# design 1

**Design 1: the metal 1 layer**

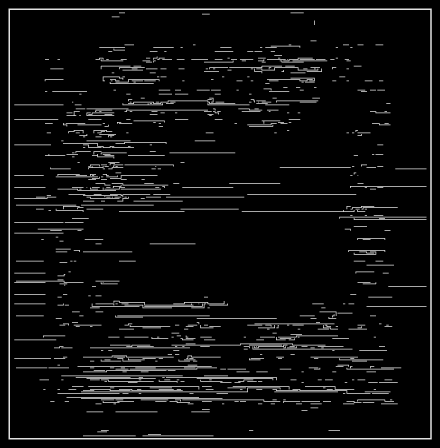
**Design 1: met2 routing**

Bar = 20 µm. Cells faint in the background.
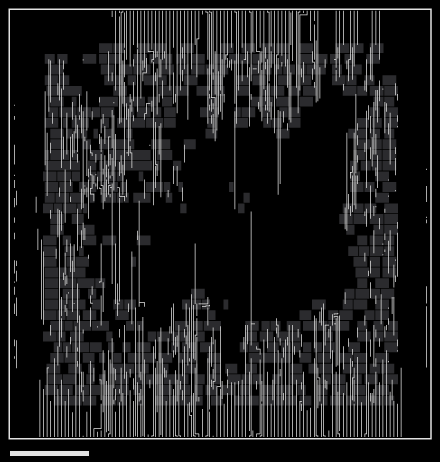
--- src/rtl/cache_mem_arbiter_if.sv ---
// rtl/cache_mem_arbiter_if.sv - cache-side and RAM-side signal bundle for cache_mem_arbiter
interface cache_mem_arbiter_if #(
    parameter int WORD_W = 32
);
    logic              iREN;
    logic [WORD_W-1:0] iaddr;
    logic              iwait;
    logic [WORD_W-1:0] iload;

    logic              dREN;
    logic              dWEN;
    logic [WORD_W-1:0] daddr;
    logic [WORD_W-1:0] dstore;
    logic              dwait;
    logic [WORD_W-1:0] dload;

    logic              ramREN;
    logic              ramWEN;
    logic [WORD_W-1:0] ramaddr;
    logic [WORD_W-1:0] ramstore;
    logic [WORD_W-1:0] ramload;
    logic [1:0]        ramstate;

    // slave: the arbiter's view; master: the caches plus RAM driving it
    modport slave (
        input  iREN, iaddr, dREN, dWEN, daddr, dstore, ramload, ramstate,
        output iwait, iload, dwait, dload, ramREN, ramWEN, ramaddr, ramstore
    );

    modport master (
        output iREN, iaddr, dREN, dWEN, daddr, dstore, ramload, ramstate,
        input  iwait, iload, dwait, dload, ramREN, ramWEN, ramaddr, ramstore
    );
endinterface

--- src/rtl/cache_mem_arbiter.sv ---
// rtl/cache_mem_arbiter.sv - icache/dcache arbiter for one RAM port; ARB_STATS_EN adds transfer counters
module cache_mem_arbiter #(
    parameter int WORD_W      = 32,
    parameter int DSTREAK_MAX = 4
) (
    input  logic                CLK,
    input  logic                nRST,
    cache_mem_arbiter_if.slave  bus
`ifdef ARB_STATS_EN
    ,
    output logic [31:0]         icount,
    output logic [31:0]         dcount
`endif
);
    localparam int         SW         = $clog2(DSTREAK_MAX + 1);
    localparam logic [1:0] RAM_ACCESS = 2'd2;

    typedef enum logic [1:0] {
        IDLE   = 2'd0,
        IGRANT = 2'd1,
        DGRANT = 2'd2
    } state_t;

    state_t        state;
    state_t        state_next;
    logic [SW-1:0] streak;
    logic [SW-1:0] streak_next;

    logic d_req;
    logic force_i;
    logic access;

    assign d_req   = bus.dREN | bus.dWEN;
    assign force_i = bus.iREN && (streak == SW'(DSTREAK_MAX));
    assign access  = (bus.ramstate == RAM_ACCESS);

    // Data is passed straight through; each cache qualifies it with its own wait.
    assign bus.iload = bus.ramload;
    assign bus.dload = bus.ramload;

    always_ff @(posedge CLK or negedge nRST) begin
        if (!nRST) begin
            state  <= IDLE;
            streak <= '0;
        end else begin
            state  <= state_next;
            streak <= streak_next;
        end
    end

    always_comb begin
        state_next   = state;
        streak_next  = streak;
        bus.ramREN   = 1'b0;
        bus.ramWEN   = 1'b0;
        bus.ramaddr  = '0;
        bus.ramstore = '0;
        bus.iwait    = 1'b1;
        bus.dwait    = 1'b1;

        case (state)
            IDLE: begin
                if (!bus.iREN) begin
                    streak_next = '0;
                end
                if (d_req && !force_i) begin
                    state_next = DGRANT;
                end else if (bus.iREN) begin
                    state_next  = IGRANT;
                    streak_next = '0;
                end
            end

            DGRANT: begin
                bus.ramaddr  = bus.daddr;
                bus.ramstore = bus.dstore;
                if (bus.dWEN) begin
                    bus.ramWEN = 1'b1;
                end else begin
                    bus.ramREN = bus.dREN;
                end
                bus.dwait = !access;
                // Each dcache win while icache waits brings the forced icache grant closer.
                if (access) begin
                    state_next = IDLE;
                    if (bus.iREN && (streak != SW'(DSTREAK_MAX))) begin
                        streak_next = streak + SW'(1);
                    end
                end else if (!d_req) begin
                    state_next = IDLE;
                end
            end

            IGRANT: begin
                bus.ramaddr = bus.iaddr;
                bus.ramREN  = bus.iREN;
                bus.iwait   = !access;
                if (access || !bus.iREN) begin
                    state_next = IDLE;
                end
            end

            default: begin
                state_next = IDLE;
            end
        endcase
    end

`ifdef ARB_STATS_EN
    always_ff @(posedge CLK or negedge nRST) begin
        if (!nRST) begin
            icount <= '0;
            dcount <= '0;
        end else begin
            if ((state == IGRANT) && access) begin
                icount <= icount + 32'd1;
            end
            if ((state == DGRANT) && access) begin
                dcount <= dcount + 32'd1;
            end
        end
    end
`endif

endmodule

--- src/flat_wrapper.sv ---
// flat-port wrapper written by rule: the top's interface ports become plain ports
module cache_mem_arbiter_flat 
#(
    parameter int WORD_W      = 32,
    parameter int DSTREAK_MAX = 4
)
  (CLK, nRST, bus_iREN, bus_iaddr, bus_dREN, bus_dWEN, bus_daddr, bus_dstore, bus_ramload, bus_ramstate, bus_iwait, bus_iload, bus_dwait, bus_dload, bus_ramREN, bus_ramWEN, bus_ramaddr, bus_ramstore);
  cache_mem_arbiter_if #(.WORD_W(WORD_W)) bus_i ();
  input  logic CLK;
  input  logic nRST;
  input wire logic [$bits(bus_i.iREN)-1:0] bus_iREN;
  input wire logic [$bits(bus_i.iaddr)-1:0] bus_iaddr;
  input wire logic [$bits(bus_i.dREN)-1:0] bus_dREN;
  input wire logic [$bits(bus_i.dWEN)-1:0] bus_dWEN;
  input wire logic [$bits(bus_i.daddr)-1:0] bus_daddr;
  input wire logic [$bits(bus_i.dstore)-1:0] bus_dstore;
  input wire logic [$bits(bus_i.ramload)-1:0] bus_ramload;
  input wire logic [$bits(bus_i.ramstate)-1:0] bus_ramstate;
  output wire logic [$bits(bus_i.iwait)-1:0] bus_iwait;
  output wire logic [$bits(bus_i.iload)-1:0] bus_iload;
  output wire logic [$bits(bus_i.dwait)-1:0] bus_dwait;
  output wire logic [$bits(bus_i.dload)-1:0] bus_dload;
  output wire logic [$bits(bus_i.ramREN)-1:0] bus_ramREN;
  output wire logic [$bits(bus_i.ramWEN)-1:0] bus_ramWEN;
  output wire logic [$bits(bus_i.ramaddr)-1:0] bus_ramaddr;
  output wire logic [$bits(bus_i.ramstore)-1:0] bus_ramstore;
  assign bus_i.iREN = bus_iREN;
  assign bus_i.iaddr = bus_iaddr;
  assign bus_i.dREN = bus_dREN;
  assign bus_i.dWEN = bus_dWEN;
  assign bus_i.daddr = bus_daddr;
  assign bus_i.dstore = bus_dstore;
  assign bus_i.ramload = bus_ramload;
  assign bus_i.ramstate = bus_ramstate;
  assign bus_iwait = bus_i.iwait;
  assign bus_iload = bus_i.iload;
  assign bus_dwait = bus_i.dwait;
  assign bus_dload = bus_i.dload;
  assign bus_ramREN = bus_i.ramREN;
  assign bus_ramWEN = bus_i.ramWEN;
  assign bus_ramaddr = bus_i.ramaddr;
  assign bus_ramstore = bus_i.ramstore;
  cache_mem_arbiter #(.WORD_W(WORD_W), .DSTREAK_MAX(DSTREAK_MAX)) u_core (.CLK(CLK), .nRST(nRST), .bus(bus_i));
endmodule
--- config.mk ---
export PLATFORM = sky130hd
export DESIGN_NAME = cache_mem_arbiter_flat
export DESIGN_NICKNAME = d
export VERILOG_FILES = /design/src/rtl/cache_mem_arbiter_if.sv /design/src/rtl/cache_mem_arbiter.sv /design/src/flat_wrapper.sv
export SDC_FILE = /design/constraint.sdc
export NUM_CORES = 1
export LEC_CHECK = 0
export CAP_MARGIN = 20
export CORE_AREA = 8 8 99 101
export DETAILED_ROUTE_END_ITERATION = 7
export DIE_AREA = 0 0 107 109
export GPL_TIMING_DRIVEN = 0
export HOLD_SLACK_MARGIN = 0.05
export PLACE_DENSITY = 0.82
export SYNTH_ARGS = -nofsm -noshare
export SYNTH_HDL_FRONTEND = slang
export SYNTH_SLANG_ARGS = --single-unit
export TNS_END_PERCENT = 1
--- constraint.sdc ---
create_clock -name CLK -period 3.4 [get_ports CLK]
set_input_delay 0.68 -clock CLK [delete_from_list [all_inputs] [get_ports CLK]]
set_output_delay 0.68 -clock CLK [all_outputs]
set_load 0.1 [all_outputs]
==> flow_summary.json <==
{
  "flop_area_um2": 125.1,
  "xor_share": 0,
  "grtUsageTotal": 0.1480,
  "die_area_um2": 11660,
  "outcome": "finished clean",
  "placed_cells_incl_taps": 566,
  "yosys_warnings": 0,
  "path_max_fanout": 6,
  "ant_nets": 0,
  "syn_avg_cell_area_um2": 7.111,
  "grt_start_max_net_pins": 11,
  "top_logic_kind": "buffers and inverters",
  "largest_register_ffs": 3,
  "clkSlewWorstSetupHoldPaths_ps": 40,
  "crit_chain": "clkdlybuf4s50_1 -> and2b_1 -> nand2_1 -> clkdlybuf4s50_1",
  "path_class": "in -> out",
  "synth_nets": 364,
  "ys.flops": 5,
  "largest_area_cell": "buf_4"
}
Notes on 'the metal 1 layer' of design 1 above:
main direction: horizontal
share of all routed wire: 33%
longest straight run: 42.3 µm
nets with wire on the layer: 515
wire length on this layer: 3150 µm
met1 usage: 0.1476
via count: 2343
WL final: 9423 µm

Notes on 'met2 routing' of design 1 above:
longest straight run: 36.4 µm
wire length on this layer: 5190 µm
nets with wire on the layer: 527
main direction: vertical
met2 Use GR: 0.2886

-- Yosys cell counts --
library cell  number
a21o_1             2
a21oi_1            2
a22o_1             1
a22oi_1           32
a311o_1            1
and2_1            34
and2b_1            1
and3_1             1
buf_2              9
buf_4             64
buf_6              1
clkbuf_1           5
dfrtp_1            5
ha_1               5
inv_1              7
mux2i_1            1
nand2_1            5
nand2b_1           1
nand3_1            2
nand4_1            2
nor2_1             2
nor2b_1           33
nor3_1             1
o21ai_0            2
o21ai_1            4
or2_0              1
-- routing by layer --
layer  vias to the layer above  GRT usage
li1                       1155          -
met1                      1069     0.1476
met2                       113     0.2886
met3                         6    0.05851
met4                         0    0.01809
met5                         -          0
-- cell type report --
| type | count | share of cell area |
|---|---|---|
| multi-input combinational | 133 | 0.2187 |
| inverter | 7 | 0.006487 |
| sequential | 5 | 0.03089 |
| buffer | 79 | 0.1372 |
| clock buffer | 4 | 0.01112 |
| timing repair buffer | 234 | 0.5622 |
| tap | 108 | 0.03336 |
-- power by group --
group	leakage (nW)	internal (mW)	total (mW)	switching, mW
registers	0.0668	0.0757	0.0889	0.0132
clock network	0.0228	0.0807	0.113	0.0319
logic	1.90	0.757	3.33	2.57

# design 2

**Design 2: the metal 1 layer**

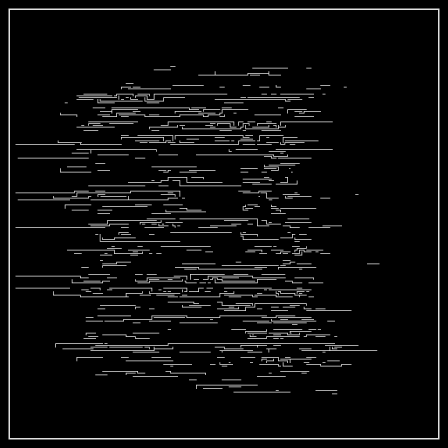
**Design 2: met2 routing**

Bar = 20 µm. Cells faint in the background.
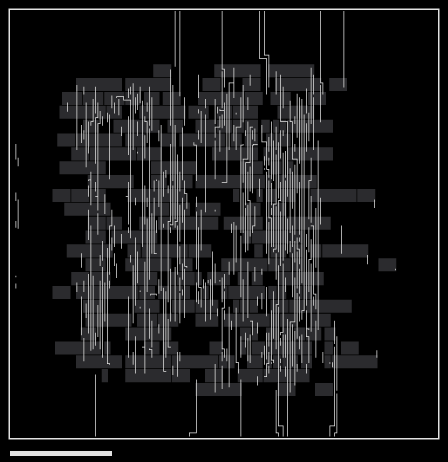
File: config.mk
export PLATFORM = sky130hd
export DESIGN_NAME = coin_bcd_accum
export DESIGN_NICKNAME = d
export VERILOG_FILES = /design/src/rtl/coin_pkg.sv /design/src/rtl/bcd_digit_add.sv /design/src/rtl/coin_bcd_accum.sv
export SDC_FILE = /design/constraint.sdc
export NUM_CORES = 1
export LEC_CHECK = 0
export CAP_MARGIN = 40
export CORE_MARGIN = 8
export CORE_UTILIZATION = 46
export CTS_CLUSTER_DIAMETER = 60
export CTS_CLUSTER_SIZE = 40
export DETAILED_ROUTE_END_ITERATION = 12
export GPL_ROUTABILITY_DRIVEN = 0
export GPL_TIMING_DRIVEN = 0
export MAX_ROUTING_LAYER = met4
export PLACE_DENSITY = 0.7
export RECOVER_POWER = 50
export REMOVE_ABC_BUFFERS = 1
export SLEW_MARGIN = 20
export SYNTH_ARGS = -nofsm -noshare
export SYNTH_HDL_FRONTEND = slang
export SYNTH_HIERARCHICAL = 1
export SYNTH_SLANG_ARGS = --single-unit
File: constraint.sdc
create_clock -name clk -period 5.68 [get_ports clk]
set_clock_uncertainty 0.1 [all_clocks]
set_input_delay 1.136 -clock clk [delete_from_list [all_inputs] [get_ports clk]]
set_output_delay 1.136 -clock clk [all_outputs]
set_load 0.01 [all_outputs]
File: src/rtl/coin_pkg.sv
`default_nettype none
// ============================================================================
// Module   : coin_pkg (package)
// Purpose  : Shared constants for the coin BCD accumulator: BCD digit width
//            and maximum, accumulator FSM state encoding, and a helper that
//            builds the all-9s saturation pattern.
// Revision : 1.0 - initial release
// ============================================================================
package coin_pkg;

    localparam int         BCD_W   = 4;
    localparam logic [3:0] BCD_MAX = 4'd9;

    // Accumulator FSM state encoding
    localparam int         ST_W      = 2;
    localparam logic [1:0] ST_IDLE   = 2'd0;
    localparam logic [1:0] ST_LOAD   = 2'd1;
    localparam logic [1:0] ST_ADD    = 2'd2;
    localparam logic [1:0] ST_COMMIT = 2'd3;

    // All-9s pattern for up to 8 BCD digits; callers cast to their width.
    function automatic logic [31:0] all_nines(input int digits);
        logic [31:0] r;
        r = '0;
        for (int i = 0; i < 8; i++) begin
            if (i < digits) begin
                r[i*BCD_W +: BCD_W] = BCD_MAX;
            end
        end
        return r;
    endfunction

endpackage
`default_nettype wire

File: src/rtl/bcd_digit_add.sv
`default_nettype none
// ============================================================================
// Module   : bcd_digit_add
// Purpose  : Combinational single-digit BCD adder.
// Ports    : a[3:0], b[3:0] - BCD digit operands (0..9)
//            cin            - carry in
//            s[3:0]         - BCD sum digit
//            cout           - decimal carry out
// Revision : 1.0 - initial release
// ============================================================================
module bcd_digit_add (
    input  logic [3:0] a,
    input  logic [3:0] b,
    input  logic       cin,
    output logic [3:0] s,
    output logic       cout
);

    logic [4:0] w_sum;

    assign w_sum = {1'b0, a} + {1'b0, b} + {4'b0000, cin};
    assign cout  = (w_sum > 5'd9);
    // Subtracting 10 modulo 16 on the low nibble is the same as adding 6.
    assign s     = cout ? (w_sum[3:0] + 4'd6) : w_sum[3:0];

endmodule
`default_nettype wire

File: src/rtl/coin_bcd_accum.sv
`default_nettype none
// ============================================================================
// Module   : coin_bcd_accum
// Purpose  : Running BCD total of inserted coins. Coin pulses are queued in
//            per-coin pending flags and added one at a time, one BCD digit
//            per clock, using a single shared digit adder.
// Ports    : clk            - system clock
//            rst_n          - asynchronous active-low reset
//            add_a/b/c      - 1-cycle coin pulses (values VAL_A/B/C, BCD)
//            clr            - 1-cycle pulse: zero total, abort any add
//            total[4*DIGITS-1:0] - BCD running total, digit 0 in [3:0]
//            busy           - high while an add is in flight
//            upd            - 1-cycle pulse after total is written by an add
//            ovf            - overflow indication
// Config   : COIN_SAT_EN defined   -> saturate to all 9s, ovf sticky
//            COIN_SAT_EN undefined -> wrap modulo 10^DIGITS, ovf pulses
// Revision : 1.0 - initial release
// ============================================================================
module coin_bcd_accum #(
    parameter int         DIGITS = 4,
    parameter logic [7:0] VAL_A  = 8'h01,
    parameter logic [7:0] VAL_B  = 8'h05,
    parameter logic [7:0] VAL_C  = 8'h10
) (
    input  logic                  clk,
    input  logic                  rst_n,
    input  logic                  add_a,
    input  logic                  add_b,
    input  logic                  add_c,
    input  logic                  clr,
    output logic [4*DIGITS-1:0]   total,
    output logic                  busy,
    output logic                  upd,
    output logic                  ovf
);

    import coin_pkg::*;

    localparam int                  c_TW       = BCD_W * DIGITS;
    localparam int                  c_IDX_W    = $clog2(DIGITS);
    localparam logic [c_IDX_W-1:0]  c_IDX_ZERO = '0;
    localparam logic [c_IDX_W-1:0]  c_IDX_ONE  = c_IDX_W'(1);
    localparam logic [c_IDX_W-1:0]  c_IDX_LAST = c_IDX_W'(DIGITS - 1);
    localparam logic [c_TW-1:0]     c_NINES    = c_TW'(all_nines(DIGITS));

    logic [ST_W-1:0]    r_state;
    logic               r_pend_a;
    logic               r_pend_b;
    logic               r_pend_c;
    logic [7:0]         r_op;
    logic [c_IDX_W-1:0] r_idx;
    logic               r_carry;
    logic [c_TW-1:0]    r_work;
    logic [c_TW-1:0]    r_total;
    logic               r_upd;
    logic               r_ovf;

    logic [3:0]         w_tot_dig;
    logic [3:0]         w_op_dig;
    logic [3:0]         w_sum_dig;
    logic               w_cout;

    // Current total digit selected by the digit index. The total register
    // is not touched during ADD, so it serves directly as the left operand.
    always_comb begin
        w_tot_dig = '0;
        for (int i = 0; i < DIGITS; i++) begin
            if (r_idx == c_IDX_W'(i)) begin
                w_tot_dig = r_total[i*BCD_W +: BCD_W];
            end
        end
    end

    // Coin values are two BCD digits; higher operand digits are zero.
    always_comb begin
        w_op_dig = '0;
        if (r_idx == c_IDX_ZERO) begin
            w_op_dig = r_op[3:0];
        end else if (r_idx == c_IDX_ONE) begin
            w_op_dig = r_op[7:4];
        end
    end

    bcd_digit_add u_digit_add (
        .a    (w_tot_dig),
        .b    (w_op_dig),
        .cin  (r_carry),
        .s    (w_sum_dig),
        .cout (w_cout)
    );

    always_ff @(posedge clk or negedge rst_n) begin
        if (!rst_n) begin
            r_state  <= ST_IDLE;
            r_pend_a <= 1'b0;
            r_pend_b <= 1'b0;
            r_pend_c <= 1'b0;
            r_op     <= '0;
            r_idx    <= '0;
            r_carry  <= 1'b0;
            r_work   <= '0;
            r_total  <= '0;
            r_upd    <= 1'b0;
            r_ovf    <= 1'b0;
        end else if (clr) begin
            // clr overrides everything, including same-edge coin pulses.
            r_state  <= ST_IDLE;
            r_pend_a <= 1'b0;
            r_pend_b <= 1'b0;
            r_pend_c <= 1'b0;
            r_idx    <= '0;
            r_carry  <= 1'b0;
            r_total  <= '0;
            r_upd    <= 1'b0;
            r_ovf    <= 1'b0;
        end else begin
            r_upd <= 1'b0;
`ifndef COIN_SAT_EN
            r_ovf <= 1'b0;
`endif
            case (r_state)
                ST_IDLE: begin
                    // Priority C > B > A; the operand is latched here so
                    // the first digit is added on the very next cycle.
                    if (r_pend_c || r_pend_b || r_pend_a) begin
                        r_state <= ST_ADD;
                        r_idx   <= '0;
                        r_carry <= 1'b0;
                        if (r_pend_c) begin
                            r_pend_c <= 1'b0;
                            r_op     <= VAL_C;
                        end else if (r_pend_b) begin
                            r_pend_b <= 1'b0;
                            r_op     <= VAL_B;
                        end else begin
                            r_pend_a <= 1'b0;
                            r_op     <= VAL_A;
                        end
                    end
                end
                ST_ADD: begin
                    for (int i = 0; i < DIGITS; i++) begin
                        if (r_idx == c_IDX_W'(i)) begin
                            r_work[i*BCD_W +: BCD_W] <= w_sum_dig;
                        end
                    end
                    r_carry <= w_cout;
                    if (r_idx == c_IDX_LAST) begin
                        r_state <= ST_COMMIT;
                    end else begin
                        r_idx <= r_idx + c_IDX_ONE;
                    end
                end
                ST_COMMIT: begin
                    r_state <= ST_IDLE;
                    r_upd   <= 1'b1;
`ifdef COIN_SAT_EN
                    if (r_carry) begin
                        r_total <= c_NINES;
                        r_ovf   <= 1'b1;
                    end else begin
                        r_total <= r_work;
                    end
`else
                    r_total <= r_work;
                    r_ovf   <= r_carry;
`endif
                end
                // Operand latch is folded into the IDLE exit, so LOAD is a
                // reserved encoding that simply recovers to IDLE.
                ST_LOAD: r_state <= ST_IDLE;
                default: r_state <= ST_IDLE;
            endcase

            // A new pulse wins over a same-edge clear of its own flag.
            if (add_a) r_pend_a <= 1'b1;
            if (add_b) r_pend_b <= 1'b1;
            if (add_c) r_pend_c <= 1'b1;
        end
    end

    assign total = r_total;
    assign busy  = (r_state != ST_IDLE);
    assign upd   = r_upd;
    assign ovf   = r_ovf;

endmodule
`default_nettype wire

==> flow_summary.json <==
{
  "outcome": "finished clean",
  "core_area_um2": 4414,
  "netlist_area_um2": 2127,
  "crit_chain": "inv_1 -> ha_1 -> nor2b_1 -> a221oi_1 -> o31ai_1 -> fa_1 -> fa_1 -> xnor2_1 -> ha_1 -> a31o_1 -> a2111oi_0 -> nor2b_1 -> mux2_1",
  "hold_viol": 0,
  "critPathCaptureType": "flop",
  "p_int_mw": 0.5262,
  "synth_top_area_share": 0.5294,
  "ys_sh_aoi": 0.1706,
  "via_per_inst": 5.956,
  "cts_tree": "done",
  "grtUsageTotal": 0.1459,
  "placed_cells_incl_taps": 245,
  "post_cts_resized": 0,
  "r2r_start": "r_idx[1]$_DFFE_PN0P_",
  "clk_latency_ps": 290,
  "syn_avg_cell_area_um2": 12.30,
  "n_antenna_cell": 0,
  "wl_met2_um": 2465,
  "finish.instance_area_um2": 2474,
  "h-tree-depth": 2,
  "synth_cells": 173,
  "path_class": "reg -> reg",
  "hpwl_um": 3446,
  "crit_cells": 13,
  "numClockSinks": 45,
  "route.detailed.drc": 0,
  "numCtsBuffers": 5,
  "slew_headroom": 0.03090,
  "mux_share": 0.08941,
  "min_delay_worst_endpoint": "r_work[12]$_DFFE_PN0P_",
  "r2r_end": "r_work[15]$_DFFE_PN0P_",
  "worstMarginPinSlew_ps": 1454,
  "met1_usage": 0.1767,
  "die_x_um": 84,
  "num-fill-cells": 374,
  "top_logic_kind": "AND-OR/OR-AND gates",
  "seq_power_share": 0.534,
  "use_met3": 0.03418,
  "grt.busiest_layer": "met2",
  "crit_path_top_delay_cell": "a2111oi_0",
  "rows": 24,
  "setup_violations": 0,
  "path_max_fanout": 7,
  "ant_nets": 0,
  "yosys_cells": 173,
  "wl_per_cell_um": 19.23,
  "grt_pass1_wl_um": 8038
}
## Picture notes: 'the metal 1 layer' of design 2
longest straight run: 32.7 µm
main direction: horizontal
share of all routed wire: 44%
nets with wire on the layer: 205
wire length on this layer: 2120 µm

## Picture notes: 'met2 routing' of design 2
share of all routed wire: 51%
nets with wire on the layer: 194
wire length on this layer: 2470 µm
WL final: 4846 µm
met2 Use GR: 0.2302
via count: 1501

## final cells by class
cell class,instances,area (µm²),share of cell area
Sequential cell,45,1126,0.4552
Multi-Input combinational cell,116,933.4,0.3773
Timing Repair Buffer,26,249.0,0.1007
Clock buffer,5,68.82,0.02782
Tap cell,52,65.06,0.02630
Inverter,7,26.28,0.01062
Clock inverter,1,5.005,0.002023
## cell usage in the layout, fill, tap and decap left out, types with 2 or more instances in the layout
cell	netlist	layout
fa_1	2	2
xnor2_1	2	2
ha_1	8	8
o31ai_1	4	4
a21oi_1	8	7
mux2_1	4	4
nor2b_1	7	7
nor3_1	4	4
and2_1	3	3
o21a_1	2	2
o21ai_0	3	3
a22o_1	17	17
clkdlybuf4s50_1	0	20
clkbuf_1	1	2
nand2_1	9	9
nor2_1	4	4
clkbuf_8	0	5
conb_1	1	3
o22ai_1	2	2
dlygate4sd3_1	0	3
and2_2	3	3
inv_1	7	7
mux2_2	12	12
dfrtp_1	45	45
a221oi_1	4	4
## sequential cells by signal, indices dropped and copies added, names as in the netlist
signal	count
ovf	1
r_carry	1
r_idx	2
r_op	3
r_pend_a	1
r_pend_b	1
r_pend_c	1
r_state	2
r_work	16
total	16
upd	1

# design 3

<file path="config.mk">
export PLATFORM = sky130hd
export DESIGN_NAME = alu_arbiter_flat
export DESIGN_NICKNAME = d
export VERILOG_FILES = /design/src/rtl/alu_arbiter_if.sv /design/src/rtl/alu_arbiter.sv /design/src/flat_wrapper.sv
export SDC_FILE = /design/constraint.sdc
export NUM_CORES = 1
export LEC_CHECK = 0
export ABC_AREA = 1
export CAP_MARGIN = 20
export CORE_AREA = 2 2 77 79
export DETAILED_ROUTE_END_ITERATION = 12
export DIE_AREA = 0 0 79 81
export PLACE_DENSITY = 0.78
export SLEW_MARGIN = 25
export SYNTH_ARGS = -nofsm -noshare
export SYNTH_HDL_FRONTEND = slang
export SYNTH_SLANG_ARGS = --single-unit
</file>
<file path="constraint.sdc">
create_clock -name clk -period 1.1 [get_ports clk]
set_input_delay 0.22 -clock clk [delete_from_list [all_inputs] [get_ports clk]]
set_output_delay 0.22 -clock clk [all_outputs]
set_load 0.005 [all_outputs]
</file>
<file path="src/rtl/alu_arbiter_if.sv">
`default_nettype none
//============================================================================
// Module      : alu_arbiter_if
// Description : Bundle between two requesters, the shared ALU and the
//               response consumer of alu_arbiter.
//               slave  modport : arbiter view (alu_arbiter uses this one)
//               master modport : environment view (requesters, ALU, sink)
//               Signals:
//                 req_valid/req_ready[1:0]   per-requester handshake
//                 req{0,1}_A/_B/_OP_Code     per-requester operands
//                 alu_A/_B/_OP_Code          registered drive to the ALU
//                 alu_Result/alu_NZCV        combinational ALU outputs
//                 rsp_valid/rsp_ready/rsp_id/rsp_Result/rsp_NZCV response
//                 flags_NZCV, busy           status
// Revision    : 1.0 - initial release
//============================================================================
interface alu_arbiter_if #(
    parameter int DATA_W = 8,
    parameter int OP_W   = 3
);
    logic [1:0]        req_valid;
    logic [1:0]        req_ready;
    logic [DATA_W-1:0] req0_A;
    logic [DATA_W-1:0] req0_B;
    logic [OP_W-1:0]   req0_OP_Code;
    logic [DATA_W-1:0] req1_A;
    logic [DATA_W-1:0] req1_B;
    logic [OP_W-1:0]   req1_OP_Code;

    logic [DATA_W-1:0] alu_A;
    logic [DATA_W-1:0] alu_B;
    logic [OP_W-1:0]   alu_OP_Code;
    logic [DATA_W-1:0] alu_Result;
    logic [3:0]        alu_NZCV;

    logic              rsp_valid;
    logic              rsp_ready;
    logic              rsp_id;
    logic [DATA_W-1:0] rsp_Result;
    logic [3:0]        rsp_NZCV;
    logic [3:0]        flags_NZCV;
    logic              busy;

    modport slave (
        input  req_valid, req0_A, req0_B, req0_OP_Code,
               req1_A, req1_B, req1_OP_Code,
               alu_Result, alu_NZCV, rsp_ready,
        output req_ready, alu_A, alu_B, alu_OP_Code,
               rsp_valid, rsp_id, rsp_Result, rsp_NZCV, flags_NZCV, busy
    );

    modport master (
        output req_valid, req0_A, req0_B, req0_OP_Code,
               req1_A, req1_B, req1_OP_Code,
               alu_Result, alu_NZCV, rsp_ready,
        input  req_ready, alu_A, alu_B, alu_OP_Code,
               rsp_valid, rsp_id, rsp_Result, rsp_NZCV, flags_NZCV, busy
    );
endinterface
`default_nettype wire

</file>
<file path="src/rtl/alu_arbiter.sv">
`default_nettype none
//============================================================================
// Module      : alu_arbiter
// Description : Two-requester arbiter in front of a shared combinational
//               ALU. One operation in flight at a time:
//                 IDLE -> grant, latch operands  -> EXEC
//                 EXEC -> capture ALU result     -> RESP
//                 RESP -> hold response until rsp_ready -> IDLE
//               Arbitration is round-robin on ties (last_grant bit).
//               Optional macro ALU_ARB_FIXED_PRIO_EN gives requester 0
//               fixed priority on a tie; no last_grant bit exists then.
// Ports       : clk    - rising-edge clock
//               rst_n  - asynchronous active-low reset
//               bus    - alu_arbiter_if.slave (requests, ALU, response)
//               DATA_W/OP_W must match the interface instance parameters.
// Revision    : 1.0 - initial release
//============================================================================
module alu_arbiter #(
    parameter int DATA_W = 8,
    parameter int OP_W   = 3
) (
    input  logic           clk,
    input  logic           rst_n,
    alu_arbiter_if.slave   bus
);

    localparam logic [1:0] S_IDLE = 2'd0;
    localparam logic [1:0] S_EXEC = 2'd1;
    localparam logic [1:0] S_RESP = 2'd2;

    logic [1:0]        r_state;
    logic [1:0]        w_state_nxt;

    logic              w_grant;
    logic              w_grant_id;

    logic [DATA_W-1:0] r_op_a;
    logic [DATA_W-1:0] r_op_b;
    logic [OP_W-1:0]   r_op_code;
    logic              r_id;
    logic [DATA_W-1:0] r_rsp_result;
    logic [3:0]        r_rsp_nzcv;
    logic [3:0]        r_flags_nzcv;

    logic [1:0]        w_req_ready;
    logic              w_rsp_valid;
    logic              w_busy;

    //------------------------------------------------------------------------
    // Arbitration
    //------------------------------------------------------------------------
`ifdef ALU_ARB_FIXED_PRIO_EN
    always_comb begin
        // Requester 0 wins whenever it is asking.
        w_grant_id = ~bus.req_valid[0];
    end
`else
    logic r_last_grant;

    always_comb begin
        w_grant_id = 1'b0;
        if (&bus.req_valid) begin
            w_grant_id = ~r_last_grant;
        end else begin
            // Single requester (or none): bit 1 set means requester 1.
            w_grant_id = bus.req_valid[1];
        end
    end

    always_ff @(posedge clk or negedge rst_n) begin
        if (!rst_n) begin
            // Reset value 1 makes requester 0 win the first tie.
            r_last_grant <= 1'b1;
        end else if (w_grant) begin
            r_last_grant <= w_grant_id;
        end
    end
`endif

    assign w_grant = (r_state == S_IDLE) && (|bus.req_valid);

    //------------------------------------------------------------------------
    // FSM: state register
    //------------------------------------------------------------------------
    always_ff @(posedge clk or negedge rst_n) begin
        if (!rst_n) begin
            r_state <= S_IDLE;
        end else begin
            r_state <= w_state_nxt;
        end
    end

    //------------------------------------------------------------------------
    // FSM: next state
    //------------------------------------------------------------------------
    always_comb begin
        w_state_nxt = r_state;
        case (r_state)
            S_IDLE: begin
                if (w_grant) begin
                    w_state_nxt = S_EXEC;
                end
            end
            S_EXEC: begin
                w_state_nxt = S_RESP;
            end
            S_RESP: begin
                // rsp_valid is high throughout RESP, so rsp_ready alone
                // completes the handshake; outside RESP it is ignored.
                if (bus.rsp_ready) begin
                    w_state_nxt = S_IDLE;
                end
            end
            default: begin
                w_state_nxt = S_IDLE;
            end
        endcase
    end

    //------------------------------------------------------------------------
    // FSM: outputs
    //------------------------------------------------------------------------
    always_comb begin
        w_req_ready = 2'b00;
        w_rsp_valid = 1'b0;
        w_busy      = 1'b0;
        case (r_state)
            S_IDLE: begin
                // Gated by rst_n so the strobe is low while reset is held,
                // even if a requester keeps req_valid high.
                if (w_grant && rst_n) begin
                    w_req_ready[w_grant_id] = 1'b1;
                end
            end
            S_EXEC: begin
                w_busy = 1'b1;
            end
            S_RESP: begin
                w_busy      = 1'b1;
                w_rsp_valid = 1'b1;
            end
            default: begin
                w_busy = 1'b1;
            end
        endcase
    end

    //------------------------------------------------------------------------
    // Operand and response registers
    //------------------------------------------------------------------------
    always_ff @(posedge clk or negedge rst_n) begin
        if (!rst_n) begin
            r_op_a       <= '0;
            r_op_b       <= '0;
            r_op_code    <= '0;
            r_id         <= 1'b0;
            r_rsp_result <= '0;
            r_rsp_nzcv   <= 4'h0;
            r_flags_nzcv <= 4'h0;
        end else begin
            if (w_grant) begin
                r_id <= w_grant_id;
                if (w_grant_id) begin
                    r_op_a    <= bus.req1_A;
                    r_op_b    <= bus.req1_B;
                    r_op_code <= bus.req1_OP_Code;
                end else begin
                    r_op_a    <= bus.req0_A;
                    r_op_b    <= bus.req0_B;
                    r_op_code <= bus.req0_OP_Code;
                end
            end
            // The ALU has had the whole EXEC cycle to settle on the
            // registered operands; sample its outputs on the closing edge.
            if (r_state == S_EXEC) begin
                r_rsp_result <= bus.alu_Result;
                r_rsp_nzcv   <= bus.alu_NZCV;
                r_flags_nzcv <= bus.alu_NZCV;
            end
        end
    end

    //------------------------------------------------------------------------
    // Output drive
    //------------------------------------------------------------------------
    assign bus.req_ready   = w_req_ready;
    assign bus.rsp_valid   = w_rsp_valid;
    assign bus.busy        = w_busy;
    assign bus.alu_A       = r_op_a;
    assign bus.alu_B       = r_op_b;
    assign bus.alu_OP_Code = r_op_code;
    assign bus.rsp_id      = r_id;
    assign bus.rsp_Result  = r_rsp_result;
    assign bus.rsp_NZCV    = r_rsp_nzcv;
    assign bus.flags_NZCV  = r_flags_nzcv;

endmodule
`default_nettype wire

</file>
<file path="src/flat_wrapper.sv">
// flat-port wrapper written by rule: the top's interface ports become plain ports
module alu_arbiter_flat 
#(
    parameter int DATA_W = 8,
    parameter int OP_W   = 3
)
  (clk, rst_n, bus_req_valid, bus_req0_A, bus_req0_B, bus_req0_OP_Code, bus_req1_A, bus_req1_B, bus_req1_OP_Code, bus_alu_Result, bus_alu_NZCV, bus_rsp_ready, bus_req_ready, bus_alu_A, bus_alu_B, bus_alu_OP_Code, bus_rsp_valid, bus_rsp_id, bus_rsp_Result, bus_rsp_NZCV, bus_flags_NZCV, bus_busy);
  alu_arbiter_if #(.DATA_W(DATA_W), .OP_W(OP_W)) bus_i ();
  input  logic clk;
  input  logic rst_n;
  input wire logic [$bits(bus_i.req_valid)-1:0] bus_req_valid;
  input wire logic [$bits(bus_i.req0_A)-1:0] bus_req0_A;
  input wire logic [$bits(bus_i.req0_B)-1:0] bus_req0_B;
  input wire logic [$bits(bus_i.req0_OP_Code)-1:0] bus_req0_OP_Code;
  input wire logic [$bits(bus_i.req1_A)-1:0] bus_req1_A;
  input wire logic [$bits(bus_i.req1_B)-1:0] bus_req1_B;
  input wire logic [$bits(bus_i.req1_OP_Code)-1:0] bus_req1_OP_Code;
  input wire logic [$bits(bus_i.alu_Result)-1:0] bus_alu_Result;
  input wire logic [$bits(bus_i.alu_NZCV)-1:0] bus_alu_NZCV;
  input wire logic [$bits(bus_i.rsp_ready)-1:0] bus_rsp_ready;
  output wire logic [$bits(bus_i.req_ready)-1:0] bus_req_ready;
  output wire logic [$bits(bus_i.alu_A)-1:0] bus_alu_A;
  output wire logic [$bits(bus_i.alu_B)-1:0] bus_alu_B;
  output wire logic [$bits(bus_i.alu_OP_Code)-1:0] bus_alu_OP_Code;
  output wire logic [$bits(bus_i.rsp_valid)-1:0] bus_rsp_valid;
  output wire logic [$bits(bus_i.rsp_id)-1:0] bus_rsp_id;
  output wire logic [$bits(bus_i.rsp_Result)-1:0] bus_rsp_Result;
  output wire logic [$bits(bus_i.rsp_NZCV)-1:0] bus_rsp_NZCV;
  output wire logic [$bits(bus_i.flags_NZCV)-1:0] bus_flags_NZCV;
  output wire logic [$bits(bus_i.busy)-1:0] bus_busy;
  assign bus_i.req_valid = bus_req_valid;
  assign bus_i.req0_A = bus_req0_A;
  assign bus_i.req0_B = bus_req0_B;
  assign bus_i.req0_OP_Code = bus_req0_OP_Code;
  assign bus_i.req1_A = bus_req1_A;
  assign bus_i.req1_B = bus_req1_B;
  assign bus_i.req1_OP_Code = bus_req1_OP_Code;
  assign bus_i.alu_Result = bus_alu_Result;
  assign bus_i.alu_NZCV = bus_alu_NZCV;
  assign bus_i.rsp_ready = bus_rsp_ready;
  assign bus_req_ready = bus_i.req_ready;
  assign bus_alu_A = bus_i.alu_A;
  assign bus_alu_B = bus_i.alu_B;
  assign bus_alu_OP_Code = bus_i.alu_OP_Code;
  assign bus_rsp_valid = bus_i.rsp_valid;
  assign bus_rsp_id = bus_i.rsp_id;
  assign bus_rsp_Result = bus_i.rsp_Result;
  assign bus_rsp_NZCV = bus_i.rsp_NZCV;
  assign bus_flags_NZCV = bus_i.flags_NZCV;
  assign bus_busy = bus_i.busy;
  alu_arbiter #(.DATA_W(DATA_W), .OP_W(OP_W)) u_core (.clk(clk), .rst_n(rst_n), .bus(bus_i));
endmodule
</file>
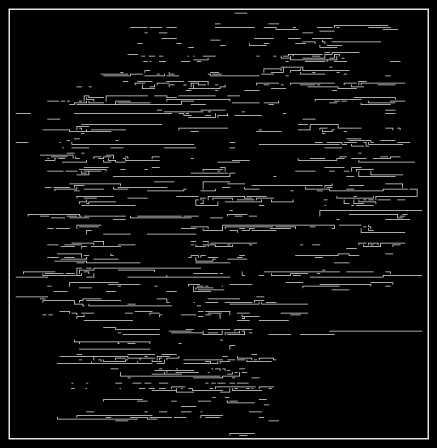
**Above:** design 3 (the metal 1 layer).
share of all routed wire: 39%
wire length on this layer: 2230 µm

==> flow_summary.json <==
{
  "post-cts-setup-buffer-count": 23,
  "p_seq_mw": 2.34,
  "start_kind": "flop",
  "comb_share": 0.2339,
  "outcome": "complete, but fails checks",
  "route.detailed.drc": 0,
  "num-fill-cells": 530,
  "vias": 1997,
  "grt_overflow": 0,
  "most_common_cell": "nand2_1",
  "nNetsFinal": 427,
  "fin_ws_ps": -376.4,
  "cpPeakStageDelay_ps": 540,
  "whs_ps": -0.9415,
  "finish.instance_area_um2": 3263,
  "p_per_area_nw_per_um2": 2466,
  "cap_viol_max_count": 0,
  "fin_skew_ps": 8.375,
  "layout.nonclk_buf_frac": 0.3784,
  "drive_gt1_frac": 0.3298,
  "met2_usage": 0.3263,
  "lay_top_cells": "nand2_1 (78), clkdlybuf4s50_1 (51), nand3_1 (44)",
  "yosysUniqueCellTypes": 16,
  "rows": 28,
  "critPathRequiredTime_ps": 880,
  "hold_viol": 4,
  "violations": "negative hold slack, negative setup slack",
  "seq_power_share": 0.291,
  "synth_nets": 299,
  "flop_area_um2": 877.1,
  "period_used_share": 1.342,
  "final_util": 0.5750,
  "io_buffers": 94,
  "hold_path_class": "in -> async",
  "met1_length_um": 2227,
  "grt_start_max_net_pins": 36,
  "setup_violations": 40,
  "route.met3.wl_um": 298,
  "drt-total-wl_um": 5688,
  "grt_pass1_wl_um": 8797,
  "clock_area_frac": 0.03604,
  "period_needed_ps": 1476,
  "critPathCaptureType": "output port",
  "xor_share": 0,
  "yosys-top-cells-area": "dfrtp_1 (46%), nand2_1 (18%), nand3_1 (12%)",
  "finalPower_mw": 8.048,
  "placed_cells_incl_taps": 408,
  "wl_met2_um": 3059,
  "clkSlewWorstSetupHoldPaths_ps": 70,
  "n_antenna_cell": 0
}
[flip-flops by register name, summed over array words and instances (netlist names)]
name / cells
u_core.bus.alu_OP_Code: 3
u_core.r_last_grant: 1
u_core.bus.rsp_id: 1
u_core.r_state: 2
u_core.bus.alu_A: 8
u_core.bus.rsp_NZCV: 4
u_core.bus.rsp_Result: 8
u_core.bus.alu_B: 8
[worst paths after layout]
| path | startpoint | end | slack (ps) | cells after the start |
|---|---|---|---|---|
| min in group clk | u_core.bus.rsp_id$_DFFE_PN0P_ | u_core.bus.rsp_id$_DFFE_PN0P_ | 480 | 2 |
| setup reg to reg | u_core.r_last_grant$_DFFE_PN1P_ | u_core.bus.alu_A[6]$_DFFE_PN0P_ | -260 | 8 |
| hold / removal | rst_n | u_core.bus.alu_A[5]$_DFFE_PN0P_ | -0.9 | 2 |
| max in group asynchronous | rst_n | u_core.r_last_grant$_DFFE_PN1P_ | 760 | 2 |
| hold reg to reg | u_core.bus.rsp_id$_DFFE_PN0P_ | u_core.bus.rsp_id$_DFFE_PN0P_ | 480 | 2 |
| setup / recovery | u_core.r_last_grant$_DFFE_PN1P_ | bus_req_ready[0] | -380 | 5 |

# design 4

===== src/rtl/core_sequencer_if.sv =====
// -----------------------------------------------------------------------------
// core_sequencer_if
// Purpose : bundles every handshake and strobe between the instruction
//           sequencer and the blocks it controls (instruction memory, decoder,
//           ALU/branch unit, data memory, register file, CSR unit, PC unit).
// Modports:
//   master - the sequencer: drives requests, enables, write strobes,
//            trap/trap_cause, instret and busy; observes halt, acks and the
//            decoder fields.
//   slave  - the surrounding datapath/memories: the mirror image.
// Signals :
//   halt        core hold request, honoured at instruction boundaries
//   imem_req/ack       instruction fetch handshake
//   dec_en             decoder enable pulse
//   opcode/memop/rwEn/rd/csrEn  decoder outputs
//   exec_en            ALU/branch enable pulse
//   dmem_req/we/width/ack       data memory handshake
//   reg_we/csr_we/pc_we         commit strobes
//   trap/trap_cause            trap pulse and latched cause
//   instret            retired-instruction count
//   busy               high whenever the core is not idle
// -----------------------------------------------------------------------------
interface core_sequencer_if;
   logic        halt;
   logic        imem_req;
   logic        imem_ack;
   logic        dec_en;
   logic [6:0]  opcode;
   logic [4:0]  memop;
   logic        rwEn;
   logic [4:0]  rd;
   logic        csrEn;
   logic        exec_en;
   logic        dmem_req;
   logic        dmem_we;
   logic [2:0]  dmem_width;
   logic        dmem_ack;
   logic        reg_we;
   logic        csr_we;
   logic        pc_we;
   logic        trap;
   logic [1:0]  trap_cause;
   logic [31:0] instret;
   logic        busy;

   modport master (
      input  halt, imem_ack, opcode, memop, rwEn, rd, csrEn, dmem_ack,
      output imem_req, dec_en, exec_en, dmem_req, dmem_we, dmem_width,
             reg_we, csr_we, pc_we, trap, trap_cause, instret, busy
   );

   modport slave (
      output halt, imem_ack, opcode, memop, rwEn, rd, csrEn, dmem_ack,
      input  imem_req, dec_en, exec_en, dmem_req, dmem_we, dmem_width,
             reg_we, csr_we, pc_we, trap, trap_cause, instret, busy
   );
endinterface


===== src/rtl/core_sequencer.sv =====
// -----------------------------------------------------------------------------
// core_sequencer
// Purpose : multi-cycle control FSM stepping one instruction at a time through
//           FETCH -> DECODE -> EXEC -> (MEM) -> WB, with a TRAP path for
//           illegal opcodes and memory timeouts. Counts retired instructions.
// Parameters:
//   TIMEOUT_CYCLES - max cycles to wait for a memory ack (0 = wait forever)
// Ports:
//   clk    - core clock, rising edge
//   reset  - asynchronous active-high reset, returns to IDLE with all outputs 0
//   io_bus - core_sequencer_if.master (handshakes, decoder fields, strobes)
// -----------------------------------------------------------------------------
module core_sequencer #(
   parameter int TIMEOUT_CYCLES = 16
) (
   input  logic             clk,
   input  logic             reset,
   core_sequencer_if.master io_bus
);

   localparam logic [2:0] S_IDLE   = 3'd0;
   localparam logic [2:0] S_FETCH  = 3'd1;
   localparam logic [2:0] S_DECODE = 3'd2;
   localparam logic [2:0] S_EXEC   = 3'd3;
   localparam logic [2:0] S_MEM    = 3'd4;
   localparam logic [2:0] S_WB     = 3'd5;
   localparam logic [2:0] S_TRAP   = 3'd6;

   localparam logic [1:0] CAUSE_ILLEGAL = 2'b01;
   localparam logic [1:0] CAUSE_IMEM_TO = 2'b10;
   localparam logic [1:0] CAUSE_DMEM_TO = 2'b11;

   // Counter only needs to reach TIMEOUT_CYCLES-1.
   localparam int            CW         = (TIMEOUT_CYCLES > 2) ? $clog2(TIMEOUT_CYCLES) : 1;
   localparam logic [CW-1:0] WAIT_LIMIT = CW'((TIMEOUT_CYCLES > 0) ? TIMEOUT_CYCLES - 1 : 0);
   localparam bit            TIMEOUT_EN = (TIMEOUT_CYCLES != 0);

   logic [2:0]    r_state;
   logic [2:0]    w_state_next;
   logic [CW-1:0] r_wait_cnt;
   logic [1:0]    r_trap_cause;
   logic [1:0]    w_trap_cause_next;
   logic [31:0]   r_instret;
   logic          w_timeout;
   logic          w_waiting;
   logic          w_mem_access;
   logic          w_legal;

   function automatic logic f_legal(input logic [6:0] op);
      logic ok;
      ok = 1'b0;
      if (op[1:0] == 2'b11) begin
         case (op[6:2])
            5'b00000, 5'b00011, 5'b00100, 5'b00101, 5'b01000, 5'b01100,
            5'b01101, 5'b11000, 5'b11001, 5'b11011, 5'b11100: ok = 1'b1;
            default:                                           ok = 1'b0;
         endcase
      end
      return ok;
   endfunction

   assign w_legal      = f_legal(io_bus.opcode);
   // Loads (01) and stores (10) touch data memory; 00 and fence (11) do not.
   assign w_mem_access = (io_bus.memop[4:3] == 2'b01) || (io_bus.memop[4:3] == 2'b10);
   // Ack in the limit cycle is handled first in the next-state logic, so ack wins.
   assign w_timeout    = TIMEOUT_EN && (r_wait_cnt == WAIT_LIMIT);
   assign w_waiting    = ((r_state == S_FETCH) && !io_bus.imem_ack) ||
                         ((r_state == S_MEM)   && !io_bus.dmem_ack);

   always_comb begin
      w_state_next      = r_state;
      w_trap_cause_next = r_trap_cause;
      case (r_state)
         S_IDLE:   if (!io_bus.halt) w_state_next = S_FETCH;
         S_FETCH: begin
            if (io_bus.imem_ack) begin
               w_state_next = S_DECODE;
            end else if (w_timeout) begin
               w_state_next      = S_TRAP;
               w_trap_cause_next = CAUSE_IMEM_TO;
            end
         end
         S_DECODE: w_state_next = S_EXEC;
         S_EXEC: begin
            if (!w_legal) begin
               w_state_next      = S_TRAP;
               w_trap_cause_next = CAUSE_ILLEGAL;
            end else if (w_mem_access) begin
               w_state_next = S_MEM;
            end else begin
               w_state_next = S_WB;
            end
         end
         S_MEM: begin
            if (io_bus.dmem_ack) begin
               w_state_next = S_WB;
            end else if (w_timeout) begin
               w_state_next      = S_TRAP;
               w_trap_cause_next = CAUSE_DMEM_TO;
            end
         end
         S_WB, S_TRAP: w_state_next = io_bus.halt ? S_IDLE : S_FETCH;
         default:      w_state_next = S_IDLE;
      endcase
   end

   always_ff @(posedge clk or posedge reset) begin
      if (reset) begin
         r_state      <= S_IDLE;
         r_wait_cnt   <= '0;
         r_trap_cause <= 2'b00;
         r_instret    <= 32'd0;
      end else begin
         r_state      <= w_state_next;
         r_trap_cause <= w_trap_cause_next;
         // FETCH and MEM are never adjacent, so clearing in every other
         // state (and on ack) is equivalent to clearing on entry. Saturates
         // at the limit, which also keeps it parked when timeouts are off.
         if (w_waiting) begin
            if (r_wait_cnt != WAIT_LIMIT) r_wait_cnt <= r_wait_cnt + 1'b1;
         end else begin
            r_wait_cnt <= '0;
         end
         if (r_state == S_WB) r_instret <= r_instret + 32'd1;
      end
   end

   assign io_bus.imem_req   = (r_state == S_FETCH);
   assign io_bus.dec_en     = (r_state == S_DECODE);
   assign io_bus.exec_en    = (r_state == S_EXEC);
   assign io_bus.dmem_req   = (r_state == S_MEM);
   assign io_bus.dmem_we    = (r_state == S_MEM) && (io_bus.memop[4:3] == 2'b10);
   assign io_bus.dmem_width = (r_state == S_MEM) ? io_bus.memop[2:0] : 3'b000;
   assign io_bus.reg_we     = (r_state == S_WB) && io_bus.rwEn && (io_bus.rd != 5'd0);
   assign io_bus.csr_we     = (r_state == S_WB) && io_bus.csrEn;
   assign io_bus.pc_we      = (r_state == S_WB) || (r_state == S_TRAP);
   assign io_bus.trap       = (r_state == S_TRAP);
   assign io_bus.trap_cause = r_trap_cause;
   assign io_bus.instret    = r_instret;
   assign io_bus.busy       = (r_state != S_IDLE);

endmodule


===== src/flat_wrapper.sv =====
// flat-port wrapper written by rule: the top's interface ports become plain ports
module core_sequencer_flat 
#(
   parameter int TIMEOUT_CYCLES = 16
)
  (clk, reset, io_bus_halt, io_bus_imem_ack, io_bus_opcode, io_bus_memop, io_bus_rwEn, io_bus_rd, io_bus_csrEn, io_bus_dmem_ack, io_bus_imem_req, io_bus_dec_en, io_bus_exec_en, io_bus_dmem_req, io_bus_dmem_we, io_bus_dmem_width, io_bus_reg_we, io_bus_csr_we, io_bus_pc_we, io_bus_trap, io_bus_trap_cause, io_bus_instret, io_bus_busy);
  core_sequencer_if io_bus_i ();
  input  logic clk;
  input  logic reset;
  input wire logic [$bits(io_bus_i.halt)-1:0] io_bus_halt;
  input wire logic [$bits(io_bus_i.imem_ack)-1:0] io_bus_imem_ack;
  input wire logic [$bits(io_bus_i.opcode)-1:0] io_bus_opcode;
  input wire logic [$bits(io_bus_i.memop)-1:0] io_bus_memop;
  input wire logic [$bits(io_bus_i.rwEn)-1:0] io_bus_rwEn;
  input wire logic [$bits(io_bus_i.rd)-1:0] io_bus_rd;
  input wire logic [$bits(io_bus_i.csrEn)-1:0] io_bus_csrEn;
  input wire logic [$bits(io_bus_i.dmem_ack)-1:0] io_bus_dmem_ack;
  output wire logic [$bits(io_bus_i.imem_req)-1:0] io_bus_imem_req;
  output wire logic [$bits(io_bus_i.dec_en)-1:0] io_bus_dec_en;
  output wire logic [$bits(io_bus_i.exec_en)-1:0] io_bus_exec_en;
  output wire logic [$bits(io_bus_i.dmem_req)-1:0] io_bus_dmem_req;
  output wire logic [$bits(io_bus_i.dmem_we)-1:0] io_bus_dmem_we;
  output wire logic [$bits(io_bus_i.dmem_width)-1:0] io_bus_dmem_width;
  output wire logic [$bits(io_bus_i.reg_we)-1:0] io_bus_reg_we;
  output wire logic [$bits(io_bus_i.csr_we)-1:0] io_bus_csr_we;
  output wire logic [$bits(io_bus_i.pc_we)-1:0] io_bus_pc_we;
  output wire logic [$bits(io_bus_i.trap)-1:0] io_bus_trap;
  output wire logic [$bits(io_bus_i.trap_cause)-1:0] io_bus_trap_cause;
  output wire logic [$bits(io_bus_i.instret)-1:0] io_bus_instret;
  output wire logic [$bits(io_bus_i.busy)-1:0] io_bus_busy;
  assign io_bus_i.halt = io_bus_halt;
  assign io_bus_i.imem_ack = io_bus_imem_ack;
  assign io_bus_i.opcode = io_bus_opcode;
  assign io_bus_i.memop = io_bus_memop;
  assign io_bus_i.rwEn = io_bus_rwEn;
  assign io_bus_i.rd = io_bus_rd;
  assign io_bus_i.csrEn = io_bus_csrEn;
  assign io_bus_i.dmem_ack = io_bus_dmem_ack;
  assign io_bus_imem_req = io_bus_i.imem_req;
  assign io_bus_dec_en = io_bus_i.dec_en;
  assign io_bus_exec_en = io_bus_i.exec_en;
  assign io_bus_dmem_req = io_bus_i.dmem_req;
  assign io_bus_dmem_we = io_bus_i.dmem_we;
  assign io_bus_dmem_width = io_bus_i.dmem_width;
  assign io_bus_reg_we = io_bus_i.reg_we;
  assign io_bus_csr_we = io_bus_i.csr_we;
  assign io_bus_pc_we = io_bus_i.pc_we;
  assign io_bus_trap = io_bus_i.trap;
  assign io_bus_trap_cause = io_bus_i.trap_cause;
  assign io_bus_instret = io_bus_i.instret;
  assign io_bus_busy = io_bus_i.busy;
  core_sequencer #(.TIMEOUT_CYCLES(TIMEOUT_CYCLES)) u_core (.clk(clk), .reset(reset), .io_bus(io_bus_i));
endmodule

===== config.mk =====
export PLATFORM = sky130hd
export DESIGN_NAME = core_sequencer_flat
export DESIGN_NICKNAME = d
export VERILOG_FILES = /design/src/rtl/core_sequencer_if.sv /design/src/rtl/core_sequencer.sv /design/src/flat_wrapper.sv
export SDC_FILE = /design/constraint.sdc
export NUM_CORES = 1
export LEC_CHECK = 0
export ABC_AREA = 1
export CAP_MARGIN = 25
export CORE_ASPECT_RATIO = 0.6
export CORE_MARGIN = 2
export CORE_UTILIZATION = 46
export CTS_CLUSTER_DIAMETER = 40
export DETAILED_ROUTE_END_ITERATION = 10
export GPL_TIMING_DRIVEN = 0
export PLACE_DENSITY_LB_ADDON = 0.08
export RECOVER_POWER = 50
export SLEW_MARGIN = 30
export SYNTH_ARGS = -nofsm -noshare
export SYNTH_HDL_FRONTEND = slang
export SYNTH_SLANG_ARGS = --single-unit

===== constraint.sdc =====
create_clock -name clk -period 2.3 [get_ports clk]
set_clock_uncertainty 0.1 [all_clocks]
set_input_delay 0.23 -clock clk [delete_from_list [all_inputs] [get_ports clk]]
set_output_delay 0.23 -clock clk [all_outputs]
set_load 0.005 [all_outputs]

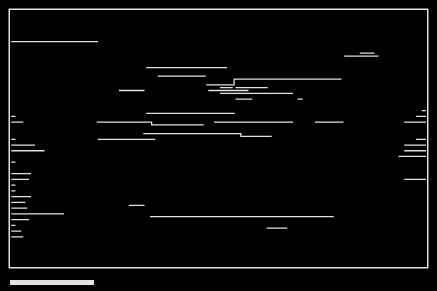
**Above:** design 4 (the metal 3 layer).
Bar = 20 µm.
main direction: horizontal
wire length on this layer: 397 µm

==> flow_summary.json <==
{
  "outcome": "finished clean",
  "clkSlewWorstSetupHoldPaths_ps": 70,
  "hold_path_class": "in -> async",
  "cap_viol_max_count": 0,
  "rows": 20,
  "ys_sh_aoi": 0.02873,
  "critPathBufInv": 2,
  "grt_pass1_wl_um": 10160,
  "fp_util": 0.4839,
  "ir_drop_mv": 0.3872,
  "ys_async_sr_fraction": 1.000,
  "ctsHoldBuffers": 0,
  "netlist_area_um2": 2482,
  "top_cells_by_count": "nand2_1 (91), inv_1 (53), dfrtp_1 (41)",
  "path_class": "reg -> out",
  "cpPeakStageDelay_ps": 520,
  "start_kind": "flop",
  "synth_cells": 325,
  "clk_latency_ps": 290,
  "edf_count": 0,
  "drt-total-wl_um": 6070,
  "endpoint": "io_bus_dmem_width[0]",
  "yosys_cells": 325,
  "yosys_warnings": 0,
  "cp_data_arrival_time_ps": 1770,
  "ys_area_um2": 2482,
  "synth_top_area_share": 0.4133,
  "num-fill-cells": 473,
  "cts_tree": "done",
  "post_cts_resized": 0,
  "yosys-top-cells-area": "dfrtp_1 (41%), nand2_1 (14%), inv_1 (8.0%)",
  "flop_area_um2": 1026,
  "io_pins": 71,
  "ys_seq_frac": 0.4133,
  "fin_cells": 469,
  "largest_register_ffs": 32,
  "ant_nets": 0,
  "cts_max_path_buffers": 2,
  "reg2reg_slack_ps": 280,
  "drt_iter0_drc": 198,
  "placed_cells_incl_taps": 462,
  "crit_cells": 4,
  "mux_share": 0,
  "antenna_found_initial": 0
}
stage by stage:
step / util / instance area, µm² / hold WS, ps / setup slack, ps
3_3_place_gp: 0.6366 / 3266 / 362.6 / 132.3
3_5_place_dp: 0.6405 / 3286 / 367.8 / 411.0
4_1_cts: 0.6573 / 3372 / 110.1 / 177.5
2_1_floorplan: - / 2482 / 299.8 / 808.9
5_1_grt: 0.6473 / 3321 / 340.1 / 61.03
6_report: 0.6473 / 3321 / 297.3 / 196.4
final cells by class:
cell class,instances,share of cell area
Clock buffer,7,0.02600
Inverter,54,0.06104
Multi-Input combinational cell,230,0.3666
Sequential cell,41,0.3090
Tap cell,66,0.02487
Timing Repair Buffer,71,0.2125
metal layers:
metal | global-route usage | share of wire
met5 | 0 | 0
met4 | 0.05479 | 0.0076
met3 | 0.04378 | 0.065
met2 | 0.3041 | 0.38
met1 | 0.3461 | 0.54
report_power, final:
| part | switching [mW] | internal (mW) | total, mW |
|---|---|---|---|
| clock | 0.232 | 0.238 | 0.470 |
| combinational | 0.280 | 0.296 | 0.576 |
| sequential | 0.0955 | 0.794 | 0.890 |

# design 5

$ cat src/rtl/k423_mem_port_arbiter.sv
// Arbitrates the single memory bus port between instruction fetch and the LSU.
// One transaction outstanding; the response is routed back to the requester that owns it.
module k423_mem_port_arbiter #(
  parameter int unsigned ADDR_W      = 32,
  parameter int unsigned DATA_W      = 32,
  parameter int unsigned STARVE_LIM  = 4,
  parameter int unsigned TIMEOUT_CYC = 255
) (
  input  logic                clk_i,
  input  logic                rst_n_i,
  input  logic                if_req_vld_i,
  output logic                if_req_rdy_o,
  input  logic [ADDR_W-1:0]   if_req_addr_i,
  input  logic                if_flush_i,
  output logic                if_rsp_vld_o,
  output logic [DATA_W-1:0]   if_rsp_rdata_o,
  output logic                if_rsp_err_o,
  input  logic                lsu_req_vld_i,
  output logic                lsu_req_rdy_o,
  input  logic [ADDR_W-1:0]   lsu_req_addr_i,
  input  logic                lsu_req_wen_i,
  input  logic [DATA_W-1:0]   lsu_req_wdata_i,
  input  logic [DATA_W/8-1:0] lsu_req_wstrb_i,
  output logic                lsu_rsp_vld_o,
  output logic [DATA_W-1:0]   lsu_rsp_rdata_o,
  output logic                lsu_rsp_err_o,
  output logic                bus_req_vld_o,
  input  logic                bus_req_rdy_i,
  output logic [ADDR_W-1:0]   bus_req_addr_o,
  output logic                bus_req_wen_o,
  output logic [DATA_W-1:0]   bus_req_wdata_o,
  output logic [DATA_W/8-1:0] bus_req_wstrb_o,
  input  logic                bus_rsp_vld_i,
  input  logic [DATA_W-1:0]   bus_rsp_rdata_i
);

  localparam int unsigned STRB_W = DATA_W / 8;
  localparam int unsigned SC_W   = $clog2(STARVE_LIM + 1);
  localparam int unsigned TC_W   = $clog2(TIMEOUT_CYC);

  typedef enum logic [1:0] {ST_IDLE, ST_REQ, ST_WAIT} state_e;

  typedef struct packed {
    logic [ADDR_W-1:0] addr;
    logic              wen;
    logic [DATA_W-1:0] wdata;
    logic [STRB_W-1:0] wstrb;
  } bus_req_t;

  state_e            state_q, state_d;
  logic              owner_lsu_q, owner_lsu_d;
  logic              drop_q, drop_d;
  logic [SC_W-1:0]   starve_cnt_q, starve_cnt_d;
  logic [TC_W-1:0]   tmo_cnt_q, tmo_cnt_d;
  logic              req_vld_q, req_vld_d;
  bus_req_t          req_q, req_d;
  logic              force_if;
  logic              done;
  logic              deliver;

  assign force_if = (starve_cnt_q == SC_W'(STARVE_LIM)) & if_req_vld_i;

  assign bus_req_vld_o   = req_vld_q;
  assign bus_req_addr_o  = req_q.addr;
  assign bus_req_wen_o   = req_q.wen;
  assign bus_req_wdata_o = req_q.wdata;
  assign bus_req_wstrb_o = req_q.wstrb;

  always_ff @(posedge clk_i or negedge rst_n_i) begin
    if (!rst_n_i) begin
      state_q      <= ST_IDLE;
      owner_lsu_q  <= 1'b0;
      drop_q       <= 1'b0;
      starve_cnt_q <= '0;
      tmo_cnt_q    <= '0;
      req_vld_q    <= 1'b0;
      req_q        <= '0;
    end else begin
      state_q      <= state_d;
      owner_lsu_q  <= owner_lsu_d;
      drop_q       <= drop_d;
      starve_cnt_q <= starve_cnt_d;
      tmo_cnt_q    <= tmo_cnt_d;
      req_vld_q    <= req_vld_d;
      req_q        <= req_d;
    end
  end

  // Response completes on bus data or on the last permitted WAIT cycle.
  assign done    = (state_q == ST_WAIT) &
                   (bus_rsp_vld_i | (tmo_cnt_q == TC_W'(TIMEOUT_CYC - 1)));
  assign deliver = done & (owner_lsu_q | ~(drop_q | if_flush_i));

  always_comb begin
    state_d         = state_q;
    owner_lsu_d     = owner_lsu_q;
    drop_d          = drop_q;
    starve_cnt_d    = starve_cnt_q;
    tmo_cnt_d       = tmo_cnt_q;
    req_vld_d       = req_vld_q;
    req_d           = req_q;
    if_req_rdy_o    = 1'b0;
    lsu_req_rdy_o   = 1'b0;
    if_rsp_vld_o    = 1'b0;
    if_rsp_rdata_o  = '0;
    if_rsp_err_o    = 1'b0;
    lsu_rsp_vld_o   = 1'b0;
    lsu_rsp_rdata_o = '0;
    lsu_rsp_err_o   = 1'b0;

    case (state_q)
      ST_IDLE: begin
        lsu_req_rdy_o = ~force_if;
        if_req_rdy_o  = ~lsu_req_vld_i | force_if;
        if (lsu_req_vld_i && !force_if) begin
          state_d     = ST_REQ;
          owner_lsu_d = 1'b1;
          drop_d      = 1'b0;
          req_vld_d   = 1'b1;
          req_d       = '{addr: lsu_req_addr_i, wen: lsu_req_wen_i,
                          wdata: lsu_req_wdata_i, wstrb: lsu_req_wstrb_i};
          if (if_req_vld_i && (starve_cnt_q < SC_W'(STARVE_LIM))) begin
            starve_cnt_d = starve_cnt_q + SC_W'(1);
          end
        end else if (if_req_vld_i) begin
          state_d      = ST_REQ;
          owner_lsu_d  = 1'b0;
          drop_d       = 1'b0;
          req_vld_d    = 1'b1;
          req_d        = '{addr: if_req_addr_i, wen: 1'b0, wdata: '0, wstrb: '0};
          starve_cnt_d = '0;
        end
      end
      ST_REQ: begin
        if (if_flush_i && !owner_lsu_q) drop_d = 1'b1;
        if (bus_req_rdy_i) begin
          state_d   = ST_WAIT;
          req_vld_d = 1'b0;
          tmo_cnt_d = '0;
        end
      end
      ST_WAIT: begin
        if (if_flush_i && !owner_lsu_q) drop_d = 1'b1;
        if (done) begin
          state_d = ST_IDLE;
        end else begin
          tmo_cnt_d = tmo_cnt_q + TC_W'(1);
        end
      end
      default: state_d = ST_IDLE;
    endcase

    // Route the completed response to its owner; a timeout returns zero data.
    if (deliver) begin
      if (owner_lsu_q) begin
        lsu_rsp_vld_o   = 1'b1;
        lsu_rsp_rdata_o = bus_rsp_vld_i ? bus_rsp_rdata_i : '0;
        lsu_rsp_err_o   = ~bus_rsp_vld_i;
      end else begin
        if_rsp_vld_o    = 1'b1;
        if_rsp_rdata_o  = bus_rsp_vld_i ? bus_rsp_rdata_i : '0;
        if_rsp_err_o    = ~bus_rsp_vld_i;
      end
    end
  end

endmodule

$ cat config.mk
export PLATFORM = sky130hd
export DESIGN_NAME = k423_mem_port_arbiter
export DESIGN_NICKNAME = d
export VERILOG_FILES = /design/src/rtl/k423_mem_port_arbiter.sv
export SDC_FILE = /design/constraint.sdc
export NUM_CORES = 1
export LEC_CHECK = 0
export ABC_AREA = 0
export CORE_MARGIN = 4
export CORE_UTILIZATION = 39
export DETAILED_ROUTE_END_ITERATION = 12
export PLACE_DENSITY = 0.95
export SETUP_SLACK_MARGIN = 0.1
export SYNTH_ARGS = -nofsm -noshare
export SYNTH_HDL_FRONTEND = slang
export SYNTH_SLANG_ARGS = --single-unit
$ cat constraint.sdc
create_clock -name clk_i -period 6.3 [get_ports clk_i]
set_input_delay 1.89 -clock clk_i [delete_from_list [all_inputs] [get_ports clk_i]]
set_output_delay 1.89 -clock clk_i [all_outputs]
set_load 0.01 [all_outputs]
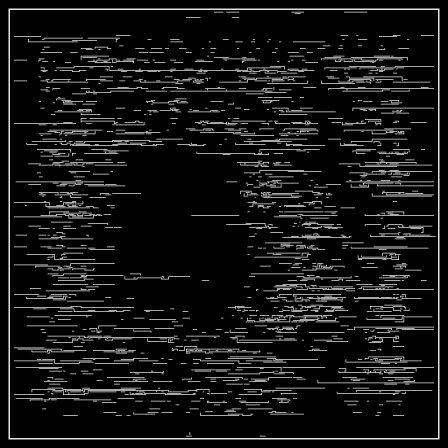
**Above:** design 5 (the metal 1 layer).
main direction: horizontal
longest straight run: 36.3 µm
share of all routed wire: 35%
WL final: 14620 µm
met1 usage: 0.2245
via count: 4300

==> flow_summary.json <==
{
  "ys_async_sr_fraction": 1.000,
  "core_area_um2": 10460,
  "h-tree-depth": 3,
  "fin_ws_ps": 429.9,
  "grtUsageTotal": 0.2253,
  "slew_headroom": 0.3088,
  "worstMarginPinSlew_ps": 1037,
  "comb_share": 0.2604,
  "n_antenna_cell": 0,
  "fp_util": 0.4050,
  "nNetsFinal": 852,
  "critPathCaptureType": "output port",
  "ys.flops": 85,
  "reg2reg_depth": 5,
  "yosys-top-cells-area": "dfrtp_1 (50%), a22o_1 (7.9%), mux2i_1 (7.6%)",
  "clock_area_frac": 0.02661,
  "ir_drop_mv": 0.3062,
  "clk_latency_ps": 360,
  "top_logic_kind": "simple AND/OR/NAND/NOR gates",
  "area_growth_pct": 70.86,
  "tool_warnings": 31,
  "most_common_cell": "dfrtp_1",
  "maxUsedRoutingLayer": "met4",
  "route.detailed.drc": 0,
  "path_max_fanout": 34,
  "crit_chain": "clkdlybuf4s50_1 -> inv_1 -> o21ai_2 -> nand3_4 -> nor2_1 -> clkdlybuf4s50_1",
  "period_used_share": 0.9318,
  "top_area_cell_class": "non-clock buffers",
  "drive_gt1_frac": 0.04231,
  "top_cells_by_count": "dfrtp_1 (85), nand2_1 (75), nor2_1 (69)",
  "fin_cells": 845,
  "ctsHoldBuffers": 0,
  "synth_nets": 588,
  "first_pass_iters": 4,
  "pre_cts_ws_ps": 414.1,
  "synth_cells": 440,
  "met1_length_um": 5143,
  "simple_gate_area_frac": 0.1801,
  "r2r_start": "state_q[1]$_DFFE_PN0P_",
  "final_util": 0.6921,
  "io_buffers": 279,
  "largest_area_cell": "dfrtp_1",
  "grt_start_max_net_pins": 86,
  "yosysUniqueCellTypes": 35,
  "hold_viol": 0,
  "max_freq_mhz": 170.4,
  "drt_iter0_drc": 256,
  "cts_max_path_buffers": 2,
  "cp_data_arrival_time_ps": 3980,
  "period_needed_ps": 5870,
  "postPlaceCellArea_um2": 7048,
  "hpwl_um": 11610,
  "synth_top_area_share": 0.5019,
  "outcome": "finished clean",
  "post-cts-setup-buffer-count": 0,
  "crit_cells": 6,
  "fin_skew_ps": 12.00,
  "final_max_slew_viol_count": 0,
  "wl_met2_um": 7911,
  "yosys_cells": 440,
  "whs_ps": 480.4,
  "hold_path.startpoint": "bus_req_addr_o[19]$_DFFE_PN0P_",
  "ys_area_um2": 4238,
  "grt.busiest_layer": "met2",
  "rsz0062_at_grt": "false",
  "cts_tree": "done",
  "yosys_warnings": 0,
  "placed_cells_incl_taps": 829,
  "clkSlewWorstSetupHoldPaths_ps": 80
}
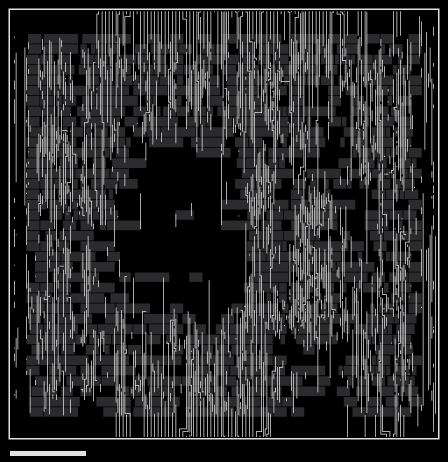
**Above:** design 5 (met2 routing).
Bar = 20 µm. Cells faint in the background.
longest straight run: 66.0 µm
share of all routed wire: 54%
wire length on this layer: 7910 µm
met2 Use GR: 0.4374

-- registers in the layout, summed over array words and instances, names as in the netlist --
name             count
tmo_cnt_q            8
bus_req_wdata_o     32
state_q              2
bus_req_vld_o        1
bus_req_wstrb_o      4
owner_lsu_q          1
bus_req_wen_o        1
bus_req_addr_o      32
drop_q               1
starve_cnt_q         3
-- placed cells by master, fill, tap and decap left out, drive strengths merged --
cell,synthesis,routed
o22a,5,5
nand2b,1,1
or4,2,2
clkinv,0,2
buf,22,5
nor3b,1,1
nand4b,1,1
o211ai,1,1
a21oi,2,2
nand4,1,1
dfrtp,85,85
nand3b,1,1
nor2,69,69
clkdlybuf4s50,0,278
a211o,2,2
nor3,4,4
ha,8,8
nand2,76,76
nor4,3,3
nand3,11,11
clkinvlp,0,1
a22o,38,38
and2,2,2
a21o,1,1
or3b,1,1
bufinv,0,1
a31oi,4,4
clkbuf,8,12
a31o,1,1
and3,3,3
mux2i,32,32
inv,12,12
mux2,3,3
o21ai,40,40
-- power breakdown --
group	switching [mW]	leakage (nW)	internal, mW
Combinational	0.574	1.92	0.663
Clock	0.193	0.0964	0.193
Sequential	0.148	1.08	0.776
Total	0.915	3.10	1.63

# design 6

`config.mk`:
```
export PLATFORM = sky130hd
export DESIGN_NAME = vga_text_ctrl_flat
export DESIGN_NICKNAME = d
export VERILOG_FILES = /design/src/rtl/vga_text_ctrl_if.sv /design/src/rtl/vga_text_ctrl.sv /design/src/flat_wrapper.sv
export SDC_FILE = /design/constraint.sdc
export NUM_CORES = 1
export LEC_CHECK = 0
export CORE_UTILIZATION = 51
export DETAILED_ROUTE_END_ITERATION = 8
export PLACE_DENSITY = 0.8
export SYNTH_ARGS = -nofsm -noshare
export SYNTH_HDL_FRONTEND = slang
export SYNTH_SLANG_ARGS = --single-unit
```
`constraint.sdc`:
```
create_clock -name clk_20MHz -period 1.94 [get_ports clk_20MHz]
set_input_delay 0.582 -clock clk_20MHz [delete_from_list [all_inputs] [get_ports clk_20MHz]]
set_output_delay 0.582 -clock clk_20MHz [all_outputs]
set_load 0.01 [all_outputs]
```
`src/rtl/vga_text_ctrl_if.sv`:
```
// vga_text_ctrl_if: CPU register bus plus VGA text-RAM write port.
//
// Handshake: cpu_we and cpu_re are one-cycle strobes with no ready/stall.
// The controller never back-pressures. A CHAR or CMD write that arrives
// while busy is high is dropped and recorded in the sticky overrun flag.
// ram_wren qualifies ram_addr/ram_data in the same cycle; the RAM always
// accepts. dbg_state mirrors the sequencer state encoding.
interface vga_text_ctrl_if;
  logic [2:0]  cpu_addr;
  logic [7:0]  cpu_din;
  logic        cpu_we;
  logic        cpu_re;
  logic [7:0]  cpu_dout;
  logic        busy;
  logic [12:0] ram_addr;
  logic [7:0]  ram_data;
  logic        ram_wren;
  logic [2:0]  dbg_state;

  modport slave (
    input  cpu_addr, cpu_din, cpu_we, cpu_re,
    output cpu_dout, busy, ram_addr, ram_data, ram_wren, dbg_state
  );

  modport master (
    output cpu_addr, cpu_din, cpu_we, cpu_re,
    input  cpu_dout, busy, ram_addr, ram_data, ram_wren, dbg_state
  );
endinterface

```
`src/rtl/vga_text_ctrl.sv`:
```
// vga_text_ctrl: text console sequencer in front of the VGA char/colour RAM.
// Each CHAR write becomes a character-plane write, then a colour-plane write,
// then a cursor advance. A fill engine handles clear-screen, clear-line and
// the line clear that follows every row change.
// Optional macro VGA_TEXT_CTRL_CTRLCHARS_EN: interpret CHAR bytes below 0x20
// (newline, CR, backspace, form feed) instead of drawing them.
module vga_text_ctrl #(
  parameter int          COLS      = 50,
  parameter int          ROWS      = 30,
  parameter logic [7:0]  ATTR_RST  = 8'hF0,
  parameter logic [7:0]  FILL_CHAR = 8'h20
) (
  input  logic            clk_20MHz,
  input  logic            reset,
  vga_text_ctrl_if.slave  bus
);

  localparam logic [5:0] COLS_M1 = 6'(COLS - 1);
  localparam logic [5:0] ROWS_M1 = 6'(ROWS - 1);

  typedef enum logic [2:0] {
    S_IDLE   = 3'd0,
    S_PUT_C  = 3'd1,
    S_PUT_A  = 3'd2,
    S_FILL_C = 3'd3,
    S_FILL_A = 3'd4,
    S_ADV    = 3'd5
  } state_t;

  state_t     state_q, state_d;
  logic [5:0] cur_x_q, cur_x_d;
  logic [5:0] cur_y_q, cur_y_d;
  logic [7:0] attr_q, attr_d;
  logic [7:0] char_q, char_d;     // byte being put (or control code)
  logic [7:0] wattr_q, wattr_d;   // attribute latched for the running op
  logic [5:0] wrow_q, wrow_d;     // write position of the running op
  logic [5:0] wcol_q, wcol_d;
  logic [5:0] fend_q, fend_d;     // last row the fill covers
  logic       fscr_q, fscr_d;     // fill is a full clear-screen
  logic       done_q, done_d;     // one trailing busy cycle after a fill
  logic       ovr_q, ovr_d;
  logic [7:0] dout_q, dout_d;

  logic       busy_w;
  logic       wr_char, wr_cmd;
  logic       in_ctrl;            // incoming CHAR byte is a control code
  logic       cur_ctrl;           // latched CHAR byte is a control code
  logic [5:0] nl_row;

`ifdef VGA_TEXT_CTRL_CTRLCHARS_EN
  assign in_ctrl  = (bus.cpu_din < 8'h20);
  assign cur_ctrl = (char_q < 8'h20);
`else
  assign in_ctrl  = 1'b0;
  assign cur_ctrl = 1'b0;
`endif

  assign busy_w  = (state_q != S_IDLE) || done_q;
  assign wr_char = bus.cpu_we && (bus.cpu_addr == 3'd0);
  assign wr_cmd  = bus.cpu_we && (bus.cpu_addr == 3'd4);
  assign nl_row  = (wrow_q == ROWS_M1) ? 6'd0 : wrow_q + 6'd1;

  // Sequencer next state, cursor/attribute updates, overrun and read data.
  always_comb begin
    state_d = state_q;
    cur_x_d = cur_x_q;
    cur_y_d = cur_y_q;
    attr_d  = attr_q;
    char_d  = char_q;
    wattr_d = wattr_q;
    wrow_d  = wrow_q;
    wcol_d  = wcol_q;
    fend_d  = fend_q;
    fscr_d  = fscr_q;
    done_d  = 1'b0;
    ovr_d   = ovr_q;
    dout_d  = dout_q;

    case (state_q)
      S_IDLE: begin
        if (!done_q) begin
          if (wr_char) begin
            char_d  = bus.cpu_din;
            wattr_d = attr_q;
            wrow_d  = cur_y_q;
            wcol_d  = cur_x_q;
            state_d = in_ctrl ? S_ADV : S_PUT_C;
          end else if (wr_cmd && bus.cpu_din == 8'h01) begin
            wattr_d = attr_q;
            wrow_d  = 6'd0;
            wcol_d  = 6'd0;
            fend_d  = ROWS_M1;
            fscr_d  = 1'b1;
            state_d = S_FILL_C;
          end else if (wr_cmd && bus.cpu_din == 8'h02) begin
            wattr_d = attr_q;
            wrow_d  = cur_y_q;
            wcol_d  = 6'd0;
            fend_d  = cur_y_q;
            fscr_d  = 1'b0;
            state_d = S_FILL_C;
          end
        end
      end
      S_PUT_C: state_d = S_PUT_A;
      S_PUT_A: state_d = S_ADV;
      S_ADV: begin
        state_d = S_IDLE;
        if (cur_ctrl) begin
          case (char_q)
            8'h0A: begin
              cur_x_d = 6'd0;
              cur_y_d = nl_row;
              wattr_d = attr_q;
              wrow_d  = nl_row;
              wcol_d  = 6'd0;
              fend_d  = nl_row;
              fscr_d  = 1'b0;
              state_d = S_FILL_C;
            end
            8'h0D: cur_x_d = 6'd0;
            8'h08: cur_x_d = (wcol_q == 6'd0) ? 6'd0 : wcol_q - 6'd1;
            8'h0C: begin
              wattr_d = attr_q;
              wrow_d  = 6'd0;
              wcol_d  = 6'd0;
              fend_d  = ROWS_M1;
              fscr_d  = 1'b1;
              state_d = S_FILL_C;
            end
            default: ;
          endcase
        end else if (wcol_q == COLS_M1) begin
          // End of row: wrap to the next row and clear it.
          cur_x_d = 6'd0;
          cur_y_d = nl_row;
          wattr_d = attr_q;
          wrow_d  = nl_row;
          wcol_d  = 6'd0;
          fend_d  = nl_row;
          fscr_d  = 1'b0;
          state_d = S_FILL_C;
        end else begin
          cur_x_d = wcol_q + 6'd1;
          cur_y_d = wrow_q;
        end
      end
      S_FILL_C: state_d = S_FILL_A;
      S_FILL_A: begin
        if (wcol_q != COLS_M1) begin
          wcol_d  = wcol_q + 6'd1;
          state_d = S_FILL_C;
        end else if (wrow_q != fend_q) begin
          wcol_d  = 6'd0;
          wrow_d  = wrow_q + 6'd1;
          state_d = S_FILL_C;
        end else begin
          state_d = S_IDLE;
          done_d  = 1'b1;
          cur_x_d = 6'd0;
          if (fscr_q) cur_y_d = 6'd0;
        end
      end
      default: state_d = S_IDLE;
    endcase

    // Register writes land last so a CPU write wins over a same-cycle update.
    if (bus.cpu_we) begin
      case (bus.cpu_addr)
        3'd1: attr_d  = bus.cpu_din;
        3'd2: cur_x_d = (bus.cpu_din >= 8'(COLS)) ? COLS_M1 : bus.cpu_din[5:0];
        3'd3: cur_y_d = (bus.cpu_din >= 8'(ROWS)) ? ROWS_M1 : bus.cpu_din[5:0];
        default: ;
      endcase
    end

    if (bus.cpu_re) begin
      case (bus.cpu_addr)
        3'd1:    dout_d = attr_q;
        3'd2:    dout_d = {2'b00, cur_x_q};
        3'd3:    dout_d = {2'b00, cur_y_q};
        3'd5:    dout_d = {6'b0, ovr_q, busy_w};
        default: dout_d = 8'h00;
      endcase
      if (bus.cpu_addr == 3'd5) ovr_d = 1'b0;
    end
    // Setting overrun takes priority over the clear-on-read above.
    if ((wr_char || wr_cmd) && busy_w) ovr_d = 1'b1;
  end

  // State and datapath registers with synchronous reset.
  always_ff @(posedge clk_20MHz) begin
    if (reset) begin
      state_q <= S_IDLE;
      cur_x_q <= 6'd0;
      cur_y_q <= 6'd0;
      attr_q  <= ATTR_RST;
      char_q  <= 8'h00;
      wattr_q <= 8'h00;
      wrow_q  <= 6'd0;
      wcol_q  <= 6'd0;
      fend_q  <= 6'd0;
      fscr_q  <= 1'b0;
      done_q  <= 1'b0;
      ovr_q   <= 1'b0;
      dout_q  <= 8'h00;
    end else begin
      state_q <= state_d;
      cur_x_q <= cur_x_d;
      cur_y_q <= cur_y_d;
      attr_q  <= attr_d;
      char_q  <= char_d;
      wattr_q <= wattr_d;
      wrow_q  <= wrow_d;
      wcol_q  <= wcol_d;
      fend_q  <= fend_d;
      fscr_q  <= fscr_d;
      done_q  <= done_d;
      ovr_q   <= ovr_d;
      dout_q  <= dout_d;
    end
  end

  // RAM write port decoded from state; quiet (all zero) outside write states.
  always_comb begin
    bus.ram_wren = 1'b0;
    bus.ram_addr = 13'd0;
    bus.ram_data = 8'h00;
    case (state_q)
      S_PUT_C: begin
        bus.ram_wren = 1'b1;
        bus.ram_addr = {1'b0, wrow_q, wcol_q};
        bus.ram_data = char_q;
      end
      S_PUT_A: begin
        bus.ram_wren = 1'b1;
        bus.ram_addr = {1'b1, wrow_q, wcol_q};
        bus.ram_data = wattr_q;
      end
      S_FILL_C: begin
        bus.ram_wren = 1'b1;
        bus.ram_addr = {1'b0, wrow_q, wcol_q};
        bus.ram_data = FILL_CHAR;
      end
      S_FILL_A: begin
        bus.ram_wren = 1'b1;
        bus.ram_addr = {1'b1, wrow_q, wcol_q};
        bus.ram_data = wattr_q;
      end
      default: ;
    endcase
  end

  assign bus.cpu_dout  = dout_q;
  assign bus.busy      = busy_w;
  assign bus.dbg_state = state_q;

endmodule
```
`src/flat_wrapper.sv`:
```
// flat-port wrapper written by rule: the top's interface ports become plain ports
module vga_text_ctrl_flat 
#(
  parameter int          COLS      = 50,
  parameter int          ROWS      = 30,
  parameter logic [7:0]  ATTR_RST  = 8'hF0,
  parameter logic [7:0]  FILL_CHAR = 8'h20
)
  (clk_20MHz, reset, bus_cpu_addr, bus_cpu_din, bus_cpu_we, bus_cpu_re, bus_cpu_dout, bus_busy, bus_ram_addr, bus_ram_data, bus_ram_wren, bus_dbg_state);
  vga_text_ctrl_if bus_i ();
  input  logic clk_20MHz;
  input  logic reset;
  input wire logic [$bits(bus_i.cpu_addr)-1:0] bus_cpu_addr;
  input wire logic [$bits(bus_i.cpu_din)-1:0] bus_cpu_din;
  input wire logic [$bits(bus_i.cpu_we)-1:0] bus_cpu_we;
  input wire logic [$bits(bus_i.cpu_re)-1:0] bus_cpu_re;
  output wire logic [$bits(bus_i.cpu_dout)-1:0] bus_cpu_dout;
  output wire logic [$bits(bus_i.busy)-1:0] bus_busy;
  output wire logic [$bits(bus_i.ram_addr)-1:0] bus_ram_addr;
  output wire logic [$bits(bus_i.ram_data)-1:0] bus_ram_data;
  output wire logic [$bits(bus_i.ram_wren)-1:0] bus_ram_wren;
  output wire logic [$bits(bus_i.dbg_state)-1:0] bus_dbg_state;
  assign bus_i.cpu_addr = bus_cpu_addr;
  assign bus_i.cpu_din = bus_cpu_din;
  assign bus_i.cpu_we = bus_cpu_we;
  assign bus_i.cpu_re = bus_cpu_re;
  assign bus_cpu_dout = bus_i.cpu_dout;
  assign bus_busy = bus_i.busy;
  assign bus_ram_addr = bus_i.ram_addr;
  assign bus_ram_data = bus_i.ram_data;
  assign bus_ram_wren = bus_i.ram_wren;
  assign bus_dbg_state = bus_i.dbg_state;
  vga_text_ctrl #(.COLS(COLS), .ROWS(ROWS), .ATTR_RST(ATTR_RST), .FILL_CHAR(FILL_CHAR)) u_core (.clk_20MHz(clk_20MHz), .reset(reset), .bus(bus_i));
endmodule
```
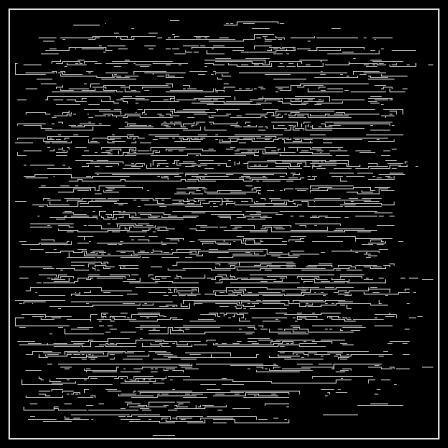
**Above:** design 6 (the metal 1 layer).
wire length on this layer: 5640 µm
longest straight run: 28.1 µm
via count: 4751
WL final: 15220 µm
met1 usage: 0.4177

==> flow_summary.json <==
{
  "rsz0062_at_grt": "true",
  "fp_util": 0.5282,
  "yosysUniqueCellTypes": 66,
  "crit_cells": 3,
  "logic_area_um2": 2885,
  "rows": 32,
  "path_class": "reg -> out",
  "n_antenna_cell": 0,
  "die_area_um2": 8365,
  "slew_headroom": 0.6742,
  "h-tree-depth": 3,
  "wl_met2_um": 7272,
  "seq_power_share": 0.235,
  "logic_gates": 380,
  "route.met3.wl_um": 1374,
  "cts_max_path_buffers": 2,
  "n_all_buffers": 171,
  "mux_share": 0.04568,
  "postPlaceCellArea_um2": 5303,
  "root_buffer": "clkbuf_8",
  "r2r_start": "u_core.bus.dbg_state[2]$_SDFFE_PP0P_",
  "synth_cells": 495,
  "ys.flops": 68,
  "largest_area_cell": "dfxtp_1",
  "gp_congestion": 0.9278,
  "nNetsFinal": 658,
  "core_area_um2": 7727,
  "startpoint": "u_core.bus.dbg_state[2]$_SDFFE_PP0P_",
  "fin_ws_ps": -239.5,
  "xor_share": 0.03219,
  "setup_violations": 33,
  "tns_ps": -4657,
  "io_pins": 49,
  "outcome": "complete, but fails checks",
  "layout_top_cell": "buf_4",
  "endpoint": "bus_busy",
  "cap_viol_max_count": 0,
  "hpwl_um": 9868,
  "synth_top_area_share": 0.3335,
  "grtUsageTotal": 0.3429,
  "placed_cells_incl_taps": 705,
  "violations": "negative setup slack",
  "numCtsBuffers": 9,
  "yosys_warnings": 0,
  "tool_warnings": 31,
  "p_int_mw": 4.600
}
## sequential cells by signal, indices dropped and copies added (netlist names)
signal,flops
u_core.fend_q,6
u_core.bus.dbg_state,3
u_core.ovr_q,1
u_core.wattr_q,8
u_core.fscr_q,1
u_core.done_q,1
u_core.wcol_q,6
u_core.wrow_q,6
u_core.char_q,8
u_core.cur_x_q,6
u_core.cur_y_q,6
u_core.attr_q,8
u_core.bus.cpu_dout,8
## Yosys cell counts (all sizes together), types with 2 or more instances
library cell,count
o31a,2
o31ai,2
or3,2
o211ai,3
nor4,2
nand4,3
and3,2
a32oi,2
a21o,3
o21a,2
nand2b,9
inv,9
dfxtp,68
ha,4
a22oi,5
nor2,56
buf,20
xnor2,3
a21oi,52
and2,15
o21ai,27
nor2b,12
clkbuf,19
a22o,8
o311ai,5
mux2i,13
a31oi,6
nand3,17
a211o,4
a221oi,14
and4b,2
nand2,26
nor3,16
nor3b,4
a211oi,19
a311oi,4
nor4b,2
xor2,12
mux2,5
## tightest hold or removal path: cells and delay by family, from the launching register on
| kind | cells | cell delay (ps) |
|---|---|---|
| compound gates | 1 | 50 |
| flops | 1 | 320 |
| simple gates | 1 | 50 |

# design 7

**Design 7: the metal 1 layer**

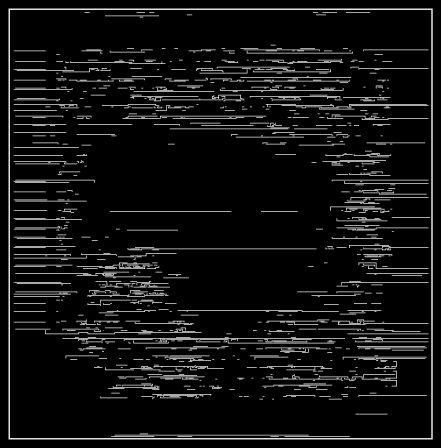
**Design 7: met2 routing**

Bar = 20 µm. Cells faint in the background.
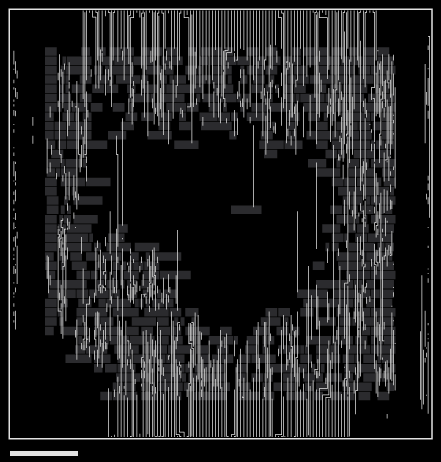
==> src/rtl/ram_arbiter_pkg.sv <==
// Shared types for the data-RAM arbiter.
//   arb_owner_e : current bus owner (normal arbitration or locked external burst)
//   mem_req_t   : one master's access payload (we/sel/addr/wdata)
//   cnt_w       : width of a counter that must hold 0..limit
package ram_arbiter_pkg;

    localparam int unsigned MEM_ADDR_W = 32;
    localparam int unsigned MEM_DATA_W = 32;
    localparam int unsigned MEM_SEL_W  = 4;

    typedef enum logic {
        ARB_CORE = 1'b0,
        ARB_EXT  = 1'b1
    } arb_owner_e;

    typedef struct packed {
        logic                  we;
        logic [MEM_SEL_W-1:0]  sel;
        logic [MEM_ADDR_W-1:0] addr;
        logic [MEM_DATA_W-1:0] wdata;
    } mem_req_t;

    function automatic int unsigned cnt_w(input int unsigned limit);
        return $clog2(limit + 1);
    endfunction

endpackage

==> src/rtl/ram_arbiter_if.sv <==
// Bus bundle between the two RAM masters (core ex-stage, external loader),
// the arbiter and the data RAM.
//   slave  : arbiter view (takes requests, drives grants and the RAM port)
//   master : environment view (drives requests and RAM read data)
interface ram_arbiter_if;
    import ram_arbiter_pkg::*;

    logic                  core_req;
    logic                  core_we;
    logic [MEM_SEL_W-1:0]  core_sel;
    logic [MEM_ADDR_W-1:0] core_addr;
    logic [MEM_DATA_W-1:0] core_wdata;
    logic                  core_gnt;
    logic [MEM_DATA_W-1:0] core_rdata;
    logic                  core_hold;

    logic                  ext_req;
    logic                  ext_we;
    logic                  ext_lock;
    logic [MEM_SEL_W-1:0]  ext_sel;
    logic [MEM_ADDR_W-1:0] ext_addr;
    logic [MEM_DATA_W-1:0] ext_wdata;
    logic                  ext_gnt;
    logic [MEM_DATA_W-1:0] ext_rdata;

    logic                  ram_we;
    logic [MEM_SEL_W-1:0]  ram_sel;
    logic [MEM_ADDR_W-1:0] ram_wraddr;
    logic [MEM_DATA_W-1:0] ram_wdata;
    logic [MEM_DATA_W-1:0] ram_rdata;

    modport slave (
        input  core_req, core_we, core_sel, core_addr, core_wdata,
        output core_gnt, core_rdata, core_hold,
        input  ext_req, ext_we, ext_lock, ext_sel, ext_addr, ext_wdata,
        output ext_gnt, ext_rdata,
        output ram_we, ram_sel, ram_wraddr, ram_wdata,
        input  ram_rdata
    );

    modport master (
        output core_req, core_we, core_sel, core_addr, core_wdata,
        input  core_gnt, core_rdata, core_hold,
        output ext_req, ext_we, ext_lock, ext_sel, ext_addr, ext_wdata,
        input  ext_gnt, ext_rdata,
        input  ram_we, ram_sel, ram_wraddr, ram_wdata,
        output ram_rdata
    );

endinterface

==> src/rtl/ram_arbiter.sv <==
// Two-master arbiter for the single data RAM.
// Core has priority; a waiting external master wins once it has been denied
// STARVE_LIMIT consecutive cycles, and a locked external burst is capped at
// BURST_MAX grants while the core waits. Grants and the RAM drive are
// combinational (zero-cycle access); owner and counters are registered.
// Ports:
//   clk, rst : clock, synchronous active-high reset
//   bus      : ram_arbiter_if.slave (core_*, ext_*, ram_* signals)
module ram_arbiter
    import ram_arbiter_pkg::*;
#(
    parameter int unsigned STARVE_LIMIT = 4,
    parameter int unsigned BURST_MAX    = 8
) (
    input  logic          clk,
    input  logic          rst,
    ram_arbiter_if.slave  bus
);

    localparam int unsigned WAIT_W  = cnt_w(STARVE_LIMIT);
    localparam int unsigned BURST_W = cnt_w(BURST_MAX);
    localparam logic [WAIT_W-1:0]  WAIT_SAT  = WAIT_W'(STARVE_LIMIT);
    localparam logic [BURST_W-1:0] BURST_SAT = BURST_W'(BURST_MAX);

    arb_owner_e         owner_q, owner_d;
    logic [WAIT_W-1:0]  wait_cnt_q, wait_cnt_d;
    logic [BURST_W-1:0] burst_cnt_q, burst_cnt_d;

    logic     core_gnt_c;
    logic     ext_gnt_c;
    mem_req_t core_r;
    mem_req_t ext_r;
    mem_req_t ram_r;

    // Grant decision; reset masks every grant.
    always_comb begin
        core_gnt_c = 1'b0;
        ext_gnt_c  = 1'b0;
        if (!rst) begin
            if (owner_q == ARB_EXT) begin
                ext_gnt_c = bus.ext_req & ~(bus.core_req & (burst_cnt_q == BURST_SAT));
            end else begin
                ext_gnt_c = bus.ext_req & (~bus.core_req | (wait_cnt_q == WAIT_SAT));
            end
            core_gnt_c = bus.core_req & ~ext_gnt_c;
        end
    end

    // RAM port mux; an idle port drives all zeros.
    always_comb begin
        core_r = '{we: bus.core_we, sel: bus.core_sel, addr: bus.core_addr, wdata: bus.core_wdata};
        ext_r  = '{we: bus.ext_we,  sel: bus.ext_sel,  addr: bus.ext_addr,  wdata: bus.ext_wdata};
        ram_r  = '0;
        if (ext_gnt_c) begin
            ram_r = ext_r;
        end else if (core_gnt_c) begin
            ram_r = core_r;
        end
    end

    assign bus.ram_we     = ram_r.we;
    assign bus.ram_sel    = ram_r.sel;
    assign bus.ram_wraddr = ram_r.addr;
    assign bus.ram_wdata  = ram_r.wdata;

    assign bus.core_gnt   = core_gnt_c;
    assign bus.ext_gnt    = ext_gnt_c;
    assign bus.core_hold  = bus.core_req & ~core_gnt_c & ~rst;
    assign bus.core_rdata = bus.ram_rdata;
    assign bus.ext_rdata  = bus.ram_rdata;

    // Owner FSM and starvation/burst counters, next-state.
    always_comb begin
        owner_d     = owner_q;
        wait_cnt_d  = wait_cnt_q;
        burst_cnt_d = burst_cnt_q;

        if (ext_gnt_c || !bus.ext_req) begin
            wait_cnt_d = '0;
        end else if (wait_cnt_q != WAIT_SAT) begin
            wait_cnt_d = wait_cnt_q + WAIT_W'(1);
        end

        if (owner_q == ARB_CORE) begin
            burst_cnt_d = '0;
            if (ext_gnt_c && bus.ext_lock) begin
                owner_d     = ARB_EXT;
                burst_cnt_d = BURST_W'(1);
            end
        end else begin
            // A denied or unlocked cycle ends the burst; the forced-release
            // cycle lands here because ext_gnt is low in it.
            if (!ext_gnt_c || !bus.ext_lock) begin
                owner_d     = ARB_CORE;
                burst_cnt_d = '0;
            end else if (burst_cnt_q != BURST_SAT) begin
                burst_cnt_d = burst_cnt_q + BURST_W'(1);
            end
        end
    end

    // State register.
    always_ff @(posedge clk) begin
        if (rst) begin
            owner_q     <= ARB_CORE;
            wait_cnt_q  <= '0;
            burst_cnt_q <= '0;
        end else begin
            owner_q     <= owner_d;
            wait_cnt_q  <= wait_cnt_d;
            burst_cnt_q <= burst_cnt_d;
        end
    end

endmodule

==> src/flat_wrapper.sv <==
// flat-port wrapper written by rule: the top's interface ports become plain ports
module ram_arbiter_flat import ram_arbiter_pkg::*;
#(
    parameter int unsigned STARVE_LIMIT = 4,
    parameter int unsigned BURST_MAX    = 8
)
  (clk, rst, bus_core_req, bus_core_we, bus_core_sel, bus_core_addr, bus_core_wdata, bus_core_gnt, bus_core_rdata, bus_core_hold, bus_ext_req, bus_ext_we, bus_ext_lock, bus_ext_sel, bus_ext_addr, bus_ext_wdata, bus_ext_gnt, bus_ext_rdata, bus_ram_we, bus_ram_sel, bus_ram_wraddr, bus_ram_wdata, bus_ram_rdata);
  ram_arbiter_if bus_i ();
  input  logic clk;
  input  logic rst;
  input wire logic [$bits(bus_i.core_req)-1:0] bus_core_req;
  input wire logic [$bits(bus_i.core_we)-1:0] bus_core_we;
  input wire logic [$bits(bus_i.core_sel)-1:0] bus_core_sel;
  input wire logic [$bits(bus_i.core_addr)-1:0] bus_core_addr;
  input wire logic [$bits(bus_i.core_wdata)-1:0] bus_core_wdata;
  output wire logic [$bits(bus_i.core_gnt)-1:0] bus_core_gnt;
  output wire logic [$bits(bus_i.core_rdata)-1:0] bus_core_rdata;
  output wire logic [$bits(bus_i.core_hold)-1:0] bus_core_hold;
  input wire logic [$bits(bus_i.ext_req)-1:0] bus_ext_req;
  input wire logic [$bits(bus_i.ext_we)-1:0] bus_ext_we;
  input wire logic [$bits(bus_i.ext_lock)-1:0] bus_ext_lock;
  input wire logic [$bits(bus_i.ext_sel)-1:0] bus_ext_sel;
  input wire logic [$bits(bus_i.ext_addr)-1:0] bus_ext_addr;
  input wire logic [$bits(bus_i.ext_wdata)-1:0] bus_ext_wdata;
  output wire logic [$bits(bus_i.ext_gnt)-1:0] bus_ext_gnt;
  output wire logic [$bits(bus_i.ext_rdata)-1:0] bus_ext_rdata;
  output wire logic [$bits(bus_i.ram_we)-1:0] bus_ram_we;
  output wire logic [$bits(bus_i.ram_sel)-1:0] bus_ram_sel;
  output wire logic [$bits(bus_i.ram_wraddr)-1:0] bus_ram_wraddr;
  output wire logic [$bits(bus_i.ram_wdata)-1:0] bus_ram_wdata;
  input wire logic [$bits(bus_i.ram_rdata)-1:0] bus_ram_rdata;
  assign bus_i.core_req = bus_core_req;
  assign bus_i.core_we = bus_core_we;
  assign bus_i.core_sel = bus_core_sel;
  assign bus_i.core_addr = bus_core_addr;
  assign bus_i.core_wdata = bus_core_wdata;
  assign bus_core_gnt = bus_i.core_gnt;
  assign bus_core_rdata = bus_i.core_rdata;
  assign bus_core_hold = bus_i.core_hold;
  assign bus_i.ext_req = bus_ext_req;
  assign bus_i.ext_we = bus_ext_we;
  assign bus_i.ext_lock = bus_ext_lock;
  assign bus_i.ext_sel = bus_ext_sel;
  assign bus_i.ext_addr = bus_ext_addr;
  assign bus_i.ext_wdata = bus_ext_wdata;
  assign bus_ext_gnt = bus_i.ext_gnt;
  assign bus_ext_rdata = bus_i.ext_rdata;
  assign bus_ram_we = bus_i.ram_we;
  assign bus_ram_sel = bus_i.ram_sel;
  assign bus_ram_wraddr = bus_i.ram_wraddr;
  assign bus_ram_wdata = bus_i.ram_wdata;
  assign bus_i.ram_rdata = bus_ram_rdata;
  ram_arbiter #(.STARVE_LIMIT(STARVE_LIMIT), .BURST_MAX(BURST_MAX)) u_core (.clk(clk), .rst(rst), .bus(bus_i));
endmodule
==> config.mk <==
export PLATFORM = sky130hd
export DESIGN_NAME = ram_arbiter_flat
export DESIGN_NICKNAME = d
export VERILOG_FILES = /design/src/rtl/ram_arbiter_pkg.sv /design/src/rtl/ram_arbiter_if.sv /design/src/rtl/ram_arbiter.sv /design/src/flat_wrapper.sv
export SDC_FILE = /design/constraint.sdc
export NUM_CORES = 1
export LEC_CHECK = 0
export ABC_AREA = 1
export CORE_AREA = 10 10 113 115
export DETAILED_ROUTE_END_ITERATION = 10
export DIE_AREA = 0 0 123 125
export GPL_TIMING_DRIVEN = 0
export MAX_ROUTING_LAYER = met4
export PLACE_DENSITY = 0.79
export SYNTH_ARGS = -nofsm -noshare
export SYNTH_HDL_FRONTEND = slang
export SYNTH_SLANG_ARGS = --single-unit
export TNS_END_PERCENT = 50
==> constraint.sdc <==
create_clock -name clk -period 2.4 [get_ports clk]
set_input_delay 0.36 -clock clk [delete_from_list [all_inputs] [get_ports clk]]
set_output_delay 0.36 -clock clk [all_outputs]
set_load 0.1 [all_outputs]
==> flow_summary.json <==
{
  "core_area_um2": 10600,
  "reg2reg_depth": 9,
  "ys_seq_frac": 0.08743,
  "startpoint": "u_core.wait_cnt_q[0]$_SDFFE_PP0N_",
  "outcome": "finished clean",
  "start_kind": "flop",
  "xor_share": 0.009563,
  "path_max_fanout": 10,
  "crit_cells": 12,
  "ys_async_sr_fraction": 0,
  "maxUsedRoutingLayer": "met4",
  "first_pass_iters": 4,
  "ff_type": "dfxtp_1",
  "wl_met2_um": 7180,
  "layout.nonclk_buf_frac": 0.7227,
  "grt_start_max_net_pins": 11,
  "hold_path_class": "reg -> reg",
  "cpPeakStageDelay_ps": 330,
  "n_antenna_cell": 0,
  "tns_ps": 0,
  "clock_area_frac": 0.006975,
  "crit_path_top_delay_cell": "dfxtp_2",
  "wl_per_cell_um": 16.88,
  "yosys_warnings": 0,
  "fin_skew_ps": 0.9411,
  "endpoint": "bus_ram_wdata[6]",
  "flops": 8,
  "finish.instance_area_um2": 5919,
  "use_met3": 0.03375,
  "grt_pass1_vias": 3138,
  "ys_sh_aoi": 0.02732,
  "fp_util": 0.1728,
  "path_delay_family": "buffers and inverters",
  "comb_share": 0.2036,
  "num-fill-cells": 960,
  "pg_comb_mw": 1.92,
  "cts_max_path_buffers": 2,
  "drive_gt1_frac": 0.3584,
  "min_delay_worst_endpoint": "u_core.wait_cnt_q[1]$_SDFFE_PP0N_",
  "hold_path.startpoint": "u_core.wait_cnt_q[1]$_SDFFE_PP0N_"
}
## Picture notes: 'the metal 1 layer' of design 7
wire length on this layer: 4820 µm
longest straight run: 82.3 µm
WL final: 13150 µm
via count: 3043
met1 usage: 0.1642

## Picture notes: 'met2 routing' of design 7
share of all routed wire: 55%
wire length on this layer: 7180 µm
main direction: vertical
met2 Use GR: 0.3022

==> layout by cell type, fill, tap and decap left out, types with 3 or more instances in the layout <==
cell type	count
buf_8	7
inv_1	6
clkbuf_16	3
buf_4	71
inv_2	4
nand3_1	3
buf_12	71
buf_6	6
nand2_1	171
dfxtp_1	4
nand2_2	47
nor2_2	3
nor2_1	5
o21ai_0	3
clkdlybuf4s50_1	205
clkbuf_8	3
dfxtp_2	3
==> metrics by stage <==
| stage | hold WS [ps] | setup WS (ps) | utilization | cells |
|---|---|---|---|---|
| after floorplan | 478.0 | 31.26 | - | 349 |
| after global placement | 499.9 | -1083 | 0.4543 | 767 |
| after detailed placement | 503.6 | -1087 | 0.4543 | 767 |
| after CTS | 511.0 | -44.26 | 0.5323 | 772 |
| after global routing | 538.8 | -41.18 | 0.5583 | 779 |
| final | 514.3 | 109.9 | 0.5583 | 779 |
==> state kept, by name (all words and copies together), names as in the netlist <==
name                count
u_core.wait_cnt_q       3
u_core.burst_cnt_q      4
u_core.owner_q          1

# design 8

**Design 8: the metal 1 layer**

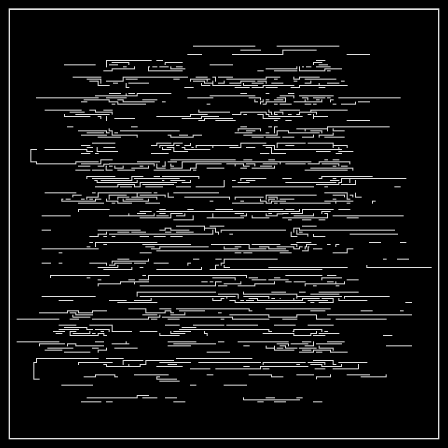
**Design 8: met2 routing**

Bar = 20 µm. Cells faint in the background.
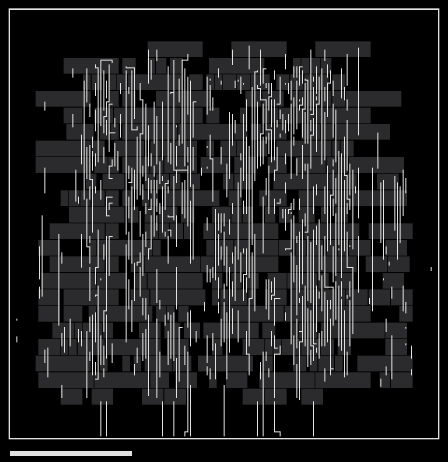
**Design 8: the metal 3 layer**

Bar = 20 µm.
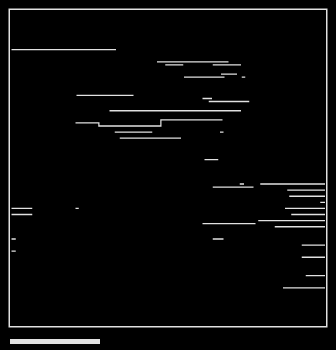
==> src/rtl/pong_pkg.sv <==
// Shared definitions for the pong match logic: FSM state encodings, key byte
// codes and winner encodings. Other pong blocks import the key constants too.
package pong_pkg;

  // Match FSM states; the numeric values are visible on o_state.
  typedef enum logic [2:0] {
    ST_IDLE  = 3'd0,
    ST_SERVE = 3'd1,
    ST_PLAY  = 3'd2,
    ST_POINT = 3'd3,
    ST_OVER  = 3'd4
  } state_e;

  // Winner encodings driven on o_winner.
  typedef enum logic [1:0] {
    WIN_NONE = 2'b00,
    WIN_P1   = 2'b01,
    WIN_P2   = 2'b10
  } winner_e;

  // Key byte codes: 'g' starts/serves, 'b' restarts the match.
  localparam logic [7:0] KEY_START   = 8'd103;
  localparam logic [7:0] KEY_RESTART = 8'd98;

  // Width of each score output.
  localparam int SCORE_W = 4;

endpackage

==> src/rtl/pong_edge_detect.sv <==
// Registered rising-edge detector for a scored level from the ball block.
// The level is registered once, then compared with its previous sample, so a
// level held high yields exactly one single-cycle o_rise.
module pong_edge_detect (
  input  logic i_clk,
  input  logic i_rst_n,
  input  logic i_level,
  output logic o_rise
);

  logic level_q, level_d;
  logic prev_q, prev_d;

  // Next-state: sample the input and keep one cycle of history.
  always_comb begin
    level_d = i_level;
    prev_d  = level_q;
  end

  // Input register and history register.
  always_ff @(posedge i_clk or negedge i_rst_n) begin
    if (!i_rst_n) begin
      level_q <= 1'b0;
      prev_q  <= 1'b0;
    end else begin
      level_q <= level_d;
      prev_q  <= prev_d;
    end
  end

  // Rise = registered sample high while the one before it was low.
  assign o_rise = level_q & ~prev_q;

endmodule

==> src/rtl/pong_score_keeper.sv <==
// Pong match controller: detects point events from the ball block, keeps both
// scores, sequences IDLE/SERVE/PLAY/POINT/OVER and drives the ball re-serve,
// freeze and serve-direction controls. All outputs come straight from flops.
module pong_score_keeper
  import pong_pkg::*;
#(
  parameter logic [7:0] START       = KEY_START,
  parameter logic [7:0] RESTART     = KEY_RESTART,
  parameter int         WIN_SCORE   = 7,
  parameter int         POINT_DELAY = 25_000_000,
  parameter int         AUTO_SERVE  = 1
) (
  input  logic               i_CLK,
  input  logic               i_RST_n,
  input  logic [7:0]         i_key_byte,
  input  logic               i_p1_scored,
  input  logic               i_p2_scored,
  output logic               o_ball_reset,
  output logic               o_ball_enable,
  output logic               o_serve_dir,
  output logic [SCORE_W-1:0] o_p1_score,
  output logic [SCORE_W-1:0] o_p2_score,
  output logic [1:0]         o_winner,
  output logic [2:0]         o_state
);

  localparam int                 CNT_W     = (POINT_DELAY > 1) ? $clog2(POINT_DELAY) : 1;
  localparam logic [CNT_W-1:0]   CNT_LAST  = CNT_W'(POINT_DELAY - 1);
  localparam logic [SCORE_W-1:0] SCORE_MAX = SCORE_W'(WIN_SCORE);

  // Saturating score increment: a score never passes the winning value.
  function automatic logic [SCORE_W-1:0] sat_inc(input logic [SCORE_W-1:0] s);
    return (s >= SCORE_MAX) ? s : s + SCORE_W'(1);
  endfunction

  state_e             state_q, state_d;
  winner_e            winner_q, winner_d;
  logic [SCORE_W-1:0] p1_score_q, p1_score_d;
  logic [SCORE_W-1:0] p2_score_q, p2_score_d;
  logic [CNT_W-1:0]   cnt_q, cnt_d;
  logic               ball_reset_q, ball_reset_d;
  logic               ball_enable_q, ball_enable_d;
  logic               serve_dir_q, serve_dir_d;

  logic p1_rise, p2_rise;
  logic key_start, key_restart;

  pong_edge_detect u_p1_edge (
    .i_clk   (i_CLK),
    .i_rst_n (i_RST_n),
    .i_level (i_p1_scored),
    .o_rise  (p1_rise)
  );

  pong_edge_detect u_p2_edge (
    .i_clk   (i_CLK),
    .i_rst_n (i_RST_n),
    .i_level (i_p2_scored),
    .o_rise  (p2_rise)
  );

  assign key_start   = (i_key_byte == START);
  assign key_restart = (i_key_byte == RESTART);

  // Next-state and next-output logic for the match FSM, scores and delay counter.
  always_comb begin
    state_d     = state_q;
    winner_d    = winner_q;
    p1_score_d  = p1_score_q;
    p2_score_d  = p2_score_q;
    cnt_d       = cnt_q;
    serve_dir_d = serve_dir_q;

    if (key_restart) begin
      // Restart wins over start and over any point seen this cycle.
      state_d     = ST_IDLE;
      winner_d    = WIN_NONE;
      p1_score_d  = '0;
      p2_score_d  = '0;
      cnt_d       = '0;
      serve_dir_d = 1'b0;
    end else begin
      case (state_q)
        ST_IDLE: begin
          if (key_start) state_d = ST_SERVE;
        end
        ST_SERVE: begin
          state_d = ST_PLAY;
        end
        ST_PLAY: begin
          // P1 takes a tie; a simultaneous P2 edge is dropped.
          if (p1_rise) begin
            p1_score_d  = sat_inc(p1_score_q);
            serve_dir_d = 1'b1;
            cnt_d       = '0;
            state_d     = ST_POINT;
          end else if (p2_rise) begin
            p2_score_d  = sat_inc(p2_score_q);
            serve_dir_d = 1'b0;
            cnt_d       = '0;
            state_d     = ST_POINT;
          end
        end
        ST_POINT: begin
          if (cnt_q == CNT_LAST) begin
            // Counter parks at its last value while waiting for a manual serve.
            if (p1_score_q == SCORE_MAX) begin
              winner_d = WIN_P1;
              cnt_d    = '0;
              state_d  = ST_OVER;
            end else if (p2_score_q == SCORE_MAX) begin
              winner_d = WIN_P2;
              cnt_d    = '0;
              state_d  = ST_OVER;
            end else if ((AUTO_SERVE != 0) || key_start) begin
              cnt_d   = '0;
              state_d = ST_SERVE;
            end
          end else begin
            cnt_d = cnt_q + CNT_W'(1);
          end
        end
        ST_OVER: begin
          state_d = ST_OVER;
        end
        default: begin
          state_d = ST_IDLE;
        end
      endcase
    end

    // SERVE lasts one cycle, so entering it gives exactly one re-serve pulse.
    ball_reset_d  = key_restart || (state_d == ST_SERVE);
    ball_enable_d = (state_d == ST_PLAY);
  end

  // State, score and output registers.
  always_ff @(posedge i_CLK or negedge i_RST_n) begin
    if (!i_RST_n) begin
      state_q       <= ST_IDLE;
      winner_q      <= WIN_NONE;
      p1_score_q    <= '0;
      p2_score_q    <= '0;
      cnt_q         <= '0;
      ball_reset_q  <= 1'b0;
      ball_enable_q <= 1'b0;
      serve_dir_q   <= 1'b0;
    end else begin
      state_q       <= state_d;
      winner_q      <= winner_d;
      p1_score_q    <= p1_score_d;
      p2_score_q    <= p2_score_d;
      cnt_q         <= cnt_d;
      ball_reset_q  <= ball_reset_d;
      ball_enable_q <= ball_enable_d;
      serve_dir_q   <= serve_dir_d;
    end
  end

  assign o_ball_reset  = ball_reset_q;
  assign o_ball_enable = ball_enable_q;
  assign o_serve_dir   = serve_dir_q;
  assign o_p1_score    = p1_score_q;
  assign o_p2_score    = p2_score_q;
  assign o_winner      = winner_q;
  assign o_state       = state_q;

endmodule

==> config.mk <==
export PLATFORM = sky130hd
export DESIGN_NAME = pong_score_keeper
export DESIGN_NICKNAME = d
export VERILOG_FILES = /design/src/rtl/pong_pkg.sv /design/src/rtl/pong_edge_detect.sv /design/src/rtl/pong_score_keeper.sv
export SDC_FILE = /design/constraint.sdc
export NUM_CORES = 1
export LEC_CHECK = 0
export CAP_MARGIN = 30
export CORE_MARGIN = 4
export CORE_UTILIZATION = 59
export CTS_CLUSTER_DIAMETER = 100
export CTS_CLUSTER_SIZE = 10
export DETAILED_ROUTE_END_ITERATION = 12
export PLACE_DENSITY = 0.84
export SETUP_SLACK_MARGIN = 0.2
export SYNTH_ARGS = -nofsm -noshare
export SYNTH_HDL_FRONTEND = slang
export SYNTH_SLANG_ARGS = --single-unit
export TNS_END_PERCENT = 20
==> constraint.sdc <==
create_clock -name i_CLK -period 3.8 [get_ports i_CLK]
set_input_delay 0.76 -clock i_CLK [delete_from_list [all_inputs] [get_ports i_CLK]]
set_output_delay 0.76 -clock i_CLK [all_outputs]
set_load 0.01 [all_outputs]
==> flow_summary.json <==
{
  "start_kind": "input pin",
  "postPlaceCellArea_um2": 2623,
  "hpwl_um": 3655,
  "h-tree-depth": 2,
  "cpPeakStageDelay_ps": 570,
  "reg2reg_slack_ps": 1350,
  "r2r_end": "cnt_q[20]$_DFFE_PN0P_",
  "period_needed_ps": 2856,
  "layout_top_cell": "dfrtp_1",
  "grt_start_max_net_pins": 32,
  "hold_viol": 0,
  "lay_top_cells": "dfrtp_1 (45), nand2_1 (26), clkdlybuf4s50_1 (26)",
  "synth_cells": 248,
  "synth_top_area_share": 0.4907,
  "slew_headroom": 0.3328,
  "most_common_cell": "dfrtp_1",
  "startpoint": "i_key_byte[1]",
  "r2r_start": "cnt_q[0]$_DFFE_PN0P_",
  "pre_cts_ws_ps": 644.3,
  "p_per_area_nw_per_um2": 466.1,
  "yosys_warnings": 0,
  "yosys-top-cells-area": "dfrtp_1 (49%), a31oi_1 (5.2%), nand2_1 (4.3%)",
  "num-fill-cells": 268,
  "period_used_share": 0.7517,
  "synth_nets": 263,
  "use_met3": 0.04460,
  "ys_seq_frac": 0.4907,
  "setup_violations": 0,
  "die_y_um": 70.37,
  "wl_met2_um": 2382,
  "numCtsBuffers": 5,
  "antenna_found_initial": 0,
  "via_per_inst": 6.270,
  "first_pass_iters": 4,
  "numClockSinks": 45,
  "ys_area_um2": 2295,
  "largest_register_ffs": 25,
  "post-cts-setup-buffer-count": 0,
  "fin_ws_ps": 943.6,
  "ir_drop_mv": 0.4805,
  "grt_overflow": 0,
  "endpoint": "cnt_q[24]$_DFFE_PN0P_",
  "yosysUniqueCellTypes": 43,
  "ys.flops": 45,
  "core_area_um2": 3716,
  "fin_cells": 322,
  "area_growth_pct": 20.12,
  "outcome": "finished clean",
  "grt_pass1_vias": 1840,
  "ant_nets": 0,
  "grtUsageTotal": 0.2146,
  "path_class": "in -> reg",
  "whs_ps": 355.5,
  "rsz0062_at_grt": "false",
  "finish.instance_area_um2": 2756,
  "finalPower_mw": 1.285,
  "final_util": 0.7418,
  "critPathBufInv": 2,
  "fin_skew_ps": 3.342,
  "tool_warnings": 26,
  "placed_cells_incl_taps": 314,
  "crit_path_top_delay_cell": "nor4bb_1",
  "fp_util": 0.6175,
  "regMostFlops": "cnt_q",
  "grt_pass1_wl_um": 8625
}
## Picture notes: 'the metal 1 layer' of design 8
main direction: horizontal
nets with wire on the layer: 257
met1 usage: 0.3043
via count: 2019
WL final: 5117 µm

## Picture notes: 'met2 routing' of design 8
nets with wire on the layer: 248
main direction: vertical

## Picture notes: 'the metal 3 layer' of design 8
longest straight run: 29.0 µm
nets with wire on the layer: 30
main direction: horizontal

## logic make-up (layout without fill, tap and decap cells)
logic type,after synthesis,in the layout,synth area share
adder cells (fa/ha/maj),3,3,0.01636
XOR/XNOR,2,2,0.007635
flip-flops,45,45,0.4907
multiplexers,2,2,0.008724
AND-OR/OR-AND,70,70,0.1952
AND/OR/NAND/NOR,103,103,0.2426
buffers and inverters,23,49,0.03871
## layout make-up
| type | instances | area, µm² | share of cell area |
|---|---|---|---|
| Clock inverter | 3 | 65.06 | 0.02360 |
| Timing Repair Buffer | 32 | 322.8 | 0.1171 |
| Sequential cell | 45 | 1126 | 0.4085 |
| Clock buffer | 5 | 68.82 | 0.02497 |
| Inverter | 9 | 33.78 | 0.01226 |
| Tap cell | 48 | 60.06 | 0.02179 |
| Multi-Input combinational cell | 180 | 1080 | 0.3917 |
## power by group
| group | switching, mW | total, mW | internal (mW) |
|---|---|---|---|
| registers | 0.0815 | 0.622 | 0.541 |
| logic | 0.115 | 0.238 | 0.124 |
| clock network | 0.163 | 0.424 | 0.261 |
| total | 0.359 | 1.28 | 0.926 |

# design 9

**Design 9: the metal 1 layer**

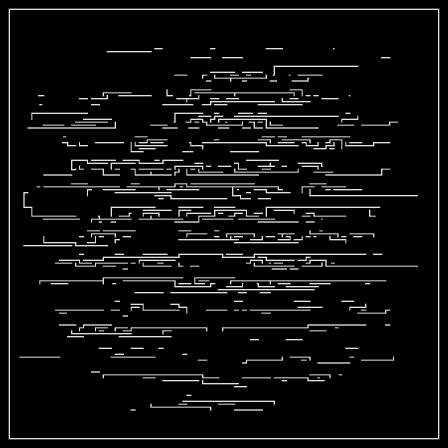
**Design 9: met2 routing**

Bar = 10 µm. Cells faint in the background.
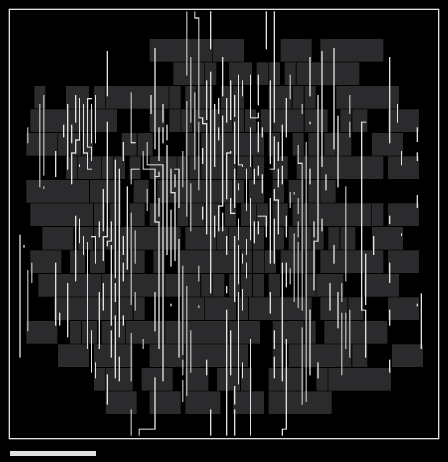
**Design 9: the metal 3 layer**

Bar = 10 µm.
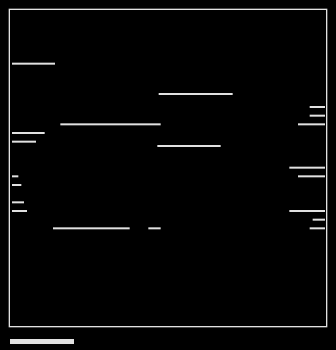
--- config.mk ---
export PLATFORM = sky130hd
export DESIGN_NAME = pispo_frame
export DESIGN_NICKNAME = d
export VERILOG_FILES = /design/src/rtl/pispo_pkg.sv /design/src/rtl/pispo_shreg.sv /design/src/rtl/pispo_frame.sv
export SDC_FILE = /design/constraint.sdc
export NUM_CORES = 1
export LEC_CHECK = 0
export ABC_AREA = 1
export CORE_MARGIN = 1.5
export CORE_UTILIZATION = 52
export CTS_CLUSTER_DIAMETER = 80
export DETAILED_ROUTE_END_ITERATION = 16
export GPL_TIMING_DRIVEN = 0
export PLACE_DENSITY = 0.89
export SLEW_MARGIN = 15
export SYNTH_ARGS = -nofsm -noshare
export SYNTH_HDL_FRONTEND = slang
export SYNTH_SLANG_ARGS = --single-unit
--- constraint.sdc ---
create_clock -name clk -period 3.85 [get_ports clk]
set_input_delay 0.5775 -clock clk [delete_from_list [all_inputs] [get_ports clk]]
set_output_delay 0.5775 -clock clk [all_outputs]
set_load 0.1 [all_outputs]
--- src/rtl/pispo_pkg.sv ---
// Shared definitions for the framed parallel/serial converter:
// FSM state encoding and bit-order selectors.
package pispo_pkg;

    typedef enum logic [1:0] {
        ST_IDLE  = 2'd0,
        ST_SHIFT = 2'd1,
        ST_DONE  = 2'd2
    } state_t;

    localparam logic ORDER_MSB = 1'b0;
    localparam logic ORDER_LSB = 1'b1;

endpackage

--- src/rtl/pispo_shreg.sv ---
// Direction-selectable shift register shared by the transmit and capture paths.
// A load takes priority over a shift.
module pispo_shreg
    import pispo_pkg::*;
#(
    parameter int WIDTH = 8
) (
    input  logic             clk,
    input  logic             rst_p,
    input  logic             load_en,
    input  logic [WIDTH-1:0] load_data,
    input  logic             shift_en,
    input  logic             lsb_first,
    input  logic             bit_in,
    output logic [WIDTH-1:0] shreg,
    output logic             sout_bit
);

    logic [WIDTH-1:0] shreg_q;
    logic [WIDTH-1:0] shreg_d;

    always_comb begin
        shreg_d = shreg_q;
        if (load_en) begin
            shreg_d = load_data;
        end else if (shift_en) begin
            if (lsb_first == ORDER_LSB) begin
                shreg_d = {bit_in, shreg_q[WIDTH-1:1]};
            end else begin
                shreg_d = {shreg_q[WIDTH-2:0], bit_in};
            end
        end
    end

    always_ff @(posedge clk) begin
        if (rst_p) begin
            shreg_q <= '0;
        end else begin
            shreg_q <= shreg_d;
        end
    end

    assign shreg    = shreg_q;
    assign sout_bit = (lsb_first == ORDER_LSB) ? shreg_q[0] : shreg_q[WIDTH-1];

endmodule

--- src/rtl/pispo_frame.sv ---
// Framed full-duplex parallel/serial converter: FSM, bit counter, frame
// config registers and the captured-word register around pispo_shreg.
module pispo_frame
    import pispo_pkg::*;
#(
    parameter int WIDTH = 8,
    parameter int CNT_W = $clog2(WIDTH)
) (
    input  logic             clk,
    input  logic             rst_p,
    input  logic             load_valid,
    output logic             load_ready,
    input  logic [WIDTH-1:0] load_data,
    input  logic             lsb_first,
    input  logic             loopback,
    input  logic             sin,
    output logic             sout,
    output logic             sout_valid,
    output logic [WIDTH-1:0] cap_data,
    output logic             cap_valid,
    output logic             busy
);

    state_t             state_q, state_d;
    logic [CNT_W-1:0]   cnt_q, cnt_d;
    logic               lsb_q, lsb_d;
    logic               loop_q, loop_d;
    logic [WIDTH-1:0]   cap_data_q, cap_data_d;

    logic               load_acc;
    logic               shifting;
    logic               last_bit;
    logic               bit_in;
    logic               sout_bit;
    logic [WIDTH-1:0]   shreg;

    assign load_acc = load_valid && load_ready;
    assign shifting = (state_q == ST_SHIFT);
    assign last_bit = shifting && (cnt_q == CNT_W'(WIDTH-1));
    assign bit_in   = loop_q ? sout_bit : sin;

    pispo_shreg #(.WIDTH(WIDTH)) u_shreg (
        .clk       (clk),
        .rst_p     (rst_p),
        .load_en   (load_acc),
        .load_data (load_data),
        .shift_en  (shifting),
        .lsb_first (lsb_q),
        .bit_in    (bit_in),
        .shreg     (shreg),
        .sout_bit  (sout_bit)
    );

    // State register
    always_ff @(posedge clk) begin
        if (rst_p) begin
            state_q <= ST_IDLE;
        end else begin
            state_q <= state_d;
        end
    end

    // Next-state logic
    always_comb begin
        state_d = state_q;
        case (state_q)
            ST_IDLE:  if (load_acc) state_d = ST_SHIFT;
            ST_SHIFT: if (last_bit) state_d = ST_DONE;
            ST_DONE:  state_d = load_acc ? ST_SHIFT : ST_IDLE;
            default:  state_d = ST_IDLE;
        endcase
    end

    // Output decode
    always_comb begin
        load_ready = 1'b0;
        busy       = 1'b0;
        sout_valid = 1'b0;
        cap_valid  = 1'b0;
        case (state_q)
            ST_IDLE:  load_ready = 1'b1;
            ST_SHIFT: begin
                busy       = 1'b1;
                sout_valid = 1'b1;
            end
            ST_DONE: begin
                load_ready = 1'b1;
                cap_valid  = 1'b1;
            end
            default: load_ready = 1'b0;
        endcase
    end

    assign sout     = shifting & sout_bit;
    assign cap_data = cap_data_q;

    // The captured word is the shift register after the final shift, so it is
    // formed here from the current contents plus the last incoming bit.
    always_comb begin
        cnt_d      = cnt_q;
        lsb_d      = lsb_q;
        loop_d     = loop_q;
        cap_data_d = cap_data_q;
        if (load_acc) begin
            cnt_d  = '0;
            lsb_d  = lsb_first;
            loop_d = loopback;
        end else if (shifting) begin
            cnt_d = cnt_q + CNT_W'(1);
        end
        if (last_bit) begin
            if (lsb_q == ORDER_LSB) begin
                cap_data_d = {bit_in, shreg[WIDTH-1:1]};
            end else begin
                cap_data_d = {shreg[WIDTH-2:0], bit_in};
            end
        end
    end

    always_ff @(posedge clk) begin
        if (rst_p) begin
            cnt_q      <= '0;
            lsb_q      <= 1'b0;
            loop_q     <= 1'b0;
            cap_data_q <= '0;
        end else begin
            cnt_q      <= cnt_d;
            lsb_q      <= lsb_d;
            loop_q     <= loop_d;
            cap_data_q <= cap_data_d;
        end
    end

endmodule
==> flow_summary.json <==
{
  "outcome": "finished clean",
  "wl_met2_um": 1154,
  "crit_chain": "inv_1 -> nand2_1 -> nand2_1 -> nor2_1 -> clkdlybuf4s50_1",
  "reg2reg_slack_ps": 2510,
  "startpoint": "lsb_q$_SDFFE_PP0P_",
  "met1_length_um": 1025,
  "r2r_end": "cap_data[0]$_SDFFE_PP0P_",
  "cap_viol_max_count": 0,
  "largest_area_cell": "dfxtp_1",
  "route.met3.wl_um": 96,
  "most_common_cell": "nand2_1",
  "numClockSinks": 23,
  "grt_overflow": 0,
  "critPathRequiredTime_ps": 3270,
  "drt_iter0_drc": 15,
  "vias": 1023,
  "die_y_um": 49.54,
  "wl_per_cell_um": 11.01,
  "period_used_share": 0.7393,
  "ir_drop_mv": 0.2462,
  "fin_ws_ps": 1004,
  "yosys_warnings": 0,
  "rows": 16,
  "area_growth_pct": 28.44,
  "cts_tree": "done",
  "top_cells_by_count": "nand2_1 (51), dfxtp_1 (23), inv_1 (21)",
  "die_x_um": 49.54,
  "drt-total-wl_um": 2323,
  "yosysUniqueCellTypes": 22,
  "ys_seq_frac": 0.4089,
  "ctsHoldBuffers": 0,
  "cp_common_cell": "nand2_1",
  "yosys-top-cells-area": "dfxtp_1 (41%), nand2_1 (17%), inv_1 (7.0%)",
  "numCtsBuffers": 3,
  "finish.instance_area_um2": 1446,
  "fp_util": 0.5625,
  "worstMarginPinSlew_ps": 970.8,
  "final_max_slew_viol_count": 0,
  "p_per_area_nw_per_um2": 333.5,
  "min_delay_worst_endpoint": "cap_data[6]$_SDFFE_PP0P_"
}
About 'the metal 1 layer' of design 9:
nets with wire on the layer: 179
wire length on this layer: 1030 µm
longest straight run: 17.9 µm
main direction: horizontal
share of all routed wire: 44%

About 'met2 routing' of design 9:
main direction: vertical
nets with wire on the layer: 155

About 'the metal 3 layer' of design 9:
main direction: horizontal
nets with wire on the layer: 17

## registers in the layout (all words and copies together), names as in the netlist
signal / flops
state_q: 2
cap_data: 8
loop_q: 1
lsb_q: 1
u_shreg.shreg: 8
cnt_q: 3
## area by class of cell
class,count,area (µm²),area share
inverters,27,108.9,0.07526
multi-input cells,101,533.0,0.3685
well taps,27,33.78,0.02336
flip-flops and latches,23,460.4,0.3183
plain buffers,3,23.77,0.01644
repair buffers,26,260.3,0.1799
clock buffers,4,26.28,0.01817
## power breakdown
| group | total, mW | leakage (nW) | switching (mW) | internal (mW) |
|---|---|---|---|---|
| clock | 0.114 | 0.0150 | 0.0738 | 0.0407 |
| sequential | 0.254 | 0.188 | 0.00602 | 0.248 |
| combinational | 0.114 | 0.462 | 0.0746 | 0.0391 |
## kinds of logic after synthesis
family,Yosys count,share of synthesized area
XOR/XNOR,1,0.007779
AND-OR/OR-AND,28,0.1489
AND/OR/NAND/NOR,70,0.2944
flip-flops,23,0.4089
buffers and inverters,30,0.1178
adder cells (fa/ha/maj),2,0.02222
## critical path: cells and delay by family, from the launching register on
family | cells | cell delay (ps)
AND/OR/NAND/NOR | 3 | 270
buffers and inverters | 2 | 1270
flip-flops | 1 | 400


## Gallery

Close-up of the layout.
shot_01.png
Bar = 5 µm. Region (21, 84) to (41, 104) µm. Cells in gray, sequential cells in the stronger gray; small squares are vias.
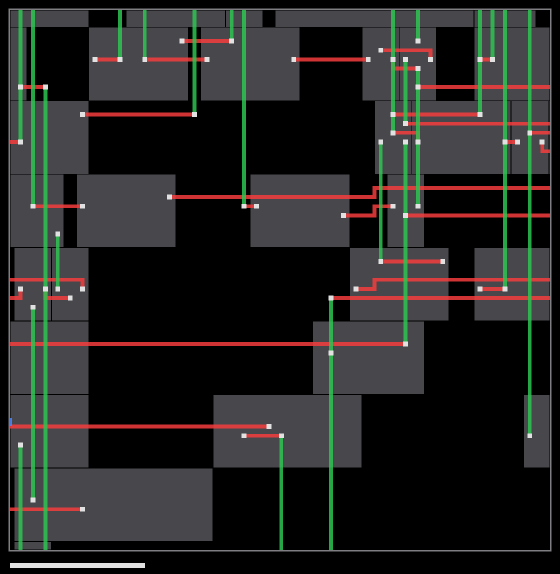
shot_02.png
Bar = 5 µm. Region (17, 72) to (37, 92) µm. Cells in gray, sequential cells in the stronger gray; small squares are vias.
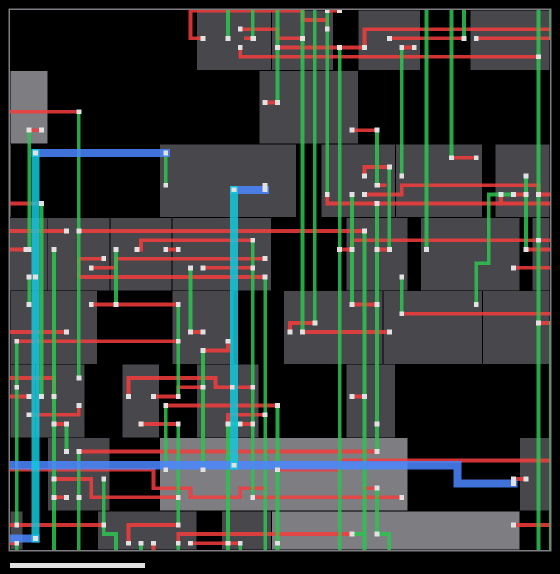
shot_03.png
Bar = 5 µm. Region (2, 27) to (22, 47) µm. Cells in gray, sequential cells in the stronger gray; small squares are vias.
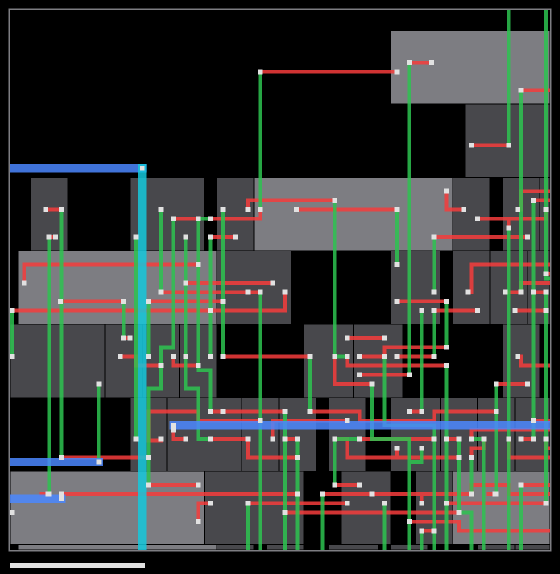
shot_04.png
Bar = 5 µm. Region (10, 51) to (30, 71) µm. Cells in gray, sequential cells in the stronger gray; small squares are vias.
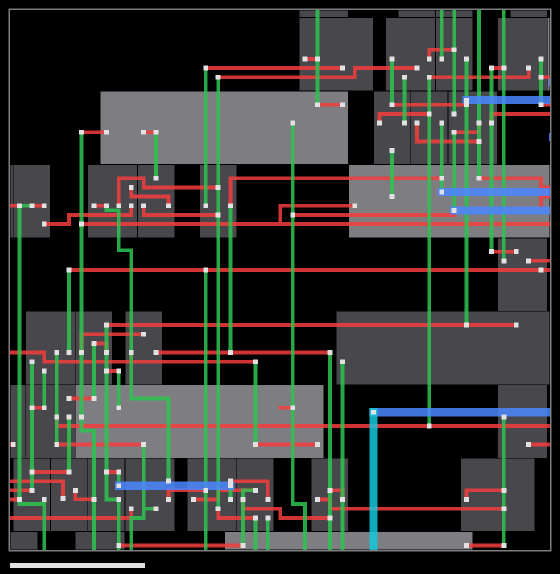
shot_05.png
Bar = 5 µm. Region (11, 53) to (31, 73) µm. Cells in gray, sequential cells in the stronger gray; small squares are vias.
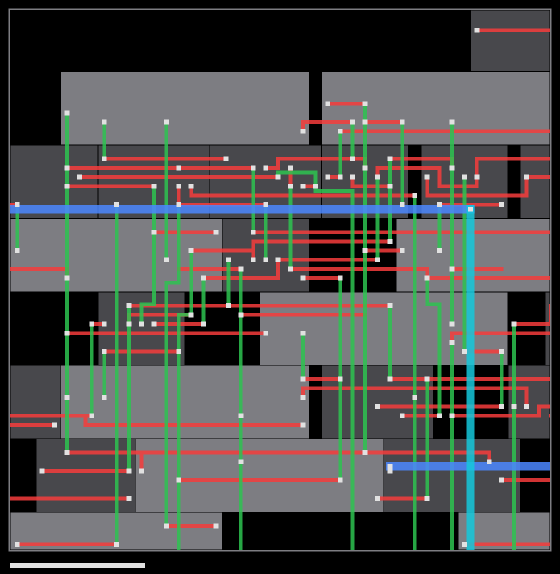
shot_06.png
Bar = 5 µm. Region (15, 36) to (35, 56) µm. Cells in gray, sequential cells in the stronger gray; small squares are vias.
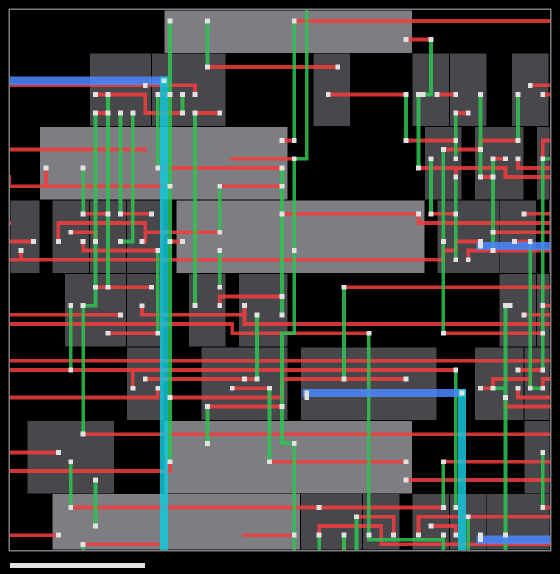
| from | picture |
|---|---|
| design 3 | shot_04.png |
| design 4 | shot_06.png |
| design 7 | shot_01.png |
| design 1 | shot_02.png |
| design 9 | shot_03.png |
| design 2 | shot_05.png |
- smallest die: shot_03.png
- largest die: shot_01.png

Key to shot_02.png:
legend:
  blue:
    layer: metal 3
  cyan:
    layer: metal 4
  red:
    layer: metal 1
  green:
    layer: metal 2
netlist names of flops here include: u_core.state (1), u_core.streak (1)
sequential cells in the window: 2
most frequent: clkdlybuf4s50_1 (5), nor2b_1 (4), a22oi_1 (3)
cells with their middle in the window: 30


==> notes/layouts.md <==
Pictures saved along the way, in no particular order.

The metal 3 layer.
Bar = 20 µm.
picture 1
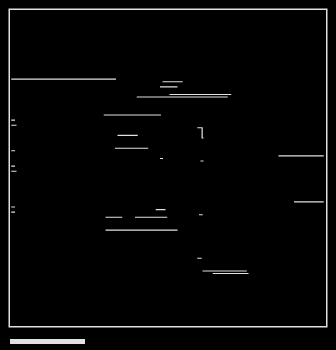
picture 2
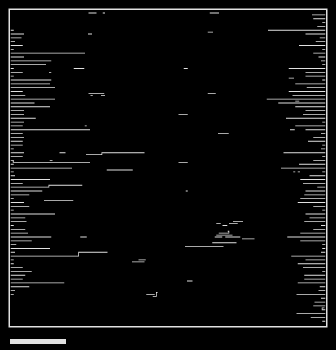
picture 3
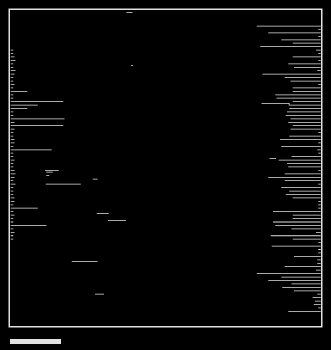
picture 4
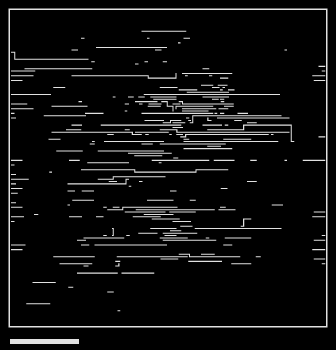
picture 5
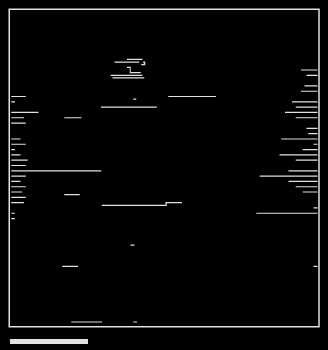
picture 5: design 3
picture 1: design 2
picture 3: design 7
picture 2: design 5
picture 4: design 6
- largest die: picture 3

Key to picture 5:
longest straight run: 22.8 µm
wire length on this layer: 299 µm
share of all routed wire: 5.3%
main direction: horizontal

Power and IR drop assume default switching activity.
